######## seq_detect_ctrl ########
==> seq_detect_ctrl/pins.png <==
Pins as bars across the die edge, other pins in grey.
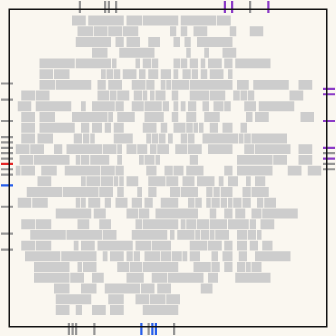

File: src/rtl/seq_detect_pkg.sv
// Shared state type and default sizing for the serial pattern detector.
package seq_detect_pkg;

   localparam int DEFAULT_MAX_LEN = 8;
   localparam int DEFAULT_CNT_W   = 8;

   typedef enum logic [1:0] {
      IDLE  = 2'd0,
      READY = 2'd1,
      RUN   = 2'd2,
      DONE  = 2'd3
   } state_t;

endpackage

File: src/rtl/seq_matcher.sv
// Serial history register with fill tracking; flags a match on the bit being shifted in.
module seq_matcher
   import seq_detect_pkg::*;
#(
   parameter int MAX_LEN = DEFAULT_MAX_LEN
) (
   input  logic                     clk,
   input  logic                     rst_n,
   input  logic                     clear_i,
   input  logic                     shift_i,
   input  logic                     bit_i,
   input  logic [MAX_LEN-1:0]       pattern_i,
   input  logic [$clog2(MAX_LEN):0] len_i,
   output logic                     match_o
);

   localparam int LEN_W = $clog2(MAX_LEN) + 1;

   logic [MAX_LEN-1:0] hist_q;
   logic [MAX_LEN-1:0] histNext;
   logic [LEN_W-1:0]   fill_q;
   logic [LEN_W-1:0]   fillNext;
   logic               patternHit;

   // Compare against the history as it will look after this bit lands, so the
   // registered detect pulse lines up with the edge that stores the bit.
   assign histNext = {hist_q[MAX_LEN-2:0], bit_i};
   assign fillNext = (fill_q >= len_i) ? len_i : fill_q + 1'b1;

   always_comb begin
      patternHit = 1'b1;
      for (int i = 0; i < MAX_LEN; i++) begin
         if ((i < int'(len_i)) && (histNext[i] != pattern_i[i])) begin
            patternHit = 1'b0;
         end
      end
   end

   assign match_o = shift_i && (fillNext >= len_i) && patternHit;

   always_ff @(posedge clk or negedge rst_n) begin
      if (!rst_n) begin
         hist_q <= '0;
         fill_q <= '0;
      end else if (clear_i) begin
         hist_q <= '0;
         fill_q <= '0;
      end else if (shift_i) begin
         hist_q <= histNext;
         fill_q <= fillNext;
      end
   end

endmodule

File: src/rtl/seq_detect_ctrl.sv
// Configurable serial sequence detector: config handshake, arm/abort control,
// saturating match counter and optional stop-after-N-detections.
module seq_detect_ctrl
   import seq_detect_pkg::*;
#(
   parameter int MAX_LEN = DEFAULT_MAX_LEN,
   parameter int CNT_W   = DEFAULT_CNT_W
) (
   input  logic                     clk,
   input  logic                     rst_n,
   input  logic                     cfg_valid,
   output logic                     cfg_ready,
   input  logic [MAX_LEN-1:0]       cfg_pattern,
   input  logic [$clog2(MAX_LEN):0] cfg_len,
   input  logic [CNT_W-1:0]         cfg_target,
   output logic                     cfg_err,
   input  logic                     start,
   input  logic                     stop,
   input  logic                     a,
   input  logic                     a_valid,
   output logic                     detected,
   output logic [CNT_W-1:0]         count,
   output logic                     busy,
   output logic                     done
);

   localparam int                 LEN_W     = $clog2(MAX_LEN) + 1;
   localparam logic [LEN_W-1:0]   MAX_LEN_V = LEN_W'(MAX_LEN);
   localparam logic [CNT_W-1:0]   CNT_MAX   = '1;

   state_t             state_q;
   logic [MAX_LEN-1:0] pattern_q;
   logic [LEN_W-1:0]   len_q;
   logic [CNT_W-1:0]   target_q;
   logic [CNT_W-1:0]   count_q;
   logic [CNT_W-1:0]   countInc;
   logic               cfgErr_q;
   logic               detected_q;
   logic               cfgAccept;
   logic               cfgLegal;
   logic               armRun;
   logic               shiftEn;
   logic               match;

   assign cfgAccept = cfg_valid && (state_q != RUN);
   assign cfgLegal  = (cfg_len != '0) && (cfg_len <= MAX_LEN_V);
   assign armRun    = ((state_q == READY) || (state_q == DONE)) && start && !cfgAccept;
   assign shiftEn   = (state_q == RUN) && a_valid && !stop;
   assign countInc  = (count_q == CNT_MAX) ? count_q : count_q + 1'b1;

   seq_matcher #(
      .MAX_LEN (MAX_LEN)
   ) matcher (
      .clk       (clk),
      .rst_n     (rst_n),
      .clear_i   (armRun),
      .shift_i   (shiftEn),
      .bit_i     (a),
      .pattern_i (pattern_q),
      .len_i     (len_q),
      .match_o   (match)
   );

   // A config offered while not running always takes priority over start;
   // a rejected config only raises the error pulse and leaves everything else alone.
   always_ff @(posedge clk or negedge rst_n) begin
      if (!rst_n) begin
         state_q    <= IDLE;
         pattern_q  <= '0;
         len_q      <= '0;
         target_q   <= '0;
         count_q    <= '0;
         cfgErr_q   <= 1'b0;
         detected_q <= 1'b0;
      end else begin
         cfgErr_q   <= 1'b0;
         detected_q <= 1'b0;
         if (cfgAccept) begin
            if (cfgLegal) begin
               pattern_q <= cfg_pattern;
               len_q     <= cfg_len;
               target_q  <= cfg_target;
               state_q   <= READY;
            end else begin
               cfgErr_q <= 1'b1;
            end
         end else begin
            case (state_q)
               READY, DONE: begin
                  if (start) begin
                     state_q <= RUN;
                     count_q <= '0;
                  end
               end
               RUN: begin
                  if (stop) begin
                     state_q <= READY;
                  end else if (match) begin
                     detected_q <= 1'b1;
                     count_q    <= countInc;
                     if ((target_q != '0) && (countInc == target_q)) begin
                        state_q <= DONE;
                     end
                  end
               end
               default: begin
               end
            endcase
         end
      end
   end

   assign cfg_ready = (state_q != RUN);
   assign busy      = (state_q == RUN);
   assign done      = (state_q == DONE);
   assign cfg_err   = cfgErr_q;
   assign detected  = detected_q;
   assign count     = count_q;

endmodule

File: config.mk
export PLATFORM = sky130hd
export DESIGN_NAME = seq_detect_ctrl
export DESIGN_NICKNAME = d
export VERILOG_FILES = /design/src/rtl/seq_detect_pkg.sv /design/src/rtl/seq_matcher.sv /design/src/rtl/seq_detect_ctrl.sv
export SDC_FILE = /design/constraint.sdc
export NUM_CORES = 1
export LEC_CHECK = 0
export CORE_UTILIZATION = 45
export CTS_BUF_LIST = sky130_fd_sc_hd__clkbuf_8
export DETAILED_ROUTE_END_ITERATION = 8
export HOLD_SLACK_MARGIN = 0.02
export PLACE_DENSITY = 0.73
export SLEW_MARGIN = 20
export SYNTH_ARGS = -nofsm -noshare
export SYNTH_HDL_FRONTEND = slang
export SYNTH_HIERARCHICAL = 1
export SYNTH_SLANG_ARGS = --single-unit
export TNS_END_PERCENT = 5
File: constraint.sdc
create_clock -name clk -period 2.8 [get_ports clk]
set_input_delay 0.42 -clock clk [delete_from_list [all_inputs] [get_ports clk]]
set_output_delay 0.42 -clock clk [all_outputs]
set_load 0.02 [all_outputs]
######## truth_table_sweeper ########
==> src/rtl/truth_table_sweeper.sv <==
// truth_table_sweeper: holds an N-input Boolean function as a 2^N-bit truth
// table, evaluates it directly, and on request streams every (minterm, value)
// pair over a valid/ready handshake while counting the true minterms.
module truth_table_sweeper #(
   parameter int N    = 2,
   parameter bit GRAY = 1'b0
) (
   input  logic                clk,
   input  logic                reset,
   input  logic                start,
   input  logic [(1<<N)-1:0]   lut,
   input  logic [N-1:0]        eval_in,
   output logic                eval_out,
   output logic                busy,
   output logic                m_valid,
   input  logic                m_ready,
   output logic [N-1:0]        m_index,
   output logic                m_value,
   output logic                done,
   output logic [N:0]          ones_count
);

   localparam logic [N-1:0] LAST_STEP = {N{1'b1}};

   typedef enum logic [1:0] {
      IDLE = 2'd0,
      RUN  = 2'd1,
      DONE = 2'd2
   } state_t;

   state_t              state;
   state_t              state_nxt;
   logic [N-1:0]        step;
   logic [(1<<N)-1:0]   lut_q;
   logic                xfer;

   // Binary-reflected Gray code of a step count.
   function automatic logic [N-1:0] to_gray(input logic [N-1:0] b);
      return b ^ (b >> 1);
   endfunction

   // Minterm ordering and table lookups; both read the latched table only.
   assign m_index  = GRAY ? to_gray(step) : step;
   assign m_value  = lut_q[m_index];
   assign eval_out = lut_q[eval_in];
   assign xfer     = m_valid & m_ready;

   // Next-state and handshake outputs.
   always_comb begin
      state_nxt = state;
      busy      = 1'b0;
      m_valid   = 1'b0;
      done      = 1'b0;
      case (state)
         IDLE: begin
            if (start) state_nxt = RUN;
         end
         RUN: begin
            busy    = 1'b1;
            m_valid = 1'b1;
            // Terminal compare happens before the step increment, so the
            // N-bit step counter never wraps.
            if (m_ready && (step == LAST_STEP)) state_nxt = DONE;
         end
         DONE: begin
            done      = 1'b1;
            state_nxt = IDLE;
         end
         default: state_nxt = IDLE;
      endcase
   end

   // State register, table capture, step counter and ones accumulator.
   always_ff @(posedge clk) begin
      if (reset) begin
         state      <= IDLE;
         lut_q      <= '0;
         step       <= '0;
         ones_count <= '0;
      end else begin
         state <= state_nxt;
         if (state == IDLE && start) begin
            lut_q      <= lut;
            step       <= '0;
            ones_count <= '0;
         end else if (state == RUN && xfer) begin
            // N+1 bits hold the all-ones result 2^N without wrapping.
            ones_count <= ones_count + {{N{1'b0}}, m_value};
            if (step != LAST_STEP) step <= step + 1'b1;
         end
      end
   end

endmodule
==> config.mk <==
export PLATFORM = sky130hd
export DESIGN_NAME = truth_table_sweeper
export DESIGN_NICKNAME = d
export VERILOG_FILES = /design/src/rtl/truth_table_sweeper.sv
export SDC_FILE = /design/constraint.sdc
export NUM_CORES = 1
export LEC_CHECK = 0
export ABC_AREA = 0
export CAP_MARGIN = 20
export CORE_AREA = 2 2 46 48
export DETAILED_ROUTE_END_ITERATION = 7
export DIE_AREA = 0 0 48 50
export PLACE_DENSITY = 0.67
export SETUP_SLACK_MARGIN = 0.2
export SLEW_MARGIN = 20
export SYNTH_ARGS = -nofsm -noshare
export SYNTH_HDL_FRONTEND = slang
export SYNTH_SLANG_ARGS = --single-unit
==> constraint.sdc <==
create_clock -name clk -period 2.2 [get_ports clk]
set_input_delay 0.33 -clock clk [delete_from_list [all_inputs] [get_ports clk]]
set_output_delay 0.33 -clock clk [all_outputs]
set_load 0.1 [all_outputs]
==> truth_table_sweeper/final_clocks.png <==
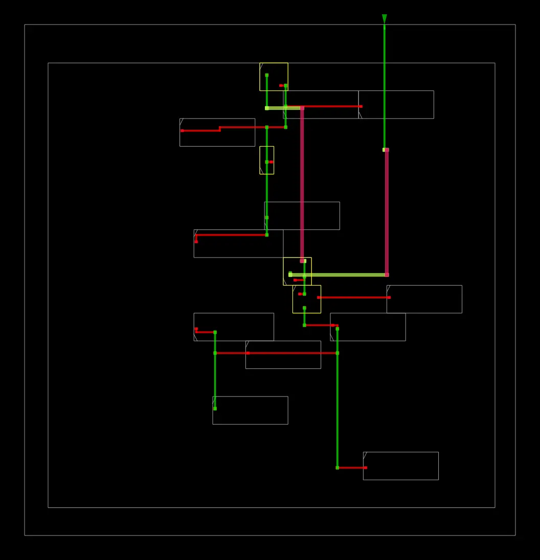
sequential cell count: 11
clock network power: 135 uW
Clk Latency, worst-skew pair: 0.26 ns
Setup Skew: 0.000676 ns

==> job_summary.md, truth_table_sweeper <==
### Metrics collected by this job

| Metric | Value |
|---|---|
| Die H | ~50 um |
| Port bufs | 19 |
| Post-CTS Resized | 0 |
| Clk buf depth | 2 |
| Worst Path Arrival | roughly 1.5 ns |
| Worst Setup EP | eval_out |
| Ys cells | 48 |
| Outcome | complete, no violations |
| Synth-to-layout area growth | 48.7% |
| GR Util All Layers | 0.0994 |
| Worst slew margin | 0.780 |
| R2R Path Start | m_index[1] |
| Core ar. | 1900 um^2 |
| Antenna Violating Nets Remaining | 0 |
| Seq/total area | 0.285 |
| Cell with the most instances after synthesis | dfxtp_1 |
| Max reg flops | 4 |
| Synthesis Warnings | 0 |
| Syn Area/Cell | ~11 um^2 |
| Non-clock buffer share | 0.225 |
| Cell area leaders | dfxtp_1 41%, mux2i_1 11%, mux4_2 8.5%, ha_1 7.1%, nor2_1 5.6% |
| Finish-stage setup viols | 0 |
| Seq cells post-synth | 11 |
| Setup Fix Bufs, Post-CTS | 0 |
| Combinational gate count | 35 |
| Cts hold-fix bufs | 0 |
| Multi-input combinational area share | 0.415 |
| Die Wd | around 48 um |
| Root Buffer | clkbuf_4 |
| Biggest Area Class | logic gates |
==> truth_table_sweeper: layout by cell type, fill, tap and decap left out, drive strengths merged <==
cell type      instances
nor2                   8
buf                   10
nand4b                 1
xor2                   1
or2                    1
dfxtp                 11
o21ai                  2
nor2b                  2
and4bb                 1
a21oi                  1
mux2i                  6
clkbuf                 4
nor3b                  2
nand2                  1
xnor2                  1
nand3                  1
clkdlybuf4s50          9
nor3                   1
nand3b                 1
ha                     3
mux4                   2
==> truth_table_sweeper: routing by layer <==
| metal | wire length (um) | vias to the layer above | part of all wire |
|---|---|---|---|
| met5 | 0 | - | 0 |
| met2 | 490 | 14 | 0.49 |
| met4 | 27 | 0 | 0.027 |
| met1 | 447 | 195 | 0.44 |
| met3 | 42 | 4 | 0.042 |
| li1 | - | 214 | - |
==> truth_table_sweeper: where the power goes <==
part	switching, mW	internal [mW]	total, mW
Combinational	0.0699	0.0444	0.114
Clock	0.0648	0.0701	0.135
Sequential	0.00782	0.205	0.213
Total	0.142	0.320	0.462
==> truth_table_sweeper: worst max-delay path, cell delays in order <==
cell             delay (ns)
clkdlybuf4s50_1        0.48
mux4_2                 0.53
buf_12                 0.19
==> seq_detect_ctrl/registers.png <==
Other sequential cells in the stronger grey, the rest of the logic in the fainter grey.
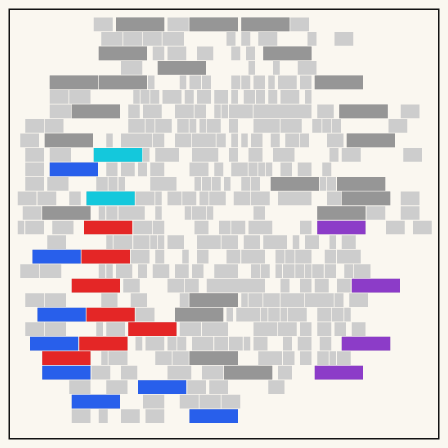
Purple stands for matcher/fill_q, placed flops 4. Cyan stands for state_q, placed flops 2. Red stands for matcher/hist_q, placed flops 7. Blue stands for pattern_q, placed flops 8, where lower left.
FF+latch area: 1080 um^2
Flop+latch power: 906 uW
Seq/total area: 0.313

## Picture notes: seq_detect_ctrl/pins.png
Purple stands for count, pins 8, direction output, edge 5 right, 3 top. Blue stands for cfg_len, pins 4, direction input, edge 3 bottom, 1 left. Red stands for cfg_valid, pins 1, direction input, edge left.
All pins by edge: 15 left, 9 bottom, 8 right, 8 top.
Die H: 80.2 um
Die Wd: 80.2 um

==> job_summary.md, seq_detect_ctrl <==
### Metrics collected by this job

| Metric | Value |
|---|---|
| CP peak stage delay | slightly above 0.4 ns |
| Core ar. | about 6000 um^2 |
| Setup Skew | approximately 0.0078 ns |
| Synth Cell Area | 2750 um^2 |
| GPL Wtd Cong | around 0.86 |
| EDFF count, synth | 0 |
| Antenna Violating Nets Remaining | 0 |
| Top post-synthesis cells by count | 43 x dfrtp_1, 21 x nor2_1, 19 x mux2_2 |
| CLK BUF | 5 |
| I/O Pins | 40 |
| Outcome | complete, but fails checks |
| Setup Fix Bufs, Post-CTS | 0 |
| Synth Seq Share | 0.391 |
| Finish-stage setup viols | 4 |
| Final setup margin | -0.0893 ns |
| Routed len/inst | 15.0 um |
| Failing checks | negative setup slack |
| Seq cells post-synth | 43 |
| Crit-path slowest cell | dfrtp_1 |
| Synth unique cells | 54 |
| Placement Cell Area | 3270 um^2 |
| Int Pwr | between 1.5 and 2 mW |
| Pwr dens | about 810 nW/um^2 |
| Non-clock buffer share | 0.149 |
| Top cell type's share of synthesized area | 0.391 |
-- seq_detect_ctrl: layer usage --
metal | vias to the layer above | track usage | wire length, um
met4 | 0 | 0.0607 | 66
met2 | 66 | 0.324 | 2860
met5 | - | 0 | 0
met1 | 1082 | 0.297 | 2830
met3 | 6 | 0.0318 | 366
li1 | 1134 | - | -
-- seq_detect_ctrl: worst paths after layout --
path / from / to / slack, ns / cells past startpoint
worst max-delay path: matcher/fill_q[2] / count[7] / -0.09 / 15
worst min-delay path: rst_n / pattern_q[0] / 0.26 / 1
worst max register to register: matcher/fill_q[2] / count[7] / -0.09 / 15
worst min register to register: pattern_q[0] / pattern_q[0] / 0.54 / 1
max in group asynchronous: rst_n / target_q[1] / 1.96 / 1
min in group clk: pattern_q[0] / pattern_q[0] / 0.54 / 1
-- seq_detect_ctrl: registers in the layout (all words and copies together), names as in the netlist --
signal / flops
matcher/hist_q: 7
target_q: 8
count: 8
matcher/fill_q: 4
cfg_err: 1
len_q: 4
state_q: 2
detected: 1
pattern_q: 8
-- seq_detect_ctrl: critical path, delay by kind of cell, from the launching register on --
family          cells  cell delay [ns]
fa+ha+maj           2             0.59
buf+inv             1             0.09
compound gates      5             0.62
simple gates        7             1.07
flops               1             0.41

######## trim_rx ########
--- config.mk ---
export PLATFORM = sky130hd
export DESIGN_NAME = trim_rx
export DESIGN_NICKNAME = d
export VERILOG_FILES = /design/src/rtl/trim_rx.sv
export SDC_FILE = /design/constraint.sdc
export NUM_CORES = 1
export LEC_CHECK = 0
export ABC_AREA = 0
export CAP_MARGIN = 20
export CORE_ASPECT_RATIO = 0.75
export CORE_UTILIZATION = 35
export CTS_CLUSTER_DIAMETER = 30
export CTS_CLUSTER_SIZE = 25
export DETAILED_ROUTE_END_ITERATION = 12
export GPL_TIMING_DRIVEN = 0
export RECOVER_POWER = 25
export SETUP_SLACK_MARGIN = 0.15
export SYNTH_ARGS = -nofsm -noshare
export SYNTH_HDL_FRONTEND = slang
export SYNTH_SLANG_ARGS = --single-unit
--- constraint.sdc ---
create_clock -name CLK50 -period 2.74 [get_ports CLK50]
set_input_delay 0.548 -clock CLK50 [delete_from_list [all_inputs] [get_ports CLK50]]
set_output_delay 0.548 -clock CLK50 [all_outputs]
set_load 0.05 [all_outputs]
--- src/rtl/trim_rx.sv ---
// Serial trim-code receiver: rebuilds LSB-first trim words from an async bit
// clock and data line, checks frame length and the +1 sweep sequence.
module trim_rx #(
  parameter int NBITS      = 12,
  parameter int GAP_CYCLES = 75000000,
  parameter int GCW        = 27
) (
  input  logic             CLK50,
  input  logic             RST,
  input  logic             EN,
  input  logic             SCLK,
  input  logic             SDIN,
  output logic [NBITS-1:0] CODE,
  output logic             CODE_VALID,
  output logic             FRAME_ERR,
  output logic             SEQ_ERR,
  output logic             BUSY,
  output logic [15:0]      FRAME_CNT
);

  // state  | meaning
  // IDLE   | waiting for the first SCLK fall of a frame
  // RECV   | shifting bits in, watching the inter-fall gap
  // DONE   | one cycle: judge length/sequence, emit pulses

  localparam logic [1:0] S_IDLE = 2'd0;
  localparam logic [1:0] S_RECV = 2'd1;
  localparam logic [1:0] S_DONE = 2'd2;

  localparam int BCW = $clog2(NBITS + 2);
  localparam logic [BCW-1:0] BIT_ONE  = BCW'(1);
  localparam logic [BCW-1:0] BIT_FULL = BCW'(NBITS);
  localparam logic [BCW-1:0] BIT_SAT  = BCW'(NBITS + 1);
  localparam logic [GCW-1:0] GAP_LAST = GCW'(GAP_CYCLES - 1);
  localparam logic [GCW-1:0] GAP_ONE  = GCW'(1);
  localparam logic [NBITS-1:0] CODE_ONE = NBITS'(1);

  logic sclk_s1_q, sclk_s2_q, sclk_s3_q;
  logic sdin_s1_q, sdin_s2_q;
  logic fall;

  logic [1:0]       state_q, state_d;
  logic [NBITS-1:0] sreg_q, sreg_d;
  logic [BCW-1:0]   bitcnt_q, bitcnt_d;
  logic [GCW-1:0]   gap_q, gap_d;
  logic [NBITS-1:0] code_q, code_d;
  logic [NBITS-1:0] code_inc;
  logic             valid_q, valid_d;
  logic             ferr_q, ferr_d;
  logic             serr_q, serr_d;
  logic [15:0]      cnt_q, cnt_d;
  logic             have_prev_q, have_prev_d;

  always_ff @(posedge CLK50 or posedge RST) begin
    if (RST) begin
      sclk_s1_q <= 1'b0;
      sclk_s2_q <= 1'b0;
      sclk_s3_q <= 1'b0;
      sdin_s1_q <= 1'b0;
      sdin_s2_q <= 1'b0;
    end else begin
      sclk_s1_q <= SCLK;
      sclk_s2_q <= sclk_s1_q;
      sclk_s3_q <= sclk_s2_q;
      sdin_s1_q <= SDIN;
      sdin_s2_q <= sdin_s1_q;
    end
  end

  // Source changes data on the rising edge, so the falling edge is mid-bit.
  assign fall     = ~sclk_s2_q & sclk_s3_q;
  assign code_inc = code_q + CODE_ONE;

  always_comb begin
    state_d     = state_q;
    sreg_d      = sreg_q;
    bitcnt_d    = bitcnt_q;
    gap_d       = gap_q;
    code_d      = code_q;
    valid_d     = 1'b0;
    ferr_d      = 1'b0;
    serr_d      = 1'b0;
    cnt_d       = cnt_q;
    have_prev_d = have_prev_q;

    case (state_q)
      S_IDLE: begin
        sreg_d   = '0;
        bitcnt_d = '0;
        gap_d    = '0;
        if (fall && EN) begin
          sreg_d   = {sdin_s2_q, {(NBITS-1){1'b0}}};
          bitcnt_d = BIT_ONE;
          state_d  = S_RECV;
        end
      end

      S_RECV: begin
        if (!EN) begin
          state_d  = S_IDLE;
          sreg_d   = '0;
          bitcnt_d = '0;
          gap_d    = '0;
        end else if (fall) begin
          sreg_d = {sdin_s2_q, sreg_q[NBITS-1:1]};
          if (bitcnt_q != BIT_SAT) begin
            bitcnt_d = bitcnt_q + BIT_ONE;
          end
          gap_d = '0;
        end else if (gap_q == GAP_LAST) begin
          state_d = S_DONE;
        end else begin
          gap_d = gap_q + GAP_ONE;
        end
      end

      S_DONE: begin
        state_d = S_IDLE;
        if (bitcnt_q == BIT_FULL) begin
          code_d      = sreg_q;
          valid_d     = 1'b1;
          cnt_d       = cnt_q + 16'd1;
          serr_d      = have_prev_q && (sreg_q != code_inc);
          have_prev_d = 1'b1;
        end else begin
          ferr_d = 1'b1;
        end
      end

      default: begin
        state_d = S_IDLE;
      end
    endcase

    // Disabling the receiver breaks the sweep history.
    if (!EN) begin
      have_prev_d = 1'b0;
    end
  end

  always_ff @(posedge CLK50 or posedge RST) begin
    if (RST) begin
      state_q     <= S_IDLE;
      sreg_q      <= '0;
      bitcnt_q    <= '0;
      gap_q       <= '0;
      code_q      <= '0;
      valid_q     <= 1'b0;
      ferr_q      <= 1'b0;
      serr_q      <= 1'b0;
      cnt_q       <= '0;
      have_prev_q <= 1'b0;
    end else begin
      state_q     <= state_d;
      sreg_q      <= sreg_d;
      bitcnt_q    <= bitcnt_d;
      gap_q       <= gap_d;
      code_q      <= code_d;
      valid_q     <= valid_d;
      ferr_q      <= ferr_d;
      serr_q      <= serr_d;
      cnt_q       <= cnt_d;
      have_prev_q <= have_prev_d;
    end
  end

  assign CODE       = code_q;
  assign CODE_VALID = valid_q;
  assign FRAME_ERR  = ferr_q;
  assign SEQ_ERR    = serr_q;
  assign BUSY       = (state_q == S_RECV);
  assign FRAME_CNT  = cnt_q;

endmodule
######## truth_table_scanner ########
==> src/rtl/tt_pkg.sv <==
// tt_pkg: shared state encoding, default truth-table mask and depth helper for the scanner
package tt_pkg;
  typedef enum logic [1:0] {S_IDLE, S_SETTLE, S_SAMPLE, S_DONE} tt_state_e;
  localparam logic [15:0] TT_XOR_MASK = 16'h3C3C;
  function automatic int tt_depth(input int n);
    return 1 << n;
  endfunction
endpackage

==> src/rtl/tt_settle_timer.sv <==
// tt_settle_timer: loadable down-counter that reports when the settle time has elapsed
module tt_settle_timer #(
  parameter int SETTLE = 1
) (
  input  logic clk,
  input  logic rst_n,
  input  logic load,
  input  logic dec,
  output logic zero
);
  localparam int W = SETTLE > 0 ? $clog2(SETTLE + 1) : 1;
  logic [W-1:0] cnt;
  always_ff @(posedge clk or negedge rst_n)
    if (!rst_n) cnt <= '0;
    else if (load) cnt <= W'(SETTLE);
    else if (dec && cnt != '0) cnt <= cnt - 1'b1;
  assign zero = cnt == '0;
endmodule

==> src/rtl/truth_table_scanner.sv <==
// truth_table_scanner: sweeps all input vectors of a combinational block, captures and checks its truth table
module truth_table_scanner
  import tt_pkg::*;
#(
  parameter int N_IN = 4,
  parameter int SETTLE = 1,
  parameter logic [(1 << N_IN)-1:0] EXPECTED = TT_XOR_MASK
) (
  input  logic                   clk,
  input  logic                   rst_n,
  input  logic                   start,
  output logic [N_IN-1:0]        vec,
  input  logic                   s_in,
  output logic                   busy,
  output logic                   done,
  output logic                   pass,
  output logic [(1 << N_IN)-1:0] table_out,
  output logic [N_IN:0]          mismatch_cnt,
  output logic                   fail_valid,
  output logic [N_IN-1:0]        first_fail
);
  tt_state_e state;
  logic accept, last, miss, zero;
  assign accept = (state == S_IDLE || state == S_DONE) && start;
  assign last = &vec;
  // case inequality so an X from the block under test is reported as a mismatch
  assign miss = s_in !== EXPECTED[vec];
  tt_settle_timer #(.SETTLE(SETTLE)) u_timer (
    .clk(clk),
    .rst_n(rst_n),
    .load(accept || (state == S_SAMPLE && !last)),
    .dec(state == S_SETTLE),
    .zero(zero)
  );
  always_ff @(posedge clk or negedge rst_n)
    if (!rst_n) begin
      state <= S_IDLE;
      vec <= '0;
      busy <= 1'b0;
      done <= 1'b0;
      pass <= 1'b0;
      table_out <= '0;
      mismatch_cnt <= '0;
      fail_valid <= 1'b0;
      first_fail <= '0;
    end else begin
      done <= 1'b0;
      case (state)
        S_IDLE, S_DONE:
          if (start) begin
            vec <= '0;
            table_out <= '0;
            mismatch_cnt <= '0;
            fail_valid <= 1'b0;
            first_fail <= '0;
            pass <= 1'b0;
            busy <= 1'b1;
            state <= S_SETTLE;
          end else state <= S_IDLE;
        S_SETTLE: state <= zero ? S_SAMPLE : S_SETTLE;
        S_SAMPLE: begin
          table_out[vec] <= s_in;
          if (miss) begin
            mismatch_cnt <= mismatch_cnt + 1'b1;
            if (!fail_valid) begin
              first_fail <= vec;
              fail_valid <= 1'b1;
            end
          end
          if (last) begin
            busy <= 1'b0;
            done <= 1'b1;
            pass <= mismatch_cnt == '0 && !miss;
            state <= S_DONE;
          end else begin
            vec <= vec + 1'b1;
            state <= S_SETTLE;
          end
        end
        default: state <= S_IDLE;
      endcase
    end
endmodule
==> config.mk <==
export PLATFORM = sky130hd
export DESIGN_NAME = truth_table_scanner
export DESIGN_NICKNAME = d
export VERILOG_FILES = /design/src/rtl/tt_pkg.sv /design/src/rtl/tt_settle_timer.sv /design/src/rtl/truth_table_scanner.sv
export SDC_FILE = /design/constraint.sdc
export NUM_CORES = 1
export LEC_CHECK = 0
export CAP_MARGIN = 25
export CORE_ASPECT_RATIO = 2
export CORE_MARGIN = 3
export CORE_UTILIZATION = 55
export DETAILED_ROUTE_END_ITERATION = 16
export PLACE_DENSITY_LB_ADDON = 0.25
export SYNTH_ARGS = -nofsm -noshare
export SYNTH_HDL_FRONTEND = slang
export SYNTH_SLANG_ARGS = --single-unit
==> constraint.sdc <==
create_clock -name clk -period 5.5 [get_ports clk]
set_input_delay 1.1 -clock clk [delete_from_list [all_inputs] [get_ports clk]]
set_output_delay 1.1 -clock clk [all_outputs]
set_load 0.01 [all_outputs]
######## y4_pack_ctrl_flat ########
### config.mk
export PLATFORM = sky130hd
export DESIGN_NAME = y4_pack_ctrl_flat
export DESIGN_NICKNAME = d
export VERILOG_FILES = /design/src/rtl/y4_pack_ctrl_if.sv /design/src/rtl/y4_pack_ctrl.sv /design/src/flat_wrapper.sv
export SDC_FILE = /design/constraint.sdc
export NUM_CORES = 1
export LEC_CHECK = 0
export CORE_UTILIZATION = 59
export CTS_BUF_LIST = sky130_fd_sc_hd__clkbuf_4 sky130_fd_sc_hd__clkbuf_8
export CTS_CLUSTER_SIZE = 10
export DETAILED_ROUTE_END_ITERATION = 12
export PLACE_DENSITY = 0.95
export SLEW_MARGIN = 20
export SYNTH_ARGS = -nofsm -noshare
export SYNTH_HDL_FRONTEND = slang
export SYNTH_SLANG_ARGS = --single-unit
export TNS_END_PERCENT = 1
### constraint.sdc
create_clock -name clk -period 8.7 [get_ports clk]
set_input_delay 1.74 -clock clk [delete_from_list [all_inputs] [get_ports clk]]
set_output_delay 1.74 -clock clk [all_outputs]
set_load 0.03 [all_outputs]
### src/rtl/y4_pack_ctrl_if.sv
// Pixel-in / word-out handshake bundle for the Y4 luma packer.
// slave is the packer side, master is the driver/monitor side.
interface y4_pack_ctrl_if;
    logic        in_valid;
    logic        in_ready;
    logic        in_sof;
    logic [5:0]  in_r;
    logic [5:0]  in_g;
    logic [5:0]  in_b;
    logic        out_valid;
    logic        out_ready;
    logic [15:0] out_data;
    logic        out_eol;
    logic        out_eof;
    logic        sync_err;

    modport slave (
        input  in_valid, in_sof, in_r, in_g, in_b, out_ready,
        output in_ready, out_valid, out_data, out_eol, out_eof, sync_err
    );

    modport master (
        output in_valid, in_sof, in_r, in_g, in_b, out_ready,
        input  in_ready, out_valid, out_data, out_eol, out_eof, sync_err
    );
endinterface

### src/rtl/y4_pack_ctrl.sv
// RGB666 -> 4-bit luma converter that packs four pixels per 16-bit word,
// tracks line/frame position and flags end-of-line/end-of-frame words.
module y4_pack_ctrl #(
    parameter int unsigned H_ACTIVE = 1600,
    parameter int unsigned V_ACTIVE = 1200
) (
    input  logic             clk,
    input  logic             rst,
    y4_pack_ctrl_if.slave    bus
);
    localparam int unsigned XW = (H_ACTIVE > 1) ? $clog2(H_ACTIVE) : 1;
    localparam int unsigned YW = (V_ACTIVE > 1) ? $clog2(V_ACTIVE) : 1;

    logic [XW-1:0] r_x;
    logic [YW-1:0] r_y;
    logic [1:0]    r_slot;
    logic [15:0]   r_acc;
    logic          r_out_valid;
    logic [15:0]   r_out_data;
    logic          r_out_eol;
    logic          r_out_eof;
    logic          r_sync_err;

    logic          w_in_ready;
    logic          w_accept;
    logic [5:0]    w_sum;
    logic [3:0]    w_luma;
    logic [XW-1:0] w_x_eff;
    logic [YW-1:0] w_y_eff;
    logic [1:0]    w_slot_eff;
    logic          w_x_last;
    logic          w_y_last;
    logic          w_close;
    logic [15:0]   w_acc_next;

    assign w_in_ready = !r_out_valid || bus.out_ready;
    assign w_accept   = bus.in_valid && w_in_ready;

    assign w_sum  = {2'b00, bus.in_r[5:2]} + {1'b0, bus.in_g[5:1]} + {2'b00, bus.in_b[5:2]};
    assign w_luma = w_sum[5:2];

    // in_sof forces the pixel to the frame origin and drops any partial word
    assign w_x_eff    = bus.in_sof ? '0 : r_x;
    assign w_y_eff    = bus.in_sof ? '0 : r_y;
    assign w_slot_eff = bus.in_sof ? '0 : r_slot;

    assign w_x_last = (w_x_eff == XW'(H_ACTIVE - 1));
    assign w_y_last = (w_y_eff == YW'(V_ACTIVE - 1));
    assign w_close  = (w_slot_eff == 2'd3) || w_x_last;

    always_comb begin
        w_acc_next = '0;
        for (int unsigned i = 0; i < 4; i++) begin
            if (i < {30'd0, w_slot_eff})
                w_acc_next[4*i +: 4] = r_acc[4*i +: 4];
            else if (i == {30'd0, w_slot_eff})
                w_acc_next[4*i +: 4] = w_luma;
        end
    end

    always_ff @(posedge clk) begin
        if (rst) begin
            r_x         <= '0;
            r_y         <= '0;
            r_slot      <= '0;
            r_acc       <= '0;
            r_out_valid <= 1'b0;
            r_out_data  <= '0;
            r_out_eol   <= 1'b0;
            r_out_eof   <= 1'b0;
            r_sync_err  <= 1'b0;
        end else begin
            if (w_accept) begin
                if (bus.in_sof && ((r_x != '0) || (r_y != '0)))
                    r_sync_err <= 1'b1;

                if (w_x_last) begin
                    r_x <= '0;
                    r_y <= w_y_last ? '0 : w_y_eff + YW'(1);
                end else begin
                    r_x <= w_x_eff + XW'(1);
                    r_y <= w_y_eff;
                end

                if (w_close) begin
                    r_slot <= '0;
                    r_acc  <= '0;
                end else begin
                    r_slot <= w_slot_eff + 2'd1;
                    r_acc  <= w_acc_next;
                end
            end

            // a closing accept reloads the output even in the cycle it is drained
            if (w_accept && w_close) begin
                r_out_valid <= 1'b1;
                r_out_data  <= w_acc_next;
                r_out_eol   <= w_x_last;
                r_out_eof   <= w_x_last && w_y_last;
            end else if (bus.out_ready) begin
                r_out_valid <= 1'b0;
            end
        end
    end

    assign bus.in_ready  = w_in_ready;
    assign bus.out_valid = r_out_valid;
    assign bus.out_data  = r_out_data;
    assign bus.out_eol   = r_out_eol;
    assign bus.out_eof   = r_out_eof;
    assign bus.sync_err  = r_sync_err;
endmodule

### src/flat_wrapper.sv
// flat-port wrapper written by rule: the top's interface ports become plain ports
module y4_pack_ctrl_flat 
#(
    parameter int unsigned H_ACTIVE = 1600,
    parameter int unsigned V_ACTIVE = 1200
)
  (clk, rst, bus_in_valid, bus_in_sof, bus_in_r, bus_in_g, bus_in_b, bus_out_ready, bus_in_ready, bus_out_valid, bus_out_data, bus_out_eol, bus_out_eof, bus_sync_err);
  y4_pack_ctrl_if bus_i ();
  input  logic clk;
  input  logic rst;
  input wire logic [$bits(bus_i.in_valid)-1:0] bus_in_valid;
  input wire logic [$bits(bus_i.in_sof)-1:0] bus_in_sof;
  input wire logic [$bits(bus_i.in_r)-1:0] bus_in_r;
  input wire logic [$bits(bus_i.in_g)-1:0] bus_in_g;
  input wire logic [$bits(bus_i.in_b)-1:0] bus_in_b;
  input wire logic [$bits(bus_i.out_ready)-1:0] bus_out_ready;
  output wire logic [$bits(bus_i.in_ready)-1:0] bus_in_ready;
  output wire logic [$bits(bus_i.out_valid)-1:0] bus_out_valid;
  output wire logic [$bits(bus_i.out_data)-1:0] bus_out_data;
  output wire logic [$bits(bus_i.out_eol)-1:0] bus_out_eol;
  output wire logic [$bits(bus_i.out_eof)-1:0] bus_out_eof;
  output wire logic [$bits(bus_i.sync_err)-1:0] bus_sync_err;
  assign bus_i.in_valid = bus_in_valid;
  assign bus_i.in_sof = bus_in_sof;
  assign bus_i.in_r = bus_in_r;
  assign bus_i.in_g = bus_in_g;
  assign bus_i.in_b = bus_in_b;
  assign bus_i.out_ready = bus_out_ready;
  assign bus_in_ready = bus_i.in_ready;
  assign bus_out_valid = bus_i.out_valid;
  assign bus_out_data = bus_i.out_data;
  assign bus_out_eol = bus_i.out_eol;
  assign bus_out_eof = bus_i.out_eof;
  assign bus_sync_err = bus_i.sync_err;
  y4_pack_ctrl #(.H_ACTIVE(H_ACTIVE), .V_ACTIVE(V_ACTIVE)) u_core (.clk(clk), .rst(rst), .bus(bus_i));
endmodule
######## lsu_sq ########
**config.mk**
```make
export PLATFORM = sky130hd
export DESIGN_NAME = lsu_sq
export DESIGN_NICKNAME = d
export VERILOG_FILES = /design/src/rtl/lsu_sq.sv
export SDC_FILE = /design/constraint.sdc
export NUM_CORES = 1
export LEC_CHECK = 0
export CAP_MARGIN = 30
export CORE_UTILIZATION = 40
export DETAILED_ROUTE_END_ITERATION = 8
export SLEW_MARGIN = 10
export SYNTH_ARGS = -nofsm -noshare
export SYNTH_HDL_FRONTEND = slang
export SYNTH_SLANG_ARGS = --single-unit
```
**constraint.sdc**
```tcl
create_clock -name clk -period 12.3 [get_ports clk]
set_clock_uncertainty 0.2 [all_clocks]
set_input_delay 1.845 -clock clk [delete_from_list [all_inputs] [get_ports clk]]
set_output_delay 1.845 -clock clk [all_outputs]
set_load 0.1 [all_outputs]
```
**src/rtl/lsu_sq.sv**
```systemverilog
// Store queue: holds issued stores until ROB retirement, then drains them in
// retirement order to the data-cache write port and broadcasts each completion.
module lsu_sq #(
    parameter int SQ_DEPTH   = 8,
    parameter int ADDR_WIDTH = 32,
    parameter int DATA_WIDTH = 32,
    parameter int TAG_WIDTH  = 6
) (
    input  logic                  clk,
    input  logic                  rst,
    input  logic                  i_flush,
    output logic                  o_full,
    input  logic                  i_alloc_en,
    input  logic [TAG_WIDTH-1:0]  i_alloc_tag,
    input  logic [ADDR_WIDTH-1:0] i_alloc_addr,
    input  logic [DATA_WIDTH-1:0] i_alloc_data,
    input  logic [1:0]            i_alloc_lsu_func,
    input  logic                  i_rob_retire_en,
    input  logic [TAG_WIDTH-1:0]  i_rob_retire_tag,
    output logic                  o_dc_wr_en,
    output logic [ADDR_WIDTH-1:0] o_dc_wr_addr,
    output logic [DATA_WIDTH-1:0] o_dc_wr_data,
    output logic [1:0]            o_dc_wr_lsu_func,
    input  logic                  i_dc_wr_done,
    input  logic                  i_dc_wr_retry,
    output logic                  o_sq_retire_en,
    output logic [ADDR_WIDTH-1:0] o_sq_retire_addr,
    output logic [1:0]            o_sq_retire_lsu_func
);

    localparam int IDX_W = $clog2(SQ_DEPTH);

    typedef enum logic [1:0] {
        S_IDLE,
        S_WRITE,
        S_RETRY,
        S_DONE
    } state_t;

    state_t state, state_nxt;

    logic [SQ_DEPTH-1:0]   slot_valid;
    logic [SQ_DEPTH-1:0]   slot_committed;
    logic [TAG_WIDTH-1:0]  slot_tag  [SQ_DEPTH];
    logic [ADDR_WIDTH-1:0] slot_addr [SQ_DEPTH];
    logic [DATA_WIDTH-1:0] slot_data [SQ_DEPTH];
    logic [1:0]            slot_func [SQ_DEPTH];

    logic [IDX_W-1:0] cfifo [SQ_DEPTH];
    logic [IDX_W:0]   cf_wr_ptr;
    logic [IDX_W:0]   cf_rd_ptr;
    logic             cf_empty;
    logic [IDX_W-1:0] cf_head;

    logic             alloc_found;
    logic             alloc_fire;
    logic [IDX_W-1:0] alloc_idx;
    logic             retire_hit;
    logic [IDX_W-1:0] retire_idx;
    logic [IDX_W-1:0] drain_idx;
    logic             drain_free;
    logic             latch_head;

    always_comb begin
        o_full = &slot_valid;
    end

    always_comb begin
        alloc_found = 1'b0;
        alloc_idx   = '0;
        for (int unsigned i = 0; i < SQ_DEPTH; i++) begin
            if (!slot_valid[i] && !alloc_found) begin
                alloc_found = 1'b1;
                alloc_idx   = IDX_W'(i);
            end
        end
        alloc_fire = i_alloc_en && alloc_found && !i_flush;
    end

    always_comb begin
        retire_hit = 1'b0;
        retire_idx = '0;
        for (int unsigned i = 0; i < SQ_DEPTH; i++) begin
            if (i_rob_retire_en && slot_valid[i] && !slot_committed[i] &&
                slot_tag[i] == i_rob_retire_tag) begin
                retire_hit = 1'b1;
                retire_idx = IDX_W'(i);
            end
        end
    end

    // A store retiring in the flush cycle commits and must survive the flush.
    always_ff @(posedge clk or posedge rst) begin
        if (rst) begin
            slot_valid     <= '0;
            slot_committed <= '0;
        end else begin
            for (int unsigned i = 0; i < SQ_DEPTH; i++) begin
                if (i_flush && slot_valid[i] && !slot_committed[i] &&
                    !(retire_hit && retire_idx == IDX_W'(i)))
                    slot_valid[i] <= 1'b0;
            end
            if (retire_hit)
                slot_committed[retire_idx] <= 1'b1;
            if (drain_free) begin
                slot_valid[drain_idx]     <= 1'b0;
                slot_committed[drain_idx] <= 1'b0;
            end
            if (alloc_fire) begin
                slot_valid[alloc_idx]     <= 1'b1;
                slot_committed[alloc_idx] <= 1'b0;
            end
        end
    end

    always_ff @(posedge clk) begin
        if (alloc_fire) begin
            slot_tag[alloc_idx]  <= i_alloc_tag;
            slot_addr[alloc_idx] <= i_alloc_addr;
            slot_data[alloc_idx] <= i_alloc_data;
            slot_func[alloc_idx] <= i_alloc_lsu_func;
        end
    end

    always_comb begin
        cf_empty = (cf_wr_ptr == cf_rd_ptr);
        cf_head  = cfifo[cf_rd_ptr[IDX_W-1:0]];
    end

    always_ff @(posedge clk or posedge rst) begin
        if (rst) begin
            cf_wr_ptr <= '0;
            cf_rd_ptr <= '0;
        end else begin
            if (retire_hit)
                cf_wr_ptr <= cf_wr_ptr + (IDX_W + 1)'(1);
            if (drain_free)
                cf_rd_ptr <= cf_rd_ptr + (IDX_W + 1)'(1);
        end
    end

    always_ff @(posedge clk) begin
        if (retire_hit)
            cfifo[cf_wr_ptr[IDX_W-1:0]] <= retire_idx;
    end

    always_ff @(posedge clk or posedge rst) begin
        if (rst)
            state <= S_IDLE;
        else
            state <= state_nxt;
    end

    always_comb begin
        state_nxt = state;
        case (state)
            S_IDLE:  if (!cf_empty) state_nxt = S_WRITE;
            S_WRITE: begin
                if (i_dc_wr_done)
                    state_nxt = S_DONE;
                else if (i_dc_wr_retry)
                    state_nxt = S_RETRY;
            end
            S_RETRY: state_nxt = S_WRITE;
            S_DONE:  state_nxt = S_IDLE;
            default: state_nxt = S_IDLE;
        endcase
    end

    always_comb begin
        o_dc_wr_en     = (state == S_WRITE);
        o_sq_retire_en = (state == S_DONE);
        drain_free     = (state == S_DONE);
        latch_head     = (state == S_IDLE) && !cf_empty;
    end

    // Output registers hold their last value; only the enables carry meaning.
    always_ff @(posedge clk or posedge rst) begin
        if (rst) begin
            drain_idx            <= '0;
            o_dc_wr_addr         <= '0;
            o_dc_wr_data         <= '0;
            o_dc_wr_lsu_func     <= '0;
            o_sq_retire_addr     <= '0;
            o_sq_retire_lsu_func <= '0;
        end else begin
            if (latch_head) begin
                drain_idx        <= cf_head;
                o_dc_wr_addr     <= slot_addr[cf_head];
                o_dc_wr_data     <= slot_data[cf_head];
                o_dc_wr_lsu_func <= slot_func[cf_head];
            end
            if (state == S_WRITE && i_dc_wr_done) begin
                o_sq_retire_addr     <= o_dc_wr_addr;
                o_sq_retire_lsu_func <= o_dc_wr_lsu_func;
            end
        end
    end

endmodule
```
==> truth_table_scanner/final_clocks.png <==
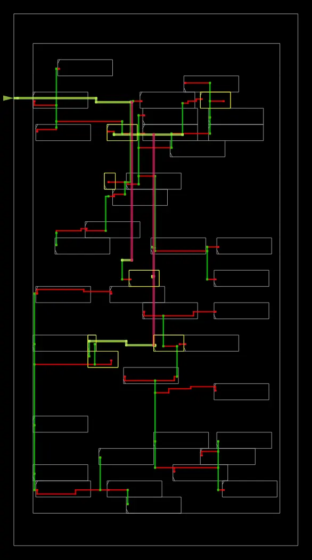
clock network power: 178 uW
sequential cell count: 36
Clk Latency, worst-skew pair: 0.28 ns
CTS sink count: 36
CLK BUF: 6

==> truth_table_scanner/gate_families.png <==
Scale bar: 10 um.
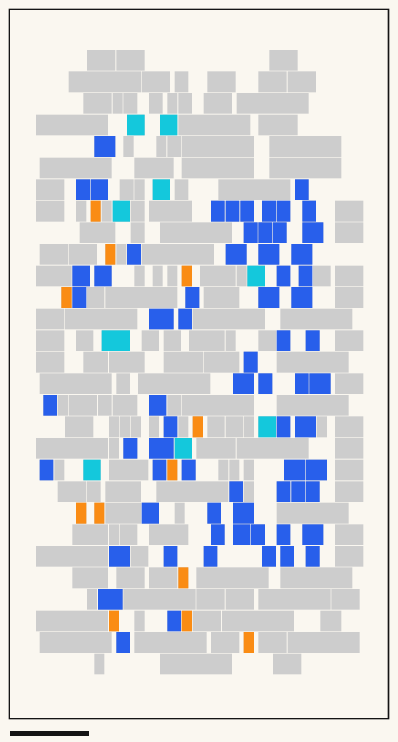
Blue stands for inverting AOI/OAI gates, cells 68. Cyan stands for AND and OR gates, cells 9. Orange stands for inverters, cells 12.
final std cells w/o fill: 272
multi-input combinational area share: 0.391

==> job_summary.md, truth_table_scanner <==
### Metrics collected by this job

| Metric | Value |
|---|---|
| Hold WC Path Type | reg2reg |
| Int Pwr | ~520 uW |
| R2R cell count | 6 |
| R2R Path Start | state[0] |
| Die area | 4250 um^2 |
| Number of H-tree levels | 2 |
| Crit-path cells | clkdlybuf4s50_1 |
| Outcome | complete, no violations |
| WP depth | 1 |
| Sequential power share | 0.380 |
| I/O Pins | 37 |
| Max-cap violations | 0 |
| Tot Pwr | about 870 uW |
| Top cell type's share of synthesized area | 0.472 |
| Vias per cell | just over 6 |
==> truth_table_scanner: worst min-delay path: cells and delay by family, from the launching register on <==
kind / cells / cell delay [ns]
AOI/OAI and AO/OA: 2 / 0.13
DFF: 1 / 0.34
==> truth_table_scanner: area by class of cell <==
| class | count | area (um^2) |
|---|---|---|
| repair buffers | 37 | 368 |
| flip-flops and latches | 36 | 901 |
| clock buffers | 6 | 72.6 |
| multi-input cells | 149 | 920 |
| clock inverters | 1 | 5.00 |
| inverters | 12 | 45.0 |
| fillers | 268 | 916 |
| well taps | 31 | 38.8 |
==> truth_table_scanner: metal layers <==
| layer | GRT usage | up-vias |
|---|---|---|
| met3 | 0.0383 | 13 |
| li1 | - | 805 |
| met1 | 0.286 | 814 |
| met2 | 0.428 | 56 |
| met5 | 0 | - |
| met4 | 0.105 | 0 |
==> truth_table_scanner: per-stage QoR <==
stage / instance area (um^2) / utilization / instances
global placement: 2270 / 0.696 / 265
CTS: 2350 / 0.720 / 272
detailed placement: 2270 / 0.696 / 265
floorplan: 1910 / - / 207
global route: 2350 / 0.720 / 272
finish: 2350 / 0.720 / 272
==> lsu_sq/gate_families.png <==
Scale bar: 100 um.
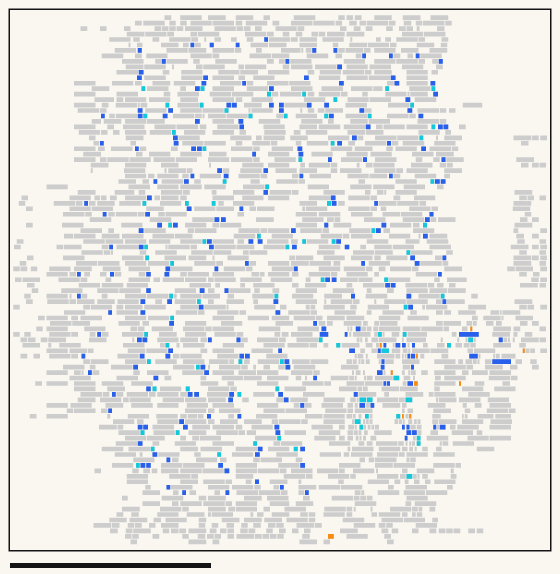
Cyan stands for AND and OR gates, cells 85. Orange stands for inverters, cells 10. Blue stands for inverting AOI/OAI gates, cells 229.
dominant logic cell type in the layout: edfxtp_1
final std cells w/o fill: 2859
multi-input combinational area share: 0.195

==> job_summary.md, lsu_sq <==
### Metrics collected by this job

| Metric | Value |
|---|---|
| WHS Path Cells | 1 |
| Seq cells post-synth | roughly 730 |
| Synth unique cells | a little under 60 |
| Fmax | slightly below 200 MHz |
| Antenna Violating Nets Remaining | 0 |
| R2R cell count | 9 |
| Int Pwr | roughly 5.2 mW |
| CP peak stage delay | between 0.8 and 0.9 ns |
| Hold Path Sink | cf_wr_ptr[3] |
| Fill cells | between 5k and 6k |
| Busiest grt layer | met2 |
| Outcome | complete, no violations |
| Sequential power share | 0.352 |
| Clk Latency, worst-skew pair | 0.63 ns |
| DRC violations left | 0 |
| Die H | 269 um |
| Worst slew margin | 0.343 |
| Cell area leaders | edfxtp_1 63%, dfrtp_1 11%, mux2i_1 7.1%, a211oi_1 3.5%, a211o_1 2.0% |
| Placed Cells | 2710 |
| Setup TNS | 0 ns |
| GRT overflow | 0 |
| Final Cell Area | 33800 um^2 |
| Sequential cell count | 729 |
| CP delay by family, top | buffers and inverters |
| Asr flop ratio synth | 0.177 |
| CLK BUF | slightly above 100 |
| Most frequent CP cell | buf_4 |
| Non-clk invs | 10 |
| Global-route met3 utilization | 0.0454 |
| CP required | 12.60 ns |
lsu_sq: logic make-up after synthesis:
group	share of synthesized area
compound gates	0.0797
simple gates	0.0412
mux	0.0890
xor+xnor	0.0178
buf+inv	0.0265
flops	0.745
fa+ha+maj	0.000877
lsu_sq: flip-flops by register name (all words and copies together) (netlist names), 3 cells and up:
register          count
slot_addr           256
slot_data           256
slot_tag             48
o_dc_wr_addr         32
o_dc_wr_data         32
o_sq_retire_addr     32
cfifo                24
slot_func            16
slot_committed        8
slot_valid            8
cf_rd_ptr             4
cf_wr_ptr             4
drain_idx             3
lsu_sq: worst max-delay path by stage:
stage | from | end | slack [ns] | depth (start not counted)
after detailed placement | i_flush | slot_data[2][12] | 7.11 | 6
after CTS | cf_rd_ptr[2] | o_dc_wr_addr[16] | 7.17 | 9
after global placement | i_flush | slot_data[2][19] | 6.96 | 5
final | cf_rd_ptr[2] | o_dc_wr_addr[16] | 7.18 | 9
after floorplan | i_flush | slot_addr[4][0] | 3.60 | 4
after global routing | cf_rd_ptr[2] | o_dc_wr_addr[29] | 6.96 | 9
==> y4_pack_ctrl_flat/gate_families.png <==
Scale bar: 20 um.
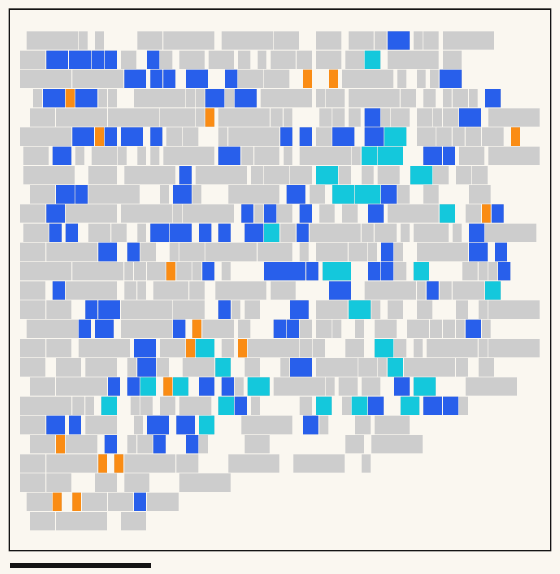
Cyan stands for AND and OR gates, cells 28. Blue stands for inverting AOI/OAI gates, cells 97, where all over the die. Orange stands for inverters, cells 17, where all over the die.
final std cells w/o fill: 494
dominant logic cell type in the layout: dfxtp_1
multi-input combinational area share: 0.524

==> y4_pack_ctrl_flat/registers.png <==
Other sequential cells in the stronger grey, the rest of the logic in the fainter grey.
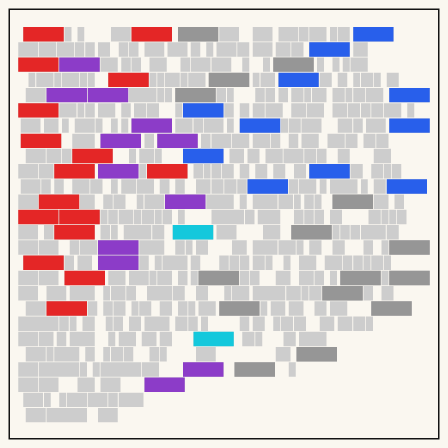
Red stands for u_core.bus.out_data, placed flops 16. Purple stands for u_core.r_acc, placed flops 12. Blue stands for u_core.r_y, placed flops 11. Cyan stands for u_core.r_slot, placed flops 2.
Another 15 sequential cells are not coloured.
FF+latch area: 1120 um^2
Seq/total area: 0.304
share of the core filled with cells: 0.710
Flop+latch power: 264 uW

==> job_summary.md, y4_pack_ctrl_flat <==
### Metrics collected by this job

| Metric | Value |
|---|---|
| Outcome | complete, no violations |
| Number of H-tree levels | 2 |
| Slew at the pin closest to its max-slew limit | just over 1 ns |
| Placed Cells | 486 |
| Min Hold Slack | 0.461 ns |
| FP Rows | 26 |
| Port bufs | 38 |
| Routed len/inst | 17.6 um |
| OpenROAD warnings | 34 |
| Clk Latency, worst-skew pair | ~0.33 ns |
| Simple Share, Synth | 0.292 |
| Finish-stage setup viols | 0 |
| Hpwl dp | 5.68 mm |
| First-pass GRT wire length | 14.7 mm |
| Top cells excl fill/tap | 56 x dfxtp_1, 51 x nand2_1, 37 x a21oi_1, 37 x clkdlybuf4s50_1, 23 x nand3_1 |
| Setup Fix Bufs, Post-CTS | 0 |
| TritonCTS Buffers | 5 |
| Share of layout cells above drive strength 1 | 0.0472 |
| Routed Wire Length | between 8 and 9 mm |
| Syn Area/Cell | about 8.0 um^2 |
| Adder share | 0.0628 |
| Final Cell Area | between 3000 and 4000 um^2 |
| R2r setup slk | between 5 and 6 ns |
| I/O Pins | about 44 |
| GRT overflow | 0 |
| Mux frac, synth | 0.0126 |
| Fill cells | 399 |
| Pin count of the biggest net entering global routing | around 55 |
| CP startpoint kind | input pin |
==> y4_pack_ctrl_flat: critical path, stage by stage <==
cell and delay [ns]:
clkdlybuf4s50_1 0.39, nor2b_1 0.70, inv_2 0.16, clkdlybuf4s50_1 0.64
==> y4_pack_ctrl_flat: state kept, by name, indices dropped and copies added, names as in the netlist <==
signal,count
u_core.bus.out_eol,1
u_core.bus.sync_err,1
u_core.r_x,11
u_core.r_acc,12
u_core.bus.out_valid,1
u_core.r_slot,2
u_core.bus.out_data,16
u_core.r_y,11
u_core.bus.out_eof,1
==> y4_pack_ctrl_flat: power breakdown <==
| part | switching, mW | internal, mW |
|---|---|---|
| combinational | 0.0518 | 0.0308 |
| clock | 0.0993 | 0.0591 |
| sequential | 0.00276 | 0.261 |
| total | 0.154 | 0.351 |
==> y4_pack_ctrl_flat: layout make-up <==
| cell class | count | area [um^2] | share of cell area |
|---|---|---|---|
| multi-input cells | 303 | 1940 | 0.524 |
| flip-flops and latches | 56 | 1120 | 0.304 |
| repair buffers | 40 | 390 | 0.106 |
| well taps | 70 | 87.6 | 0.0237 |
| clock buffers | 5 | 68.8 | 0.0186 |
| inverters | 17 | 63.8 | 0.0173 |
| clock inverters | 3 | 25.0 | 0.00678 |
==> trim_rx/metal_stack.png <==
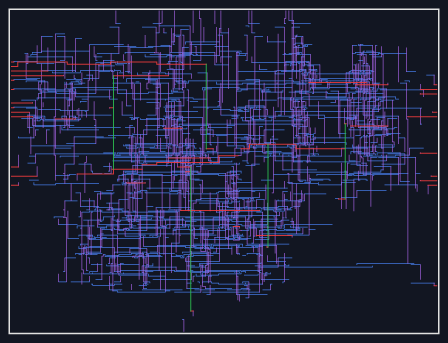
Purple stands for met2, wire length 3850 um. Green stands for met4, wire length 149 um. Blue stands for met1, wire length 4580 um. Red stands for met3, wire length 371 um.
Vias: 3164
GR Util All Layers: 0.161
Routed Wire Length: 8.95 mm
routed len/inst: 14.4 um

==> job_summary.md, trim_rx <==
### Metrics collected by this job

| Metric | Value |
|---|---|
| Pwr dens | 509 nW/um^2 |
| Top cell type's share of synthesized area | 0.497 |
| Share of the core filled with cells | 0.449 |
| Initial drt markers | roughly 150 |
| DRC violations left | 0 |
| Finish-stage setup viols | 0 |
| Placed Cells | slightly above 600 |
| Max-cap violations | 0 |
| Comb pwr share | 0.030 |
| Worst slew margin | 0.402 |
| Outcome | complete, no violations |
| CTS tree | yes |
| Hpwl dp | 6.26 mm |
| GPL Wtd Cong | between 0.7 and 0.8 |
| CP Launch Point | state_q[1] |
| Sw Ratio | 0.219 |
| Adder share | 0.0182 |
| Simple Share, Synth | 0.242 |
| Root Buffer | clkbuf_16 |
| Vias in the first global route | 3009 |
| Final std cells w/o fill | between 600 and 700 |
| Synth Area in XOR/XNOR | 0.106 |
| Floorplan Nets | around 420 |
-- trim_rx: power groups by stage --
stage | Clock, mW | Sequential (mW) | Combinational [mW]
after floorplan | 0 | 1.25 | 0.0497
after detailed placement | 0 | 1.25 | 0.0833
after global placement | 0 | 1.25 | 0.0752
final | 1.26 | 1.22 | 0.0762
after CTS | 1.29 | 1.22 | 0.0836
after global routing | 1.35 | 1.22 | 0.0877
-- trim_rx: worst max-delay path: stages (launching register included) --
cell and delay (ns):
dfrtp_1 0.40, clkbuf_1 0.27, nor2_1 0.30, dlygate4sd2_1 0.57
-- trim_rx: area by class of cell --
type,count,area (um^2),share of cell area
Multi-Input combinational cell,300,1960,0.390
Clock inverter,5,62.6,0.0125
Buffer,19,80.1,0.0159
Tap cell,157,196,0.0391
Timing Repair Buffer,38,384,0.0764
Inverter,10,38.8,0.00772
Sequential cell,82,2050,0.408
Clock buffer,11,253,0.0503
-- trim_rx: timing repair --
item / CTS / global route
buffers inserted: 0 / 0
endpoints found under the setup margin: 1 / 0
gates resized: 1 / 0

######## imm_encoder_flat ########
==> imm_encoder_flat/registers.png <==
Other sequential cells in the stronger grey, the rest of the logic in the fainter grey.
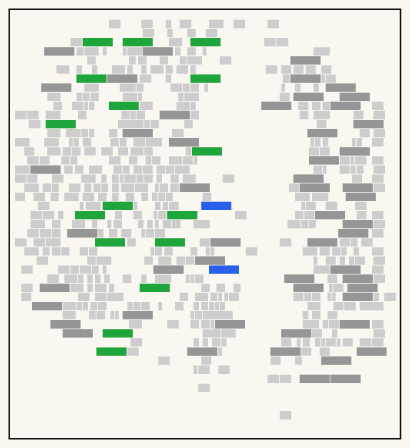

===== config.mk =====
export PLATFORM = sky130hd
export DESIGN_NAME = imm_encoder_flat
export DESIGN_NICKNAME = d
export VERILOG_FILES = /design/src/rtl/imm_encoder_if.sv /design/src/rtl/imm_encoder.sv /design/src/flat_wrapper.sv
export SDC_FILE = /design/constraint.sdc
export NUM_CORES = 1
export LEC_CHECK = 0
export CORE_ASPECT_RATIO = 1.1
export CORE_UTILIZATION = 25
export CTS_BUF_LIST = sky130_fd_sc_hd__clkbuf_8
export CTS_CLUSTER_SIZE = 24
export DETAILED_ROUTE_END_ITERATION = 8
export PLACE_DENSITY = 0.59
export SLEW_MARGIN = 20
export SYNTH_ARGS = -nofsm -noshare
export SYNTH_HDL_FRONTEND = slang
export SYNTH_SLANG_ARGS = --single-unit

===== constraint.sdc =====
create_clock -name clk -period 2.1 [get_ports clk]
set_input_delay 0.42 -clock clk [delete_from_list [all_inputs] [get_ports clk]]
set_output_delay 0.42 -clock clk [all_outputs]
set_load 0.01 [all_outputs]

===== src/rtl/imm_encoder_if.sv =====
// Stream bundle for the immediate encoder: constant-in handshake and item-out handshake.
// slave is the encoder's view, master is the producer/consumer side.
interface imm_encoder_if;
  logic        in_valid;
  logic        in_ready;
  logic [31:0] in_value;
  logic        out_valid;
  logic        out_ready;
  logic [1:0]  out_eop;
  logic [15:0] out_imm;
  logic        out_last;

  modport master (
    output in_valid, in_value, out_ready,
    input  in_ready, out_valid, out_eop, out_imm, out_last
  );

  modport slave (
    input  in_valid, in_value, out_ready,
    output in_ready, out_valid, out_eop, out_imm, out_last
  );
endinterface


===== src/rtl/imm_encoder.sv =====
// Encodes a 32-bit constant into one or two {eop, imm16} items that the datapath
// immediate extender ORs back together into the original value.
module imm_encoder #(
  parameter int CNT_W = 16
) (
  input  logic             clk,
  input  logic             reset_n,
  imm_encoder_if.slave     bus,
  output logic [CNT_W-1:0] cnt_single,
  output logic [CNT_W-1:0] cnt_double
);

  typedef enum logic [1:0] {
    IDLE  = 2'd0,
    EMIT1 = 2'd1,
    EMIT2 = 2'd2
  } state_t;

  state_t           state_reg, state_next;
  logic [15:0]      lo_reg, lo_next;
  logic [1:0]       eop_reg, eop_next;
  logic [15:0]      imm_reg, imm_next;
  logic             last_reg, last_next;
  logic             split_reg, split_next;
  logic [CNT_W-1:0] cnt_single_reg, cnt_single_next;
  logic [CNT_W-1:0] cnt_double_reg, cnt_double_next;

  // Bits 31:18 must all match bit 17 for the sign-then-shift-left-2 mode.
  logic [13:0] eq17;
  genvar gi;
  generate
    for (gi = 18; gi < 32; gi++) begin : g_eq17
      assign eq17[gi-18] = (bus.in_value[gi] == bus.in_value[17]);
    end
  endgenerate

  logic        shift_ok;
  logic [1:0]  cls_eop;
  logic [15:0] cls_imm;
  logic        cls_split;

  assign shift_ok = (&eq17) && (bus.in_value[1:0] == 2'b00);

  always_comb begin
    cls_eop   = 2'b10;
    cls_imm   = bus.in_value[31:16];
    cls_split = 1'b1;
    if (bus.in_value[31:16] == 16'h0000) begin
      cls_eop   = 2'b01;
      cls_imm   = bus.in_value[15:0];
      cls_split = 1'b0;
    end else if (&bus.in_value[31:15]) begin
      cls_eop   = 2'b00;
      cls_imm   = bus.in_value[15:0];
      cls_split = 1'b0;
    end else if (bus.in_value[15:0] == 16'h0000) begin
      cls_eop   = 2'b10;
      cls_imm   = bus.in_value[31:16];
      cls_split = 1'b0;
    end else if (shift_ok) begin
      cls_eop   = 2'b11;
      cls_imm   = bus.in_value[17:2];
      cls_split = 1'b0;
    end
  end

  always_ff @(posedge clk or negedge reset_n) begin
    if (!reset_n) begin
      state_reg      <= IDLE;
      lo_reg         <= '0;
      eop_reg        <= '0;
      imm_reg        <= '0;
      last_reg       <= 1'b0;
      split_reg      <= 1'b0;
      cnt_single_reg <= '0;
      cnt_double_reg <= '0;
    end else begin
      state_reg      <= state_next;
      lo_reg         <= lo_next;
      eop_reg        <= eop_next;
      imm_reg        <= imm_next;
      last_reg       <= last_next;
      split_reg      <= split_next;
      cnt_single_reg <= cnt_single_next;
      cnt_double_reg <= cnt_double_next;
    end
  end

  always_comb begin
    state_next      = state_reg;
    lo_next         = lo_reg;
    eop_next        = eop_reg;
    imm_next        = imm_reg;
    last_next       = last_reg;
    split_next      = split_reg;
    cnt_single_next = cnt_single_reg;
    cnt_double_next = cnt_double_reg;
    case (state_reg)
      IDLE: begin
        if (bus.in_valid) begin
          lo_next    = bus.in_value[15:0];
          eop_next   = cls_eop;
          imm_next   = cls_imm;
          last_next  = ~cls_split;
          split_next = cls_split;
          state_next = EMIT1;
        end
      end
      EMIT1: begin
        if (bus.out_ready) begin
          if (split_reg) begin
            // Second half is zero-extended so OR with the upper half is exact.
            eop_next   = 2'b01;
            imm_next   = lo_reg;
            last_next  = 1'b1;
            state_next = EMIT2;
          end else begin
            cnt_single_next = cnt_single_reg + CNT_W'(1);
            state_next      = IDLE;
          end
        end
      end
      EMIT2: begin
        if (bus.out_ready) begin
          cnt_double_next = cnt_double_reg + CNT_W'(1);
          state_next      = IDLE;
        end
      end
      default: state_next = IDLE;
    endcase
  end

  assign bus.in_ready  = (state_reg == IDLE);
  assign bus.out_valid = (state_reg == EMIT1) || (state_reg == EMIT2);
  assign bus.out_eop   = eop_reg;
  assign bus.out_imm   = imm_reg;
  assign bus.out_last  = last_reg;
  assign cnt_single    = cnt_single_reg;
  assign cnt_double    = cnt_double_reg;

endmodule


===== src/flat_wrapper.sv =====
// flat-port wrapper written by rule: the top's interface ports become plain ports
module imm_encoder_flat 
#(
  parameter int CNT_W = 16
)
  (clk, reset_n, cnt_single, cnt_double, bus_in_valid, bus_in_value, bus_out_ready, bus_in_ready, bus_out_valid, bus_out_eop, bus_out_imm, bus_out_last);
  imm_encoder_if bus_i ();
  input  logic clk;
  input  logic reset_n;
  output logic [CNT_W-1:0] cnt_single;
  output logic [CNT_W-1:0] cnt_double;
  input wire logic [$bits(bus_i.in_valid)-1:0] bus_in_valid;
  input wire logic [$bits(bus_i.in_value)-1:0] bus_in_value;
  input wire logic [$bits(bus_i.out_ready)-1:0] bus_out_ready;
  output wire logic [$bits(bus_i.in_ready)-1:0] bus_in_ready;
  output wire logic [$bits(bus_i.out_valid)-1:0] bus_out_valid;
  output wire logic [$bits(bus_i.out_eop)-1:0] bus_out_eop;
  output wire logic [$bits(bus_i.out_imm)-1:0] bus_out_imm;
  output wire logic [$bits(bus_i.out_last)-1:0] bus_out_last;
  assign bus_i.in_valid = bus_in_valid;
  assign bus_i.in_value = bus_in_value;
  assign bus_i.out_ready = bus_out_ready;
  assign bus_in_ready = bus_i.in_ready;
  assign bus_out_valid = bus_i.out_valid;
  assign bus_out_eop = bus_i.out_eop;
  assign bus_out_imm = bus_i.out_imm;
  assign bus_out_last = bus_i.out_last;
  imm_encoder #(.CNT_W(CNT_W)) u_core (.clk(clk), .reset_n(reset_n), .bus(bus_i), .cnt_single(cnt_single), .cnt_double(cnt_double));
endmodule

######## state_bank ########
==> src/rtl/state_bank.sv <==
// Multi-channel debounce, rising-edge detect and mode-driven state outputs.
// Define STATE_BANK_SYNC_EN to add a 2-flop input synchronizer per channel.
module state_bank #(
    parameter int CH        = 4,
    parameter int DB_CNT    = 16,
    parameter int DB_W      = 8,
    parameter int PULSE_LEN = 50,
    parameter int PL_W      = 8
) (
    input  logic          CLK,
    input  logic          RST,
    input  logic [CH-1:0] transition,
    input  logic [1:0]    mode,
    input  logic          clear,
    output logic [CH-1:0] state,
    output logic [CH-1:0] edge_pulse
);

    typedef enum logic [1:0] {
        M_TOGGLE  = 2'b00,
        M_FOLLOW  = 2'b01,
        M_ONESHOT = 2'b10,
        M_HOLD    = 2'b11
    } mode_e;

    localparam logic [DB_W-1:0] DB_LAST = DB_W'(DB_CNT - 1);
    localparam logic [PL_W-1:0] PL_LOAD = PL_W'(PULSE_LEN - 1);
    localparam logic [DB_W-1:0] DB_ONE  = DB_W'(1);
    localparam logic [PL_W-1:0] PL_ONE  = PL_W'(1);

    mode_e mode_q;
    assign mode_q = mode_e'(mode);

    logic [CH-1:0] samp;

`ifdef STATE_BANK_SYNC_EN
    logic [CH-1:0] sync1;
    logic [CH-1:0] sync2;

    always_ff @(posedge CLK or posedge RST) begin
        if (RST) begin
            sync1 <= '0;
            sync2 <= '0;
        end else begin
            sync1 <= transition;
            sync2 <= sync1;
        end
    end

    assign samp = sync2;
`else
    assign samp = transition;
`endif

    for (genvar i = 0; i < CH; i++) begin : g_ch
        logic [DB_W-1:0] cnt_q;
        logic [DB_W-1:0] cnt_n;
        logic            db_q;
        logic            db_n;
        logic            db_d;
        logic [PL_W-1:0] os_q;
        logic [PL_W-1:0] os_n;
        logic            st_q;
        logic            st_n;
        logic            rise;

        assign rise = db_q & ~db_d;

        // Accept a new level only after DB_CNT consecutive differing samples.
        always_comb begin
            cnt_n = cnt_q;
            db_n  = db_q;
            if (samp[i] == db_q) begin
                cnt_n = '0;
            end else if (cnt_q == DB_LAST) begin
                db_n  = samp[i];
                cnt_n = '0;
            end else begin
                cnt_n = cnt_q + DB_ONE;
            end
        end

        // One-shot counter is only live in ONESHOT; any other mode zeroes it.
        always_comb begin
            st_n = st_q;
            os_n = '0;
            if (clear) begin
                st_n = 1'b0;
            end else begin
                unique case (mode_q)
                    M_TOGGLE: begin
                        if (rise) st_n = ~st_q;
                    end
                    M_FOLLOW: begin
                        st_n = db_q;
                    end
                    M_ONESHOT: begin
                        if (rise) begin
                            st_n = 1'b1;
                            os_n = PL_LOAD;
                        end else if (os_q != '0) begin
                            os_n = os_q - PL_ONE;
                        end else begin
                            st_n = 1'b0;
                        end
                    end
                    M_HOLD: begin
                        st_n = st_q;
                    end
                endcase
            end
        end

        always_ff @(posedge CLK or posedge RST) begin
            if (RST) begin
                cnt_q <= '0;
                db_q  <= 1'b0;
                db_d  <= 1'b0;
                os_q  <= '0;
                st_q  <= 1'b0;
                edge_pulse[i] <= 1'b0;
            end else begin
                cnt_q <= cnt_n;
                db_q  <= db_n;
                db_d  <= db_q;
                os_q  <= os_n;
                st_q  <= st_n;
                edge_pulse[i] <= rise;
            end
        end

        assign state[i] = st_q;
    end

endmodule

==> config.mk <==
export PLATFORM = sky130hd
export DESIGN_NAME = state_bank
export DESIGN_NICKNAME = d
export VERILOG_FILES = /design/src/rtl/state_bank.sv
export SDC_FILE = /design/constraint.sdc
export NUM_CORES = 1
export LEC_CHECK = 0
export CORE_MARGIN = 10
export CORE_UTILIZATION = 40
export CTS_CLUSTER_DIAMETER = 120
export DETAILED_ROUTE_END_ITERATION = 8
export GPL_ROUTABILITY_DRIVEN = 0
export MAX_ROUTING_LAYER = met4
export SETUP_SLACK_MARGIN = 0.3
export SYNTH_ARGS = -nofsm -noshare
export SYNTH_HDL_FRONTEND = slang
export SYNTH_SLANG_ARGS = --single-unit
==> constraint.sdc <==
create_clock -name CLK -period 3.14 [get_ports CLK]
set_input_delay 0.785 -clock CLK [delete_from_list [all_inputs] [get_ports CLK]]
set_output_delay 0.785 -clock CLK [all_outputs]
set_load 0.02 [all_outputs]
==> imm_encoder_flat/final_clocks.png <==
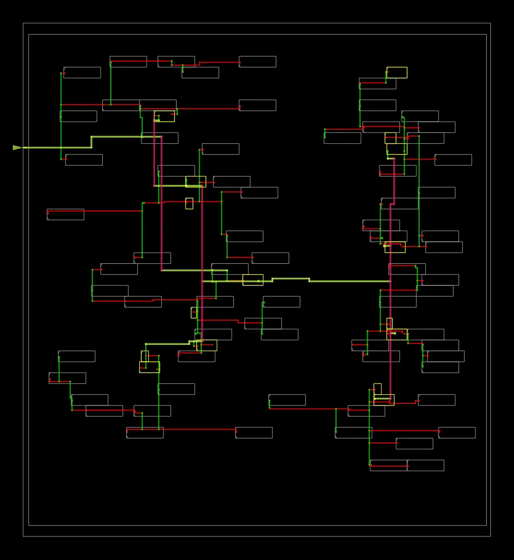
Setup Skew: 0.00878 ns
CTS sink count: 70
CLK BUF: 10
sequential cell count: 70

==> imm_encoder_flat/gate_families.png <==
Scale bar: 20 um.
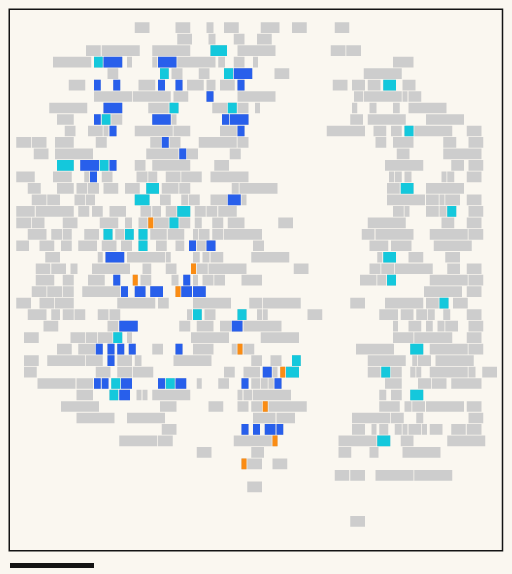
Orange stands for inverters, cells 9. Blue stands for inverting AOI/OAI gates, cells 53. Cyan stands for AND and OR gates, cells 36.
multi-input combinational area share: 0.336
final std cells w/o fill: 683
dominant logic cell type in the layout: dfrtp_1

About imm_encoder_flat/registers.png:
Green stands for u_core.bus.out_imm, placed flops 16. Blue stands for u_core.bus.out_eop, placed flops 2.
Another 52 sequential cells are not coloured.
FF+latch area: 1750 um^2
Flop+latch power: 2.13 mW
Seq/total area: 0.324
share of the core filled with cells: 0.387

==> job_summary.md, imm_encoder_flat <==
### Metrics collected by this job

| Metric | Value |
|---|---|
| Vias in the first global route | 3369 |
| Port bufs | ~88 |
| R2R cell count | 8 |
| Pwr dens | approximately 1200 nW/um^2 |
| Worst slew margin | 0.735 |
| Min Hold Slack | a little under 0.09 ns |
| Vias per cell | 4.76 |
| DRC violations left | 0 |
| Number of H-tree levels | 3 |
| Setup Crit Path Kind | in2reg |
| Final setup margin | about 0.063 ns |
| Synth Seq Share | 0.486 |
| Placed Cells | around 670 |
| Initial drt markers | around 180 |
| Outcome | complete, no violations |
| Crit Path Max Fanout | 6 |
imm_encoder_flat: cell families (layout without fill, tap and decap cells):
group	after synthesis	after routing	synth area share
and+or+nand+nor	115	115	0.174
adders and majority gates	6	6	0.0208
AOI/OAI and AO/OA	62	62	0.122
xor gates and xnor gates	30	30	0.0729
DFF	70	70	0.486
muxes	31	31	0.0923
buffers and inverters	24	181	0.0323
imm_encoder_flat: cells in the final DEF (no fill, tap or decap), types with 8 or more instances in the layout:
cell,Yosys,layout
nand2_1,32,31
o21ai_0,14,14
or3_1,13,13
inv_1,9,10
nand3_1,18,18
nand4_1,10,10
clkdlybuf4s50_1,0,69
clkbuf_8,0,10
buf_4,0,64
mux2i_1,13,13
dlymetal6s2s_1,0,8
and3_1,8,8
a21oi_1,18,18
xnor2_1,24,24
o211ai_2,9,9
mux2_2,18,18
dfrtp_1,70,70
imm_encoder_flat: timing repair:
action / in CTS / in global routing
gates resized: 26 / 22
endpoints found under the setup margin: 17 / 16
pin swaps: 9 / 6
hold endpoints to repair: 0 / 0
buffers inserted: 1 / 1
==> state_bank/gate_families.png <==
Scale bar: 20 um.
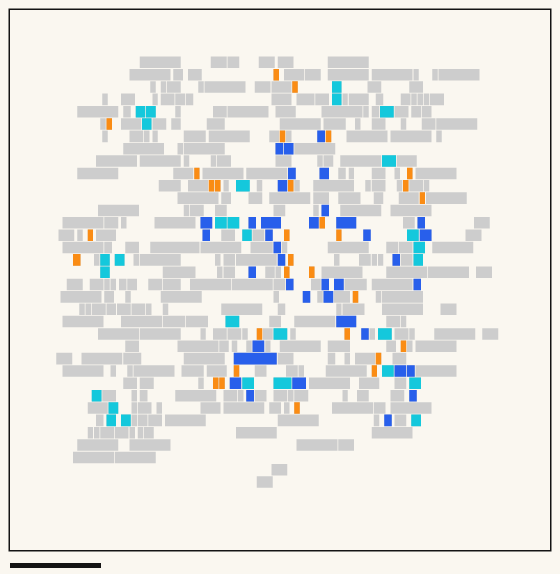
Cyan stands for AND and OR gates, cells 29. Orange stands for inverters, cells 30. Blue stands for inverting AOI/OAI gates, cells 38, where centre.
dominant logic cell type in the layout: dfrtp_1
multi-input combinational area share: 0.395
final std cells w/o fill: 545

==> job_summary.md, state_bank <==
### Metrics collected by this job

| Metric | Value |
|---|---|
| Finish-stage setup viols | 0 |
| Ys cells | between 300 and 400 |
| Worst Path Arrival | between 2 and 3 ns |
| CP startpoint kind | input pin |
| Hold WC Path Type | reg2reg |
| Comb pwr share | 0.143 |
| Synth Seq Share | 0.511 |
| FP Rows | 36 |
| Outcome | complete, no violations |
| GRT overflow | 0 |
| Vias per cell | just under 5 |
| R2R cell count | 6 |
| Die H | about 120 um |
| R2r setup slk | 1.22 ns |
| Seq cells post-synth | approximately 80 |
| Busiest grt layer | met2 |
| Routed Wire Length | 6.97 mm |
| Antenna Violating Nets Remaining | 0 |
| Met1 Wirelength | 3.33 mm |
| Top logic family | simple AND/OR/NAND/NOR gates |
| Comb power | about 320 uW |
[state_bank: layout make-up]
cell class / count / area (um^2)
clock inverters: 3 / 40.0
multi-input cells: 265 / 1760
fillers: 954 / 5190
flip-flops and latches: 80 / 2000
well taps: 133 / 166
repair buffers: 21 / 210
clock buffers: 13 / 159
inverters: 30 / 114
[state_bank: sequential cells by signal, indices dropped and copies added, names as in the netlist]
name        cells
g_ch.os_q      32
g_ch.db_d       4
g_ch.cnt_q     32
g_ch.db_q       4
g_ch.st_q       4
edge_pulse      4
[state_bank: worst max-delay path, stage by stage]
cell	delay, ns
clkdlybuf4s50_1	0.45
inv_1	0.10
ha_1	0.27
nor2b_1	0.29
o311ai_4	0.20
and4_1	0.19
a311o_1	0.31
[state_bank: worst max-delay path by stage]
stage / from / end / slack (ns) / depth (start not counted)
global placement: mode[0] / g_ch[2].st_q / 0.48 / 7
detailed placement: mode[0] / g_ch[2].st_q / 0.41 / 7
global route: mode[0] / g_ch[2].st_q / 0.68 / 7
CTS: mode[0] / g_ch[2].st_q / 0.79 / 7
finish: mode[0] / g_ch[2].st_q / 0.79 / 7
floorplan: RST / edge_pulse[0] / 0.30 / 1

######## mul_arbiter ########
==> mul_arbiter/pins.png <==
Pins as bars across the die edge, other pins in grey.
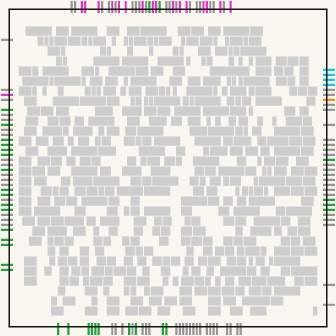

==> config.mk <==
export PLATFORM = sky130hd
export DESIGN_NAME = mul_arbiter
export DESIGN_NICKNAME = d
export VERILOG_FILES = /design/src/rtl/mul_arbiter.sv
export SDC_FILE = /design/constraint.sdc
export NUM_CORES = 1
export LEC_CHECK = 0
export CAP_MARGIN = 20
export CORE_MARGIN = 2
export CORE_UTILIZATION = 42
export DETAILED_ROUTE_END_ITERATION = 16
export PLACE_DENSITY_LB_ADDON = 0.12
export SLEW_MARGIN = 15
export SYNTH_ARGS = -nofsm -noshare
export SYNTH_HDL_FRONTEND = slang
export SYNTH_SLANG_ARGS = --single-unit
==> constraint.sdc <==
create_clock -name ck_i -period 2.59 [get_ports ck_i]
set_clock_uncertainty 0.2 [all_clocks]
set_input_delay 0.6475 -clock ck_i [delete_from_list [all_inputs] [get_ports ck_i]]
set_output_delay 0.6475 -clock ck_i [all_outputs]
set_load 0.05 [all_outputs]
==> src/rtl/mul_arbiter.sv <==
`default_nettype none
//==============================================================================
// Module   : mul_arbiter
// Purpose  : Round-robin arbiter that shares one sequential 8x8 shift-add
//            multiplier among NREQ requesters. The winner's operands are
//            latched, the multiplier is started for one cycle, and the 17-bit
//            product is returned with a one-cycle per-requester done pulse.
// Options  : MUL_ARB_TIMEOUT_EN - bound the WAIT state to TIMEOUT cycles;
//            on expiry return result 0 and pulse err together with done.
// Revision : 1.0 - initial release
//==============================================================================
module mul_arbiter #(
   parameter int NREQ    = 4,
   parameter int TIMEOUT = 16
) (
   input  logic                ck_i,
   input  logic                rst_i,
   input  logic [NREQ-1:0]     req_i,
   input  logic [NREQ*8-1:0]   a_in_i,
   input  logic [NREQ*8-1:0]   b_in_i,
   output logic [NREQ-1:0]     gnt_o,
   output logic [NREQ-1:0]     done_o,
   output logic [16:0]         result_o,
   output logic                busy_o,
   output logic                err_o,
   output logic [7:0]          mul_a_o,
   output logic [7:0]          mul_b_o,
   output logic                mul_start_o,
   input  logic [16:0]         mul_o_i,
   input  logic                mul_fin_i
);

   localparam int            C_OW      = (NREQ > 1) ? $clog2(NREQ) : 1;
   localparam logic [C_OW-1:0] C_LAST  = C_OW'(NREQ - 1);

   // Parameter sanity: the requester field is 8 bits wide per slot and the
   // timeout must allow at least one WAIT cycle.
   if (NREQ < 2 || NREQ > 8 || TIMEOUT < 1) begin : g_bad_param
      $error("mul_arbiter: NREQ must be 2..8 and TIMEOUT >= 1");
   end

   typedef enum logic [1:0] {
      ST_IDLE  = 2'd0,
      ST_START = 2'd1,
      ST_WAIT  = 2'd2,
      ST_DONE  = 2'd3
   } state_t;

   state_t            state_q,  state_d;
   logic [C_OW-1:0]   owner_q,  owner_d;
   logic [C_OW-1:0]   ptr_q,    ptr_d;
   logic [7:0]        mul_a_q,  mul_a_d;
   logic [7:0]        mul_b_q,  mul_b_d;
   logic [16:0]       result_q, result_d;

`ifdef MUL_ARB_TIMEOUT_EN
   localparam int              C_TW       = $clog2(TIMEOUT + 1);
   localparam logic [C_TW-1:0] C_TMO_LAST = C_TW'(TIMEOUT - 1);

   logic [C_TW-1:0]   cnt_q, cnt_d;
   logic              to_q,  to_d;
`endif

   logic              w_found;
   logic [C_OW-1:0]   w_pick;
   logic [C_OW-1:0]   w_idx;
   logic [7:0]        w_sel_a;
   logic [7:0]        w_sel_b;
   logic [NREQ-1:0]   w_owner_oh;

   // Round-robin search: first active request above the last winner, wrapping.
   always_comb begin
      w_found = 1'b0;
      w_pick  = '0;
      w_idx   = ptr_q;
      for (int k = 0; k < NREQ; k++) begin
         w_idx = (w_idx == C_LAST) ? '0 : w_idx + C_OW'(1);
         if (!w_found && req_i[w_idx]) begin
            w_found = 1'b1;
            w_pick  = w_idx;
         end
      end
   end

   // Operand selection for the candidate winner.
   always_comb begin
      w_sel_a = '0;
      w_sel_b = '0;
      for (int i = 0; i < NREQ; i++) begin
         if (w_pick == C_OW'(i)) begin
            w_sel_a = a_in_i[i*8 +: 8];
            w_sel_b = b_in_i[i*8 +: 8];
         end
      end
   end

   // One-hot decode of the current owner, used for gnt and done.
   always_comb begin
      w_owner_oh = '0;
      for (int i = 0; i < NREQ; i++) begin
         w_owner_oh[i] = (owner_q == C_OW'(i));
      end
   end

   // State and datapath registers; ptr resets to the last slot so slot 0 wins first.
   always_ff @(posedge ck_i) begin
      if (rst_i) begin
         state_q  <= ST_IDLE;
         owner_q  <= '0;
         ptr_q    <= C_LAST;
         mul_a_q  <= '0;
         mul_b_q  <= '0;
         result_q <= '0;
`ifdef MUL_ARB_TIMEOUT_EN
         cnt_q    <= '0;
         to_q     <= 1'b0;
`endif
      end else begin
         state_q  <= state_d;
         owner_q  <= owner_d;
         ptr_q    <= ptr_d;
         mul_a_q  <= mul_a_d;
         mul_b_q  <= mul_b_d;
         result_q <= result_d;
`ifdef MUL_ARB_TIMEOUT_EN
         cnt_q    <= cnt_d;
         to_q     <= to_d;
`endif
      end
   end

   // Next-state logic and state-decoded outputs.
   always_comb begin
      state_d     = state_q;
      owner_d     = owner_q;
      ptr_d       = ptr_q;
      mul_a_d     = mul_a_q;
      mul_b_d     = mul_b_q;
      result_d    = result_q;
      gnt_o       = '0;
      done_o      = '0;
      mul_start_o = 1'b0;
      err_o       = 1'b0;
      busy_o      = (state_q != ST_IDLE);
`ifdef MUL_ARB_TIMEOUT_EN
      cnt_d       = cnt_q;
      to_d        = to_q;
`endif

      case (state_q)
         ST_IDLE: begin
            if (w_found) begin
               owner_d = w_pick;
               ptr_d   = w_pick;
               mul_a_d = w_sel_a;
               mul_b_d = w_sel_b;
               state_d = ST_START;
`ifdef MUL_ARB_TIMEOUT_EN
               to_d    = 1'b0;
`endif
            end
         end

         // fin may still be high from the previous operation; it is not sampled here.
         ST_START: begin
            gnt_o       = w_owner_oh;
            mul_start_o = 1'b1;
            state_d     = ST_WAIT;
`ifdef MUL_ARB_TIMEOUT_EN
            cnt_d       = '0;
`endif
         end

         ST_WAIT: begin
            if (mul_fin_i) begin
               result_d = mul_o_i;
               state_d  = ST_DONE;
            end
`ifdef MUL_ARB_TIMEOUT_EN
            else if (cnt_q == C_TMO_LAST) begin
               result_d = '0;
               to_d     = 1'b1;
               state_d  = ST_DONE;
            end else begin
               cnt_d = cnt_q + C_TW'(1);
            end
`endif
         end

         ST_DONE: begin
            done_o  = w_owner_oh;
`ifdef MUL_ARB_TIMEOUT_EN
            err_o   = to_q;
`endif
            state_d = ST_IDLE;
         end

         default: begin
            state_d = ST_IDLE;
         end
      endcase
   end

   assign mul_a_o  = mul_a_q;
   assign mul_b_o  = mul_b_q;
   assign result_o = result_q;

endmodule
`default_nettype wire

######## bscan_counter_reader ########
### config.mk
export PLATFORM = sky130hd
export DESIGN_NAME = bscan_counter_reader
export DESIGN_NICKNAME = d
export VERILOG_FILES = /design/src/rtl/bscan_counter_reader.sv
export SDC_FILE = /design/constraint.sdc
export NUM_CORES = 1
export LEC_CHECK = 0
export CAP_MARGIN = 20
export CORE_ASPECT_RATIO = 1.25
export CORE_MARGIN = 2
export CORE_UTILIZATION = 60
export CTS_CLUSTER_SIZE = 14
export DETAILED_ROUTE_END_ITERATION = 12
export PLACE_DENSITY = 0.92
export REMOVE_ABC_BUFFERS = 1
export SKIP_CTS_REPAIR_TIMING = 1
export SYNTH_ARGS = -nofsm -noshare
export SYNTH_HDL_FRONTEND = slang
export SYNTH_SLANG_ARGS = --single-unit
export TNS_END_PERCENT = 1
### constraint.sdc
create_clock -name tck -period 3.5 [get_ports tck]
set_clock_uncertainty 0.05 [all_clocks]
set_input_delay 0.525 -clock tck [delete_from_list [all_inputs] [get_ports tck]]
set_output_delay 0.525 -clock tck [all_outputs]
set_load 0.01 [all_outputs]
### src/rtl/bscan_counter_reader.sv
// bscan_counter_reader: JTAG-side initiator for the BSCAN counter readback protocol.
// It walks the decoded TAP strobes through an init sequence that loads USER4, then
// runs one command scan (counter select) and one readback scan per request.
// All outputs are registered from the next-state decode, so they change on posedge tck.
module bscan_counter_reader #(
    parameter int                   IR_LENGTH       = 6,
    parameter int                   CMD_WIDTH       = 4,
    parameter logic [CMD_WIDTH-1:0] COUNTER_SEL_CMD = 4'b1001,
    parameter int                   SEL_WIDTH       = 3,
    parameter int                   READBACK_WIDTH  = 32
) (
    input  logic                      tck,
    input  logic                      rst_n,
    input  logic                      req_valid,
    output logic                      req_ready,
    input  logic [SEL_WIDTH-1:0]      req_sel,
    output logic                      rsp_valid,
    output logic [READBACK_WIDTH-1:0] rsp_data,
    output logic                      busy,
    output logic                      tdi,
    input  logic                      tdo,
    output logic                      test_logic_reset,
    output logic                      run_test_idle,
    output logic                      ir_is_user,
    output logic                      capture_dr,
    output logic                      shift_dr,
    output logic                      update_dr
);

    localparam int CMD_LEN  = CMD_WIDTH + 1 + SEL_WIDTH;
    localparam int BIT_W    = $clog2(CMD_LEN);
    localparam int RB_W     = $clog2(READBACK_WIDTH);
    localparam int IR_CYC   = IR_LENGTH + 4;
    localparam int IR_W     = $clog2(IR_CYC);

    localparam logic [BIT_W-1:0] BIT_LAST = BIT_W'(CMD_LEN - 1);
    localparam logic [RB_W-1:0]  RB_LAST  = RB_W'(READBACK_WIDTH - 1);
    localparam logic [IR_W-1:0]  IR_LAST  = IR_W'(IR_CYC - 1);

    typedef enum logic [4:0] {
        S_TLR, S_INIT_RTI, S_SEL, S_IR, S_IDLE,
        S_C_SEL, S_C_CAP, S_C_SH, S_C_EX1, S_C_UPD, S_C_RTI1, S_C_RTI2,
        S_R_SEL, S_R_CAP, S_R_SH, S_R_EX1, S_R_UPD
    } state_t;

    state_t                    state_reg, state_next;
    logic [IR_W-1:0]           ir_cnt_reg;
    logic [BIT_W-1:0]          bit_idx_reg;
    logic [RB_W-1:0]           rb_idx_reg;
    logic [CMD_LEN-1:0]        cmd_reg;
    logic [READBACK_WIDTH-1:0] cap_reg;
    logic                      tdi_next;

    // State register
    always_ff @(posedge tck or negedge rst_n) begin
        if (!rst_n) state_reg <= S_TLR;
        else        state_reg <= state_next;
    end

    // Next-state sequencing; req_valid only matters in IDLE
    always_comb begin
        state_next = state_reg;
        case (state_reg)
            S_TLR:      state_next = S_INIT_RTI;
            S_INIT_RTI: state_next = S_SEL;
            S_SEL:      state_next = S_IR;
            S_IR:       if (ir_cnt_reg == IR_LAST) state_next = S_IDLE;
            S_IDLE:     if (req_valid) state_next = S_C_SEL;
            S_C_SEL:    state_next = S_C_CAP;
            S_C_CAP:    state_next = S_C_SH;
            S_C_SH:     if (bit_idx_reg == BIT_LAST) state_next = S_C_EX1;
            S_C_EX1:    state_next = S_C_UPD;
            S_C_UPD:    state_next = S_C_RTI1;
            S_C_RTI1:   state_next = S_C_RTI2;
            S_C_RTI2:   state_next = S_R_SEL;
            S_R_SEL:    state_next = S_R_CAP;
            S_R_CAP:    state_next = S_R_SH;
            S_R_SH:     if (rb_idx_reg == RB_LAST) state_next = S_R_EX1;
            S_R_EX1:    state_next = S_R_UPD;
            S_R_UPD:    state_next = S_IDLE;
            default:    state_next = S_TLR;
        endcase
    end

    // Command bit for the upcoming shift cycle: bit 0 on entry, then the following bit
    always_comb begin
        tdi_next = 1'b0;
        if (state_next == S_C_SH) begin
            if (state_reg == S_C_SH) tdi_next = cmd_reg[bit_idx_reg + 1'b1];
            else                     tdi_next = cmd_reg[0];
        end
    end

    // Cycle counters; each sits at zero outside its state, so it is clear on entry
    always_ff @(posedge tck or negedge rst_n) begin
        if (!rst_n) begin
            ir_cnt_reg  <= '0;
            bit_idx_reg <= '0;
            rb_idx_reg  <= '0;
        end else begin
            ir_cnt_reg  <= (state_reg == S_IR)   ? ir_cnt_reg + 1'b1  : '0;
            bit_idx_reg <= (state_reg == S_C_SH) ? bit_idx_reg + 1'b1 : '0;
            rb_idx_reg  <= (state_reg == S_R_SH) ? rb_idx_reg + 1'b1  : '0;
        end
    end

    // Latch the select command at accept so later req_sel changes are ignored
    always_ff @(posedge tck or negedge rst_n) begin
        if (!rst_n)                              cmd_reg <= '0;
        else if (state_reg == S_IDLE && req_valid) cmd_reg <= {COUNTER_SEL_CMD, 1'b0, req_sel};
    end

    // Capture buffer: each bit takes tdo at the edge ending its shift cycle
    for (genvar gi = 0; gi < READBACK_WIDTH; gi++) begin : g_cap
        always_ff @(posedge tck or negedge rst_n) begin
            if (!rst_n)
                cap_reg[gi] <= 1'b0;
            else if (state_reg == S_R_SH && rb_idx_reg == RB_W'(gi))
                cap_reg[gi] <= tdo;
        end
    end

    // Publish the captured word together with the rsp_valid pulse
    always_ff @(posedge tck or negedge rst_n) begin
        if (!rst_n) begin
            rsp_data  <= '0;
            rsp_valid <= 1'b0;
        end else begin
            rsp_valid <= (state_reg == S_R_UPD);
            if (state_reg == S_R_UPD) rsp_data <= cap_reg;
        end
    end

    // Registered strobes and handshake decoded from the state being entered
    always_ff @(posedge tck or negedge rst_n) begin
        if (!rst_n) begin
            test_logic_reset <= 1'b1;
            run_test_idle    <= 1'b0;
            capture_dr       <= 1'b0;
            shift_dr         <= 1'b0;
            update_dr        <= 1'b0;
            ir_is_user       <= 1'b0;
            req_ready        <= 1'b0;
            busy             <= 1'b1;
            tdi              <= 1'b0;
        end else begin
            test_logic_reset <= (state_next == S_TLR);
            run_test_idle    <= (state_next == S_INIT_RTI) || (state_next == S_IDLE) ||
                                (state_next == S_C_RTI1) || (state_next == S_C_RTI2);
            capture_dr       <= (state_next == S_C_CAP) || (state_next == S_R_CAP);
            shift_dr         <= (state_next == S_C_SH) || (state_next == S_R_SH);
            update_dr        <= (state_next == S_C_UPD) || (state_next == S_R_UPD);
            ir_is_user       <= ir_is_user || (state_next == S_IDLE);
            req_ready        <= (state_next == S_IDLE);
            busy             <= (state_next != S_IDLE);
            tdi              <= tdi_next;
        end
    end

endmodule

######## alu_result_fifo_flat ########
==> src/rtl/alu_pkg.sv <==
// Shared ALU definitions: opcode encodings, datapath widths and the FIFO entry layout.
package alu_pkg;

    localparam int unsigned ALU_OP_W  = 3;
    localparam int unsigned ALU_RES_W = 8;

    localparam logic [ALU_OP_W-1:0] ALU_ADD  = 3'b000;
    localparam logic [ALU_OP_W-1:0] ALU_SUB  = 3'b001;
    localparam logic [ALU_OP_W-1:0] ALU_MUL  = 3'b010;
    localparam logic [ALU_OP_W-1:0] ALU_AND  = 3'b011;
    localparam logic [ALU_OP_W-1:0] ALU_OR   = 3'b100;
    localparam logic [ALU_OP_W-1:0] ALU_NAND = 3'b101;
    localparam logic [ALU_OP_W-1:0] ALU_NOR  = 3'b110;
    localparam logic [ALU_OP_W-1:0] ALU_XOR  = 3'b111;

    typedef struct packed {
        logic [ALU_OP_W-1:0]  code;
        logic [ALU_RES_W-1:0] result;
        logic                 carry;
        logic                 zero;
    } alu_entry_t;

endpackage

==> src/rtl/alu_result_fifo_if.sv <==
// Producer and consumer handshakes around the ALU result FIFO; slave is the FIFO view.
interface alu_result_fifo_if;
    import alu_pkg::*;

    logic                 in_valid;
    logic                 in_ready;
    logic [ALU_OP_W-1:0]  in_code;
    logic [ALU_RES_W-1:0] in_result;
    logic                 in_carry;

    logic                 out_valid;
    logic                 out_ready;
    logic [ALU_OP_W-1:0]  out_code;
    logic [ALU_RES_W-1:0] out_result;
    logic                 out_carry;
    logic                 out_zero;

    modport slave (
        input  in_valid, in_code, in_result, in_carry, out_ready,
        output in_ready, out_valid, out_code, out_result, out_carry, out_zero
    );

    modport master (
        output in_valid, in_code, in_result, in_carry, out_ready,
        input  in_ready, out_valid, out_code, out_result, out_carry, out_zero
    );

endinterface

==> src/rtl/alu_flag_gen.sv <==
// Status flags for an ALU result: carry is only meaningful for ADD/SUB, zero tests the full result.
module alu_flag_gen
    import alu_pkg::*;
(
    input  logic [ALU_OP_W-1:0]  code,
    input  logic [ALU_RES_W-1:0] result,
    input  logic                 carry,
    output logic                 carry_c,
    output logic                 zero_c
);

    assign carry_c = carry && ((code == ALU_ADD) || (code == ALU_SUB));
    assign zero_c  = (result == '0);

endmodule

==> src/rtl/alu_result_fifo.sv <==
// Registered result FIFO behind the ALU; head entry and handshakes come straight from flops.
// Optional accepted-push counter enabled by ALU_RESULT_FIFO_STATS_EN.
module alu_result_fifo
    import alu_pkg::*;
#(
    parameter int unsigned DEPTH = 4,
    parameter int unsigned CNT_W = 3
) (
    input  logic             clk,
    input  logic             rst_n,
    alu_result_fifo_if.slave bus,
    output logic [CNT_W-1:0] count,
    output logic [15:0]      stat_accepted
);

    localparam int unsigned PTR_W = $clog2(DEPTH);

    alu_entry_t       mem [DEPTH];
    alu_entry_t       head_q;
    alu_entry_t       head_n;
    alu_entry_t       in_entry_c;
    logic [PTR_W-1:0] wr_ptr;
    logic [PTR_W-1:0] rd_ptr;
    logic [PTR_W-1:0] wr_ptr_n;
    logic [PTR_W-1:0] rd_ptr_n;
    logic [CNT_W-1:0] count_n;
    logic             in_ready_q;
    logic             out_valid_q;
    logic             push_c;
    logic             pop_c;
    logic             carry_c;
    logic             zero_c;

    alu_flag_gen u_flag_gen (
        .code    (bus.in_code),
        .result  (bus.in_result),
        .carry   (bus.in_carry),
        .carry_c (carry_c),
        .zero_c  (zero_c)
    );

    always_comb begin
        in_entry_c.code   = bus.in_code;
        in_entry_c.result = bus.in_result;
        in_entry_c.carry  = carry_c;
        in_entry_c.zero   = zero_c;
    end

    // Next-state: the new head is either the entry being written this cycle or already in storage.
    always_comb begin
        push_c   = bus.in_valid && in_ready_q;
        pop_c    = out_valid_q && bus.out_ready;
        wr_ptr_n = push_c ? wr_ptr + PTR_W'(1) : wr_ptr;
        rd_ptr_n = pop_c  ? rd_ptr + PTR_W'(1) : rd_ptr;
        count_n  = count + CNT_W'(push_c) - CNT_W'(pop_c);
        head_n   = '0;
        if (count_n != '0) begin
            if (push_c && (rd_ptr_n == wr_ptr)) begin
                head_n = in_entry_c;
            end else begin
                head_n = mem[rd_ptr_n];
            end
        end
    end

    always_ff @(posedge clk or negedge rst_n) begin
        if (!rst_n) begin
            wr_ptr      <= '0;
            rd_ptr      <= '0;
            count       <= '0;
            in_ready_q  <= 1'b0;
            out_valid_q <= 1'b0;
            head_q      <= '0;
        end else begin
            wr_ptr      <= wr_ptr_n;
            rd_ptr      <= rd_ptr_n;
            count       <= count_n;
            in_ready_q  <= (count_n != CNT_W'(DEPTH));
            out_valid_q <= (count_n != '0);
            head_q      <= head_n;
        end
    end

    // Storage needs no reset; validity is tracked by count.
    always_ff @(posedge clk) begin
        if (push_c) begin
            mem[wr_ptr] <= in_entry_c;
        end
    end

    assign bus.in_ready   = in_ready_q;
    assign bus.out_valid  = out_valid_q;
    assign bus.out_code   = head_q.code;
    assign bus.out_result = head_q.result;
    assign bus.out_carry  = head_q.carry;
    assign bus.out_zero   = head_q.zero;

`ifdef ALU_RESULT_FIFO_STATS_EN
    logic [15:0] stat_q;

    always_ff @(posedge clk or negedge rst_n) begin
        if (!rst_n) begin
            stat_q <= '0;
        end else if (push_c && (stat_q != 16'hFFFF)) begin
            stat_q <= stat_q + 16'd1;
        end
    end

    assign stat_accepted = stat_q;
`else
    assign stat_accepted = 16'h0000;
`endif

endmodule

==> src/flat_wrapper.sv <==
// flat-port wrapper written by rule: the top's interface ports become plain ports
module alu_result_fifo_flat import alu_pkg::*;
#(
    parameter int unsigned DEPTH = 4,
    parameter int unsigned CNT_W = 3
)
  (clk, rst_n, count, stat_accepted, bus_in_valid, bus_in_code, bus_in_result, bus_in_carry, bus_out_ready, bus_in_ready, bus_out_valid, bus_out_code, bus_out_result, bus_out_carry, bus_out_zero);
  alu_result_fifo_if bus_i ();
  input  logic clk;
  input  logic rst_n;
  output logic [CNT_W-1:0] count;
  output logic [15:0] stat_accepted;
  input wire logic [$bits(bus_i.in_valid)-1:0] bus_in_valid;
  input wire logic [$bits(bus_i.in_code)-1:0] bus_in_code;
  input wire logic [$bits(bus_i.in_result)-1:0] bus_in_result;
  input wire logic [$bits(bus_i.in_carry)-1:0] bus_in_carry;
  input wire logic [$bits(bus_i.out_ready)-1:0] bus_out_ready;
  output wire logic [$bits(bus_i.in_ready)-1:0] bus_in_ready;
  output wire logic [$bits(bus_i.out_valid)-1:0] bus_out_valid;
  output wire logic [$bits(bus_i.out_code)-1:0] bus_out_code;
  output wire logic [$bits(bus_i.out_result)-1:0] bus_out_result;
  output wire logic [$bits(bus_i.out_carry)-1:0] bus_out_carry;
  output wire logic [$bits(bus_i.out_zero)-1:0] bus_out_zero;
  assign bus_i.in_valid = bus_in_valid;
  assign bus_i.in_code = bus_in_code;
  assign bus_i.in_result = bus_in_result;
  assign bus_i.in_carry = bus_in_carry;
  assign bus_i.out_ready = bus_out_ready;
  assign bus_in_ready = bus_i.in_ready;
  assign bus_out_valid = bus_i.out_valid;
  assign bus_out_code = bus_i.out_code;
  assign bus_out_result = bus_i.out_result;
  assign bus_out_carry = bus_i.out_carry;
  assign bus_out_zero = bus_i.out_zero;
  alu_result_fifo #(.DEPTH(DEPTH), .CNT_W(CNT_W)) u_core (.clk(clk), .rst_n(rst_n), .bus(bus_i), .count(count), .stat_accepted(stat_accepted));
endmodule
==> config.mk <==
export PLATFORM = sky130hd
export DESIGN_NAME = alu_result_fifo_flat
export DESIGN_NICKNAME = d
export VERILOG_FILES = /design/src/rtl/alu_pkg.sv /design/src/rtl/alu_result_fifo_if.sv /design/src/rtl/alu_flag_gen.sv /design/src/rtl/alu_result_fifo.sv /design/src/flat_wrapper.sv
export SDC_FILE = /design/constraint.sdc
export NUM_CORES = 1
export LEC_CHECK = 0
export ABC_CLOCK_PERIOD_IN_PS = 3500
export CAP_MARGIN = 20
export CORE_MARGIN = 4
export CORE_UTILIZATION = 52
export CTS_CLUSTER_DIAMETER = 30
export CTS_CLUSTER_SIZE = 10
export DETAILED_ROUTE_END_ITERATION = 12
export PLACE_DENSITY = 0.81
export SYNTH_ARGS = -nofsm -noshare
export SYNTH_HDL_FRONTEND = slang
export SYNTH_SLANG_ARGS = --single-unit
==> constraint.sdc <==
create_clock -name clk -period 3.5 [get_ports clk]
set_input_delay 0.875 -clock clk [delete_from_list [all_inputs] [get_ports clk]]
set_output_delay 0.875 -clock clk [all_outputs]
set_load 0.03 [all_outputs]
######## pc_16 ########
===== src/rtl/pc_16.sv =====
// Hack-style program counter: a clear/load/increment/hold select chain feeding a WIDTH-bit
// register, plus a one-cycle wrap flag raised when an increment rolls over from all-ones.
module pc_16 #(
    parameter int unsigned          WIDTH     = 16,
    parameter logic [WIDTH-1:0]     RESET_VAL = '0
) (
    input  logic             clk,
    input  logic             rst,
    input  logic [WIDTH-1:0] in,
    input  logic             load,
    input  logic             inc,
    input  logic             clr,
    output logic [WIDTH-1:0] out,
    output logic             wrap
);

    localparam logic [WIDTH-1:0] One = {{(WIDTH-1){1'b0}}, 1'b1};

    logic [WIDTH-1:0] count_q, count_d;
    logic [WIDTH-1:0] inc_val, sel_inc, sel_load;
    logic             wrap_q, wrap_d;
    logic             all_ones;

    // Same per-bit 2:1 select as the upstream mux primitive: sel ? b : a.
    function automatic logic [WIDTH-1:0] mux2(input logic [WIDTH-1:0] a,
                                              input logic [WIDTH-1:0] b,
                                              input logic             sel);
        return sel ? b : a;
    endfunction

    always_comb begin
        all_ones = &count_q;
        inc_val  = count_q + One;
        // Later stages override earlier ones: clr > load > inc > hold.
        sel_inc  = mux2(count_q, inc_val, inc);
        sel_load = mux2(sel_inc, in, load);
        count_d  = mux2(sel_load, RESET_VAL, clr);
        wrap_d   = inc & ~load & ~clr & all_ones;
    end

    always_ff @(posedge clk or posedge rst) begin
        if (rst) begin
            count_q <= RESET_VAL;
            wrap_q  <= 1'b0;
        end else begin
            count_q <= count_d;
            wrap_q  <= wrap_d;
        end
    end

    assign out  = count_q;
    assign wrap = wrap_q;

endmodule


===== config.mk =====
export PLATFORM = sky130hd
export DESIGN_NAME = pc_16
export DESIGN_NICKNAME = d
export VERILOG_FILES = /design/src/rtl/pc_16.sv
export SDC_FILE = /design/constraint.sdc
export NUM_CORES = 1
export LEC_CHECK = 0
export ABC_AREA = 1
export CORE_ASPECT_RATIO = 0.8
export CORE_MARGIN = 2
export CORE_UTILIZATION = 40
export DETAILED_ROUTE_END_ITERATION = 8
export MAX_ROUTING_LAYER = met4
export PLACE_DENSITY = 0.75
export SLEW_MARGIN = 10
export SYNTH_ARGS = -nofsm -noshare
export SYNTH_HDL_FRONTEND = slang
export SYNTH_SLANG_ARGS = --single-unit

===== constraint.sdc =====
create_clock -name clk -period 2.65 [get_ports clk]
set_input_delay 0.265 -clock clk [delete_from_list [all_inputs] [get_ports clk]]
set_output_delay 0.265 -clock clk [all_outputs]
set_load 0.02 [all_outputs]

==> bscan_counter_reader/gate_families.png <==
Scale bar: 20 um.
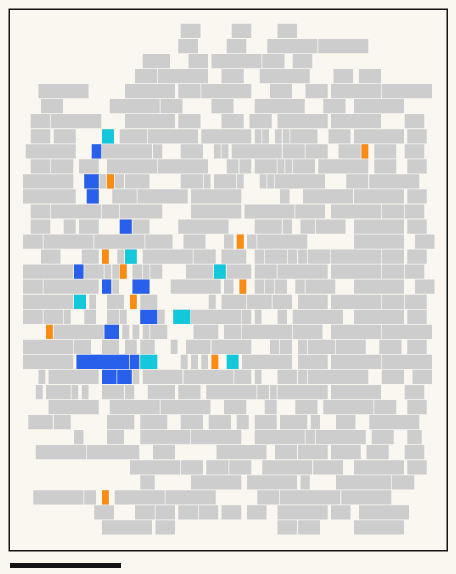
Blue stands for inverting AOI/OAI gates, cells 13, where middle left. Cyan stands for AND and OR gates, cells 7. Orange stands for inverters, cells 10.
dominant logic cell type in the layout: dfrtp_1
final std cells w/o fill: 454
multi-input combinational area share: 0.339

==> job_summary.md, bscan_counter_reader <==
### Metrics collected by this job

| Metric | Value |
|---|---|
| Worst R2R End | run_test_idle |
| Share of the core filled with cells | 0.717 |
| RSZ-0062 raised after global routing | false |
| R2r setup slk | 1.26 ns |
| Most frequent CP cell | ha_1 |
| Outcome | complete, no violations |
| Final setup margin | between 1 and 1.5 ns |
| Vias per cell | ~5.5 |
| Fmax | 447 MHz |
| DRC violations left | 0 |
| Met3 WL | 198 um |
| Cell with the most instances after synthesis | dfrtp_1 |
| Top_reg_cell synth | dfrtp_1 |
| First-pass GRT wire length | ~12 mm |
| Simple Share, Synth | 0.134 |
| Die H | between 90 and 100 um |
| Asr flop ratio synth | 1.00 |
-- bscan_counter_reader: worst min path at each step --
stage	cells past startpoint	endpoint	slack, ns	startpoint
after floorplan	0	bit_idx_reg[0]	0.18	rst_n
after global placement	1	cmd_reg[4]	0.40	cmd_reg[4]
after detailed placement	1	cmd_reg[4]	0.40	cmd_reg[4]
after CTS	1	rsp_data[17]	0.38	rst_n
after global routing	1	rsp_data[3]	0.06	rst_n
final	1	cap_reg[1]	0.05	rst_n
-- bscan_counter_reader: layout make-up --
class / count / area (um^2) / area share
flip-flops and latches: 95 / 2380 / 0.482
multi-input cells: 194 / 1680 / 0.339
well taps: 90 / 113 / 0.0228
inverters: 10 / 37.5 / 0.00760
clock buffers: 10 / 138 / 0.0279
repair buffers: 49 / 505 / 0.102
clock inverters: 6 / 92.6 / 0.0187
-- bscan_counter_reader: power breakdown --
group / switching [mW] / leakage [nW] / internal (mW)
clock: 0.383 / 0.109 / 0.426
combinational: 0.260 / 0.949 / 0.238
sequential: 0.0983 / 1.25 / 1.19
-- bscan_counter_reader: worst max-delay path, delay by kind of cell, from the launching register on --
family	cells	cell delay (ns)
simple gates	4	0.92
fa+ha+maj	2	0.52
flops	1	0.43
compound gates	2	0.22
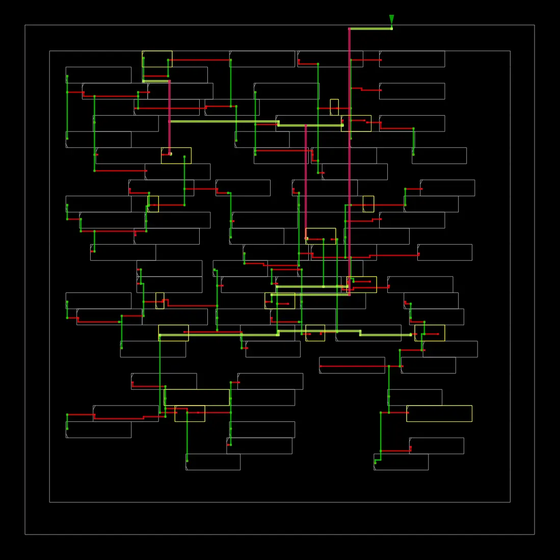
(alu_result_fifo_flat/final_clocks.png)
Setup Skew: 0.0100 ns
clock network power: 699 uW

==> alu_result_fifo_flat/gate_families.png <==
Scale bar: 20 um.
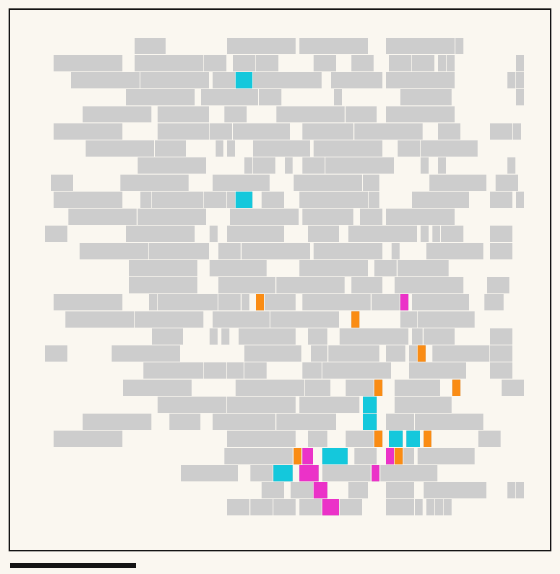
Magenta stands for NAND gates, cells 7, where bottom centre. Orange stands for inverters, cells 9. Cyan stands for AND and OR gates, cells 8.
dominant logic cell type in the layout: edfxtp_1
final std cells w/o fill: 303
multi-input combinational area share: 0.242

==> job_summary.md, alu_result_fifo_flat <==
### Metrics collected by this job

| Metric | Value |
|---|---|
| Clk Latency, worst-skew pair | about 0.34 ns |
| Worst Setup EP | u_core.bus.out_code[1] |
| Hpwl dp | 3.63 mm |
| Sw Ratio | 0.347 |
| CP Launch Point | bus_out_ready |
| TritonCTS Buffers | 9 |
| Psw | roughly 1.2 mW |
| Top post-synthesis cells by count | 52 x edfxtp_1, 22 x dfrtp_1, 16 x buf_4 |
| Fill cells | 439 |
| RSZ-0062 raised after global routing | false |
| Crit-path cells | clkdlybuf4s50_1 > and2_4 > ha_1 > inv_1 > ha_1 > fa_1 > xnor2_1 > nor3_1 > buf_4 > nor2_1 |
| Top cells excl fill/tap | 52 x edfxtp_1, 33 x clkdlybuf4s50_1, 22 x dfrtp_1 |
| Period utilization | 0.817 |
| Adder share | 0.0301 |
| Die Wd | between 80 and 90 um |
| Comb pwr share | 0.422 |
| Final setup margin | about 0.64 ns |
| Fmax | around 350 MHz |
| GPL Wtd Cong | 0.726 |
| Final Hold Viols | 0 |
| Die H | between 80 and 90 um |
| Vias | 1602 |
| Maximum vdd drop | between 0.0004 and 0.0005 V |
| Finish-stage setup viols | 0 |
| CTS tree | yes |
| R2R cell count | 9 |
| Outcome | complete, no violations |
alu_result_fifo_flat: metal layers:
metal | part of all wire | up-vias | routed length [um]
met5 | 0 | - | 0
li1 | - | 729 | -
met3 | 0.074 | 7 | 405
met4 | 0.014 | 0 | 76
met2 | 0.54 | 60 | 2960
met1 | 0.37 | 806 | 2040
alu_result_fifo_flat: power groups by stage:
stage	sequential [mW]	clock (mW)	combinational, mW
after floorplan	1.50	0	0.874
after global placement	1.32	0	1.44
after detailed placement	1.33	0	1.48
after CTS	1.31	0.715	1.48
after global routing	1.34	0.754	1.60
final	1.31	0.699	1.47
alu_result_fifo_flat: stage by stage:
stage / util / power (mW) / area, um^2
3_3_place_gp: 0.591 / 2.76 / 3500
5_1_grt: 0.631 / 3.69 / 3740
4_1_cts: 0.626 / 3.51 / 3710
3_5_place_dp: 0.591 / 2.81 / 3500
2_1_floorplan: - / 2.38 / 3220
6_report: 0.631 / 3.48 / 3740
alu_result_fifo_flat: layout make-up:
type	count	area, um^2	area share
well taps	75	93.8	0.0251
clock buffers	11	131	0.0352
flip-flops and latches	74	2110	0.565
inverters	9	33.8	0.00904
repair buffers	37	380	0.102
clock inverters	5	78.8	0.0211
multi-input cells	92	906	0.242
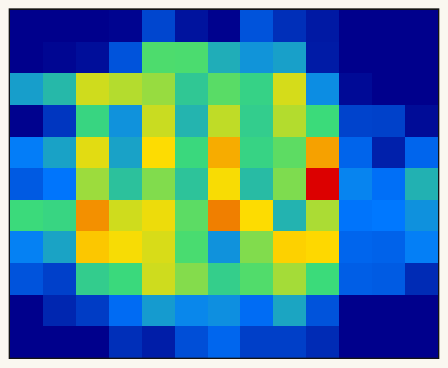
(pc_16/wire_density.png)
13 x 11 tiles, from dark blue (low) to red (high), scaled to the fullest tile. Values are wire area over tile area, all layers added.
The emptiest ninth of the die: upper right. The mean over all tiles is 0.13. The densest ninth of the die: centre. 27% of the tiles are over half the peak. The fullest tile reaches 0.41.
GR Util All Layers: 0.195
Routed Wire Length: 3.02 mm

==> job_summary.md, pc_16 <==
### Metrics collected by this job

| Metric | Value |
|---|---|
| Setup TNS | 0 ns |
| Post-CTS Resized | 0 |
| Setup Skew | 0.00650 ns |
| Non-clk invs | 21 |
| Final net count | approximately 250 |
| DRT Pass-1 Iters | 4 |
| TritonCTS Buffers | 3 |
| Synth Seq Share | 0.338 |
| Root Buffer | clkbuf_8 |
| Compound Share, Synth | 0.0765 |
| Final std cells w/o fill | about 260 |
| Setup Crit Path Kind | in2reg |
| EDFF count, synth | 0 |
| Die H | 54.2 um |
| Top logic family | simple AND/OR/NAND/NOR gates |
| Top cells excl fill/tap | 57 x nand2_1, 37 x clkdlybuf4s50_1, 36 x nor2_1 |
| Comb power | ~180 uW |
| Clk cell area share | 0.0267 |
| OpenROAD warnings | 26 |
| Outcome | complete, no violations |
| Clk slew on worst S/H paths | 0.07 ns |
| Sequential power share | 0.450 |
| Yosys chip area | 1260 um^2 |
-- pc_16: per-layer routing --
layer	wire (um)	vias to the layer above
met3	173	4
met4	29	0
met2	1300	41
met5	0	-
met1	1520	557
li1	-	661
-- pc_16: critical path, cell delays in order --
cell and delay [ns]:
clkdlybuf4s50_1 0.67, nor3_4 0.61, inv_1 0.15, o21ai_0 0.17
-- pc_16: registers in the layout, indices dropped and copies added (netlist names) --
signal and count:
out 16, wrap 1
-- pc_16: final timing paths --
kind / from / endpoint / slack, ns / depth (start not counted)
worst min-delay path: rst / out[9] / 0.40 / 2
max in group asynchronous: rst / out[12] / 1.83 / 2
min in group clk: out[14] / out[14] / 0.57 / 2
worst max-delay path: load / out[3] / 0.97 / 4
worst min register to register: out[14] / out[14] / 0.57 / 2
worst max register to register: out[0] / out[8] / 1.21 / 8
-- pc_16: Yosys cell counts (2+ instances only) --
cell type,number
buf_4,5
nand4_1,4
o21ai_1,2
nor2_1,36
nand3_1,14
nor2_2,4
nand3_2,2
inv_1,19
dfrtp_1,17
xor2_1,7
o21ai_0,8
nor2_4,2
o31ai_1,2
nand2_1,57
==> mul_arbiter/metal_stack.png <==
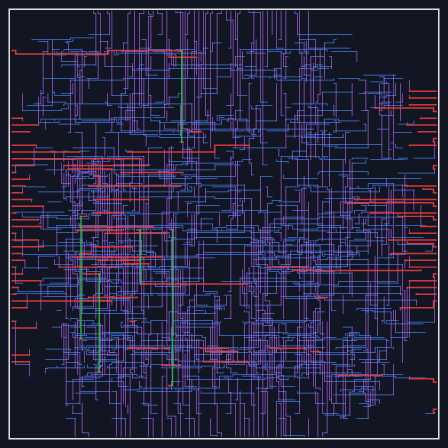
Blue stands for met1, wire length 3850 um. Purple stands for met2, wire length 4530 um. Red stands for met3, wire length 707 um. Green stands for met4, wire length 105 um.
GR Util All Layers: 0.253
Routed Wire Length: 9.19 mm

Notes on mul_arbiter/pins.png above:
Green stands for a_in_i, pins 32, direction input, edge 16 left, 10 bottom, 4 right, 2 top. Magenta stands for result_o, pins 17, direction output, edge 16 top, 1 left. Cyan stands for done_o, pins 4, direction output, edge right. Orange stands for mul_start_o, pins 1, direction output, edge right.
All pins by edge: 36 top, 33 left, 33 bottom, 30 right.
Die Wd: 86.0 um
port bufs: 130

==> job_summary.md, mul_arbiter <==
### Metrics collected by this job

| Metric | Value |
|---|---|
| Outcome | complete, no violations |
| Syn Inst Count | about 340 |
| Die area | around 7400 um^2 |
| Comb pwr share | 0.712 |
| Finish-stage setup viols | 0 |
| Share of the core filled with cells | 0.700 |
| TritonCTS Buffers | 5 |
| R2R Path Start | ptr_q[0] |
| Fmax | 403 MHz |
| Clk pwr share | 0.099 |
| Setup Fix Bufs, Post-CTS | 0 |
| First-pass GRT wire length | about 15 mm |
| Vias | approximately 3.2k |
| Bufs w/o clock | roughly 160 |
| Clk cell area share | 0.0262 |
| DRC violations left | 0 |
==> mul_arbiter: cell families after synthesis <==
kind of cell,count (synthesis),synth area share
other,1,0.00133
DFF,39,0.276
AOI/OAI and AO/OA,165,0.452
muxes,2,0.00709
and+or+nand+nor,86,0.165
adders and majority gates,6,0.0266
buffers and inverters,36,0.0722
==> mul_arbiter: Yosys cell counts, types with 9 or more instances <==
cell type,number,share of area
a21oi_1,36,0.064
a22oi_1,28,0.074
buf_2,9,0.016
clkbuf_1,13,0.017
dfxtp_1,39,0.28
nand2_1,42,0.056
nor2b_1,15,0.033
o2111ai_1,14,0.043
o211ai_1,29,0.077
o21ai_0,14,0.025
o221ai_2,10,0.053
o2bb2ai_1,14,0.043
==> mul_arbiter: critical path, delay by kind of cell <==
kind	cells	cell delay [ns]
buf+inv	2	0.76
simple gates	1	0.44
compound gates	4	0.59
==> mul_arbiter: metal layers <==
metal	global-route usage	part of all wire	vias up
met1	0.339	0.42	1490
met4	0.0563	0.011	0
li1	-	-	1571
met2	0.431	0.49	141
met5	0	0	-
met3	0.0366	0.077	11


==> gallery <==
Gate families picked out.
(a)
Scale bar: 10 um.
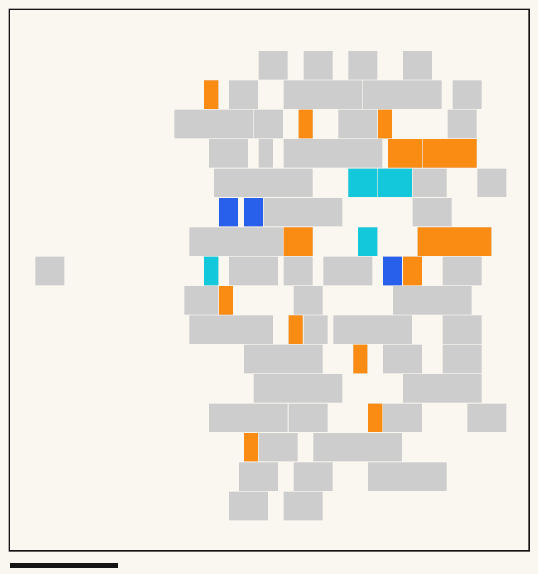
(b)
Scale bar: 20 um.
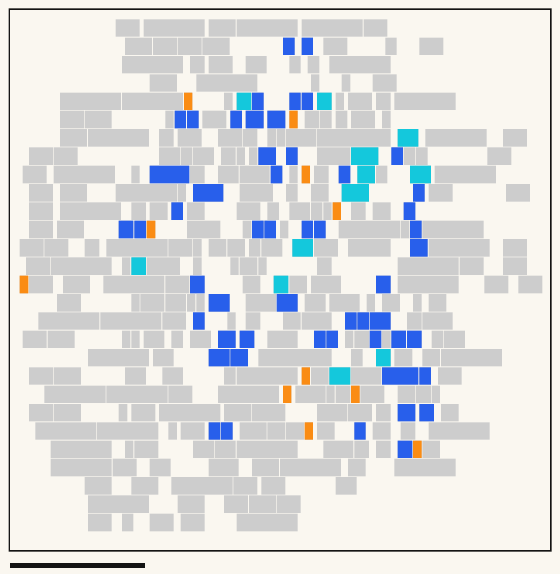
(c)
Scale bar: 20 um.
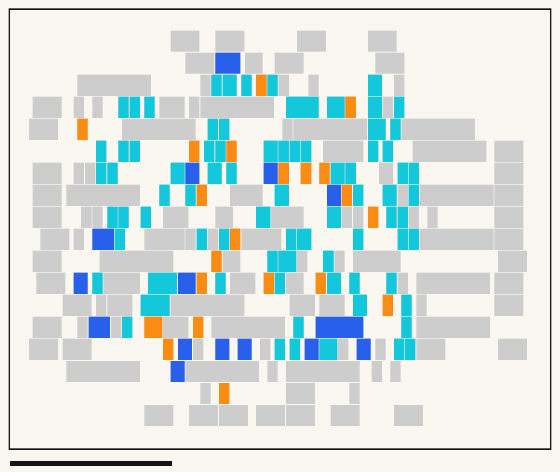
(d)
Scale bar: 50 um.
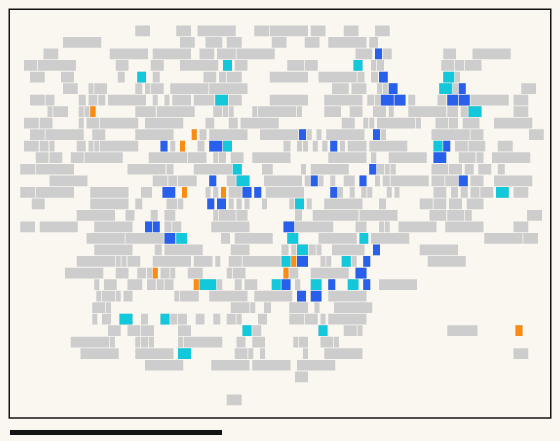
(e)
Scale bar: 20 um.
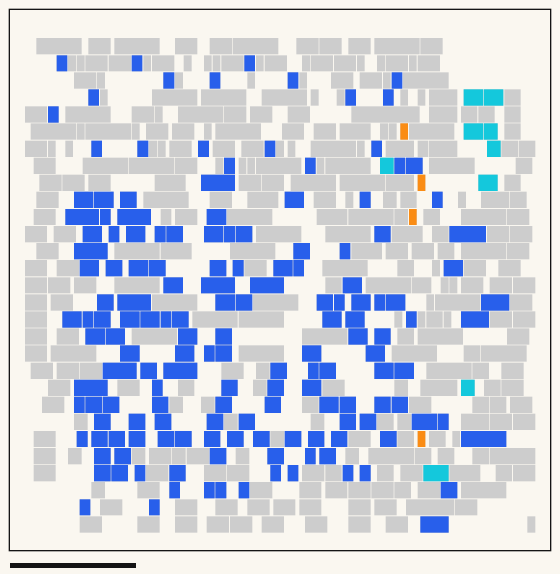
Of these, fewest cells: (a)
Of these, largest die: (d)
(a) comes from truth_table_sweeper.
(c) comes from pc_16.
(d) comes from trim_rx.
(e) comes from mul_arbiter.
(b) comes from seq_detect_ctrl.

Key to (b):
Blue stands for inverting AOI/OAI gates, cells 53. Orange stands for inverters, cells 11. Cyan stands for AND and OR gates, cells 12.


==> layout pictures side by side <==
I/O pins on the die edge.
Pins as bars across the die edge, other pins in grey.
panel A
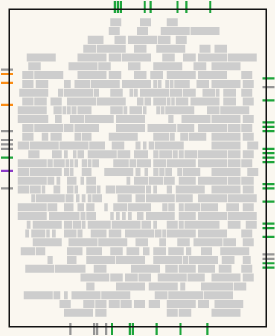
panel B
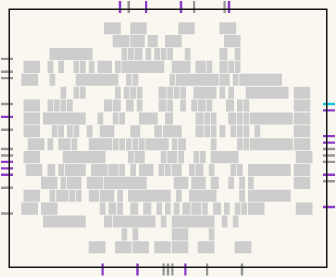
panel C
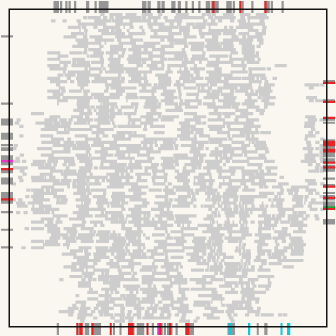
panel D
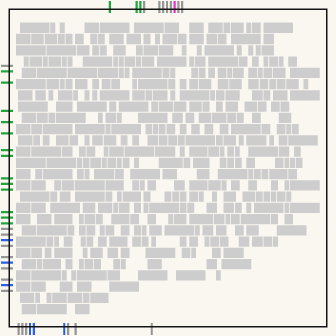
panel E
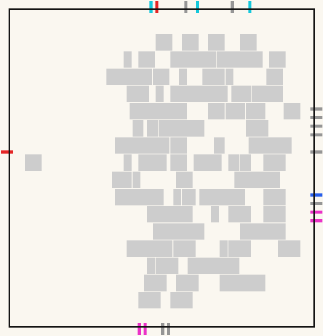
panel F
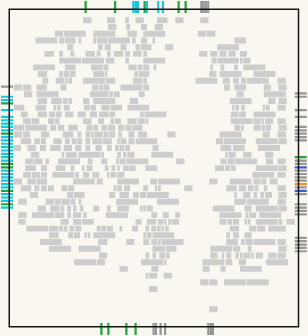
panel D: y4_pack_ctrl_flat
panel E: truth_table_sweeper
panel B: pc_16
panel C: lsu_sq
panel F: imm_encoder_flat
panel A: bscan_counter_reader
- fewest pins: panel E
- most pins: panel C

Power and IR drop assume default switching activity.
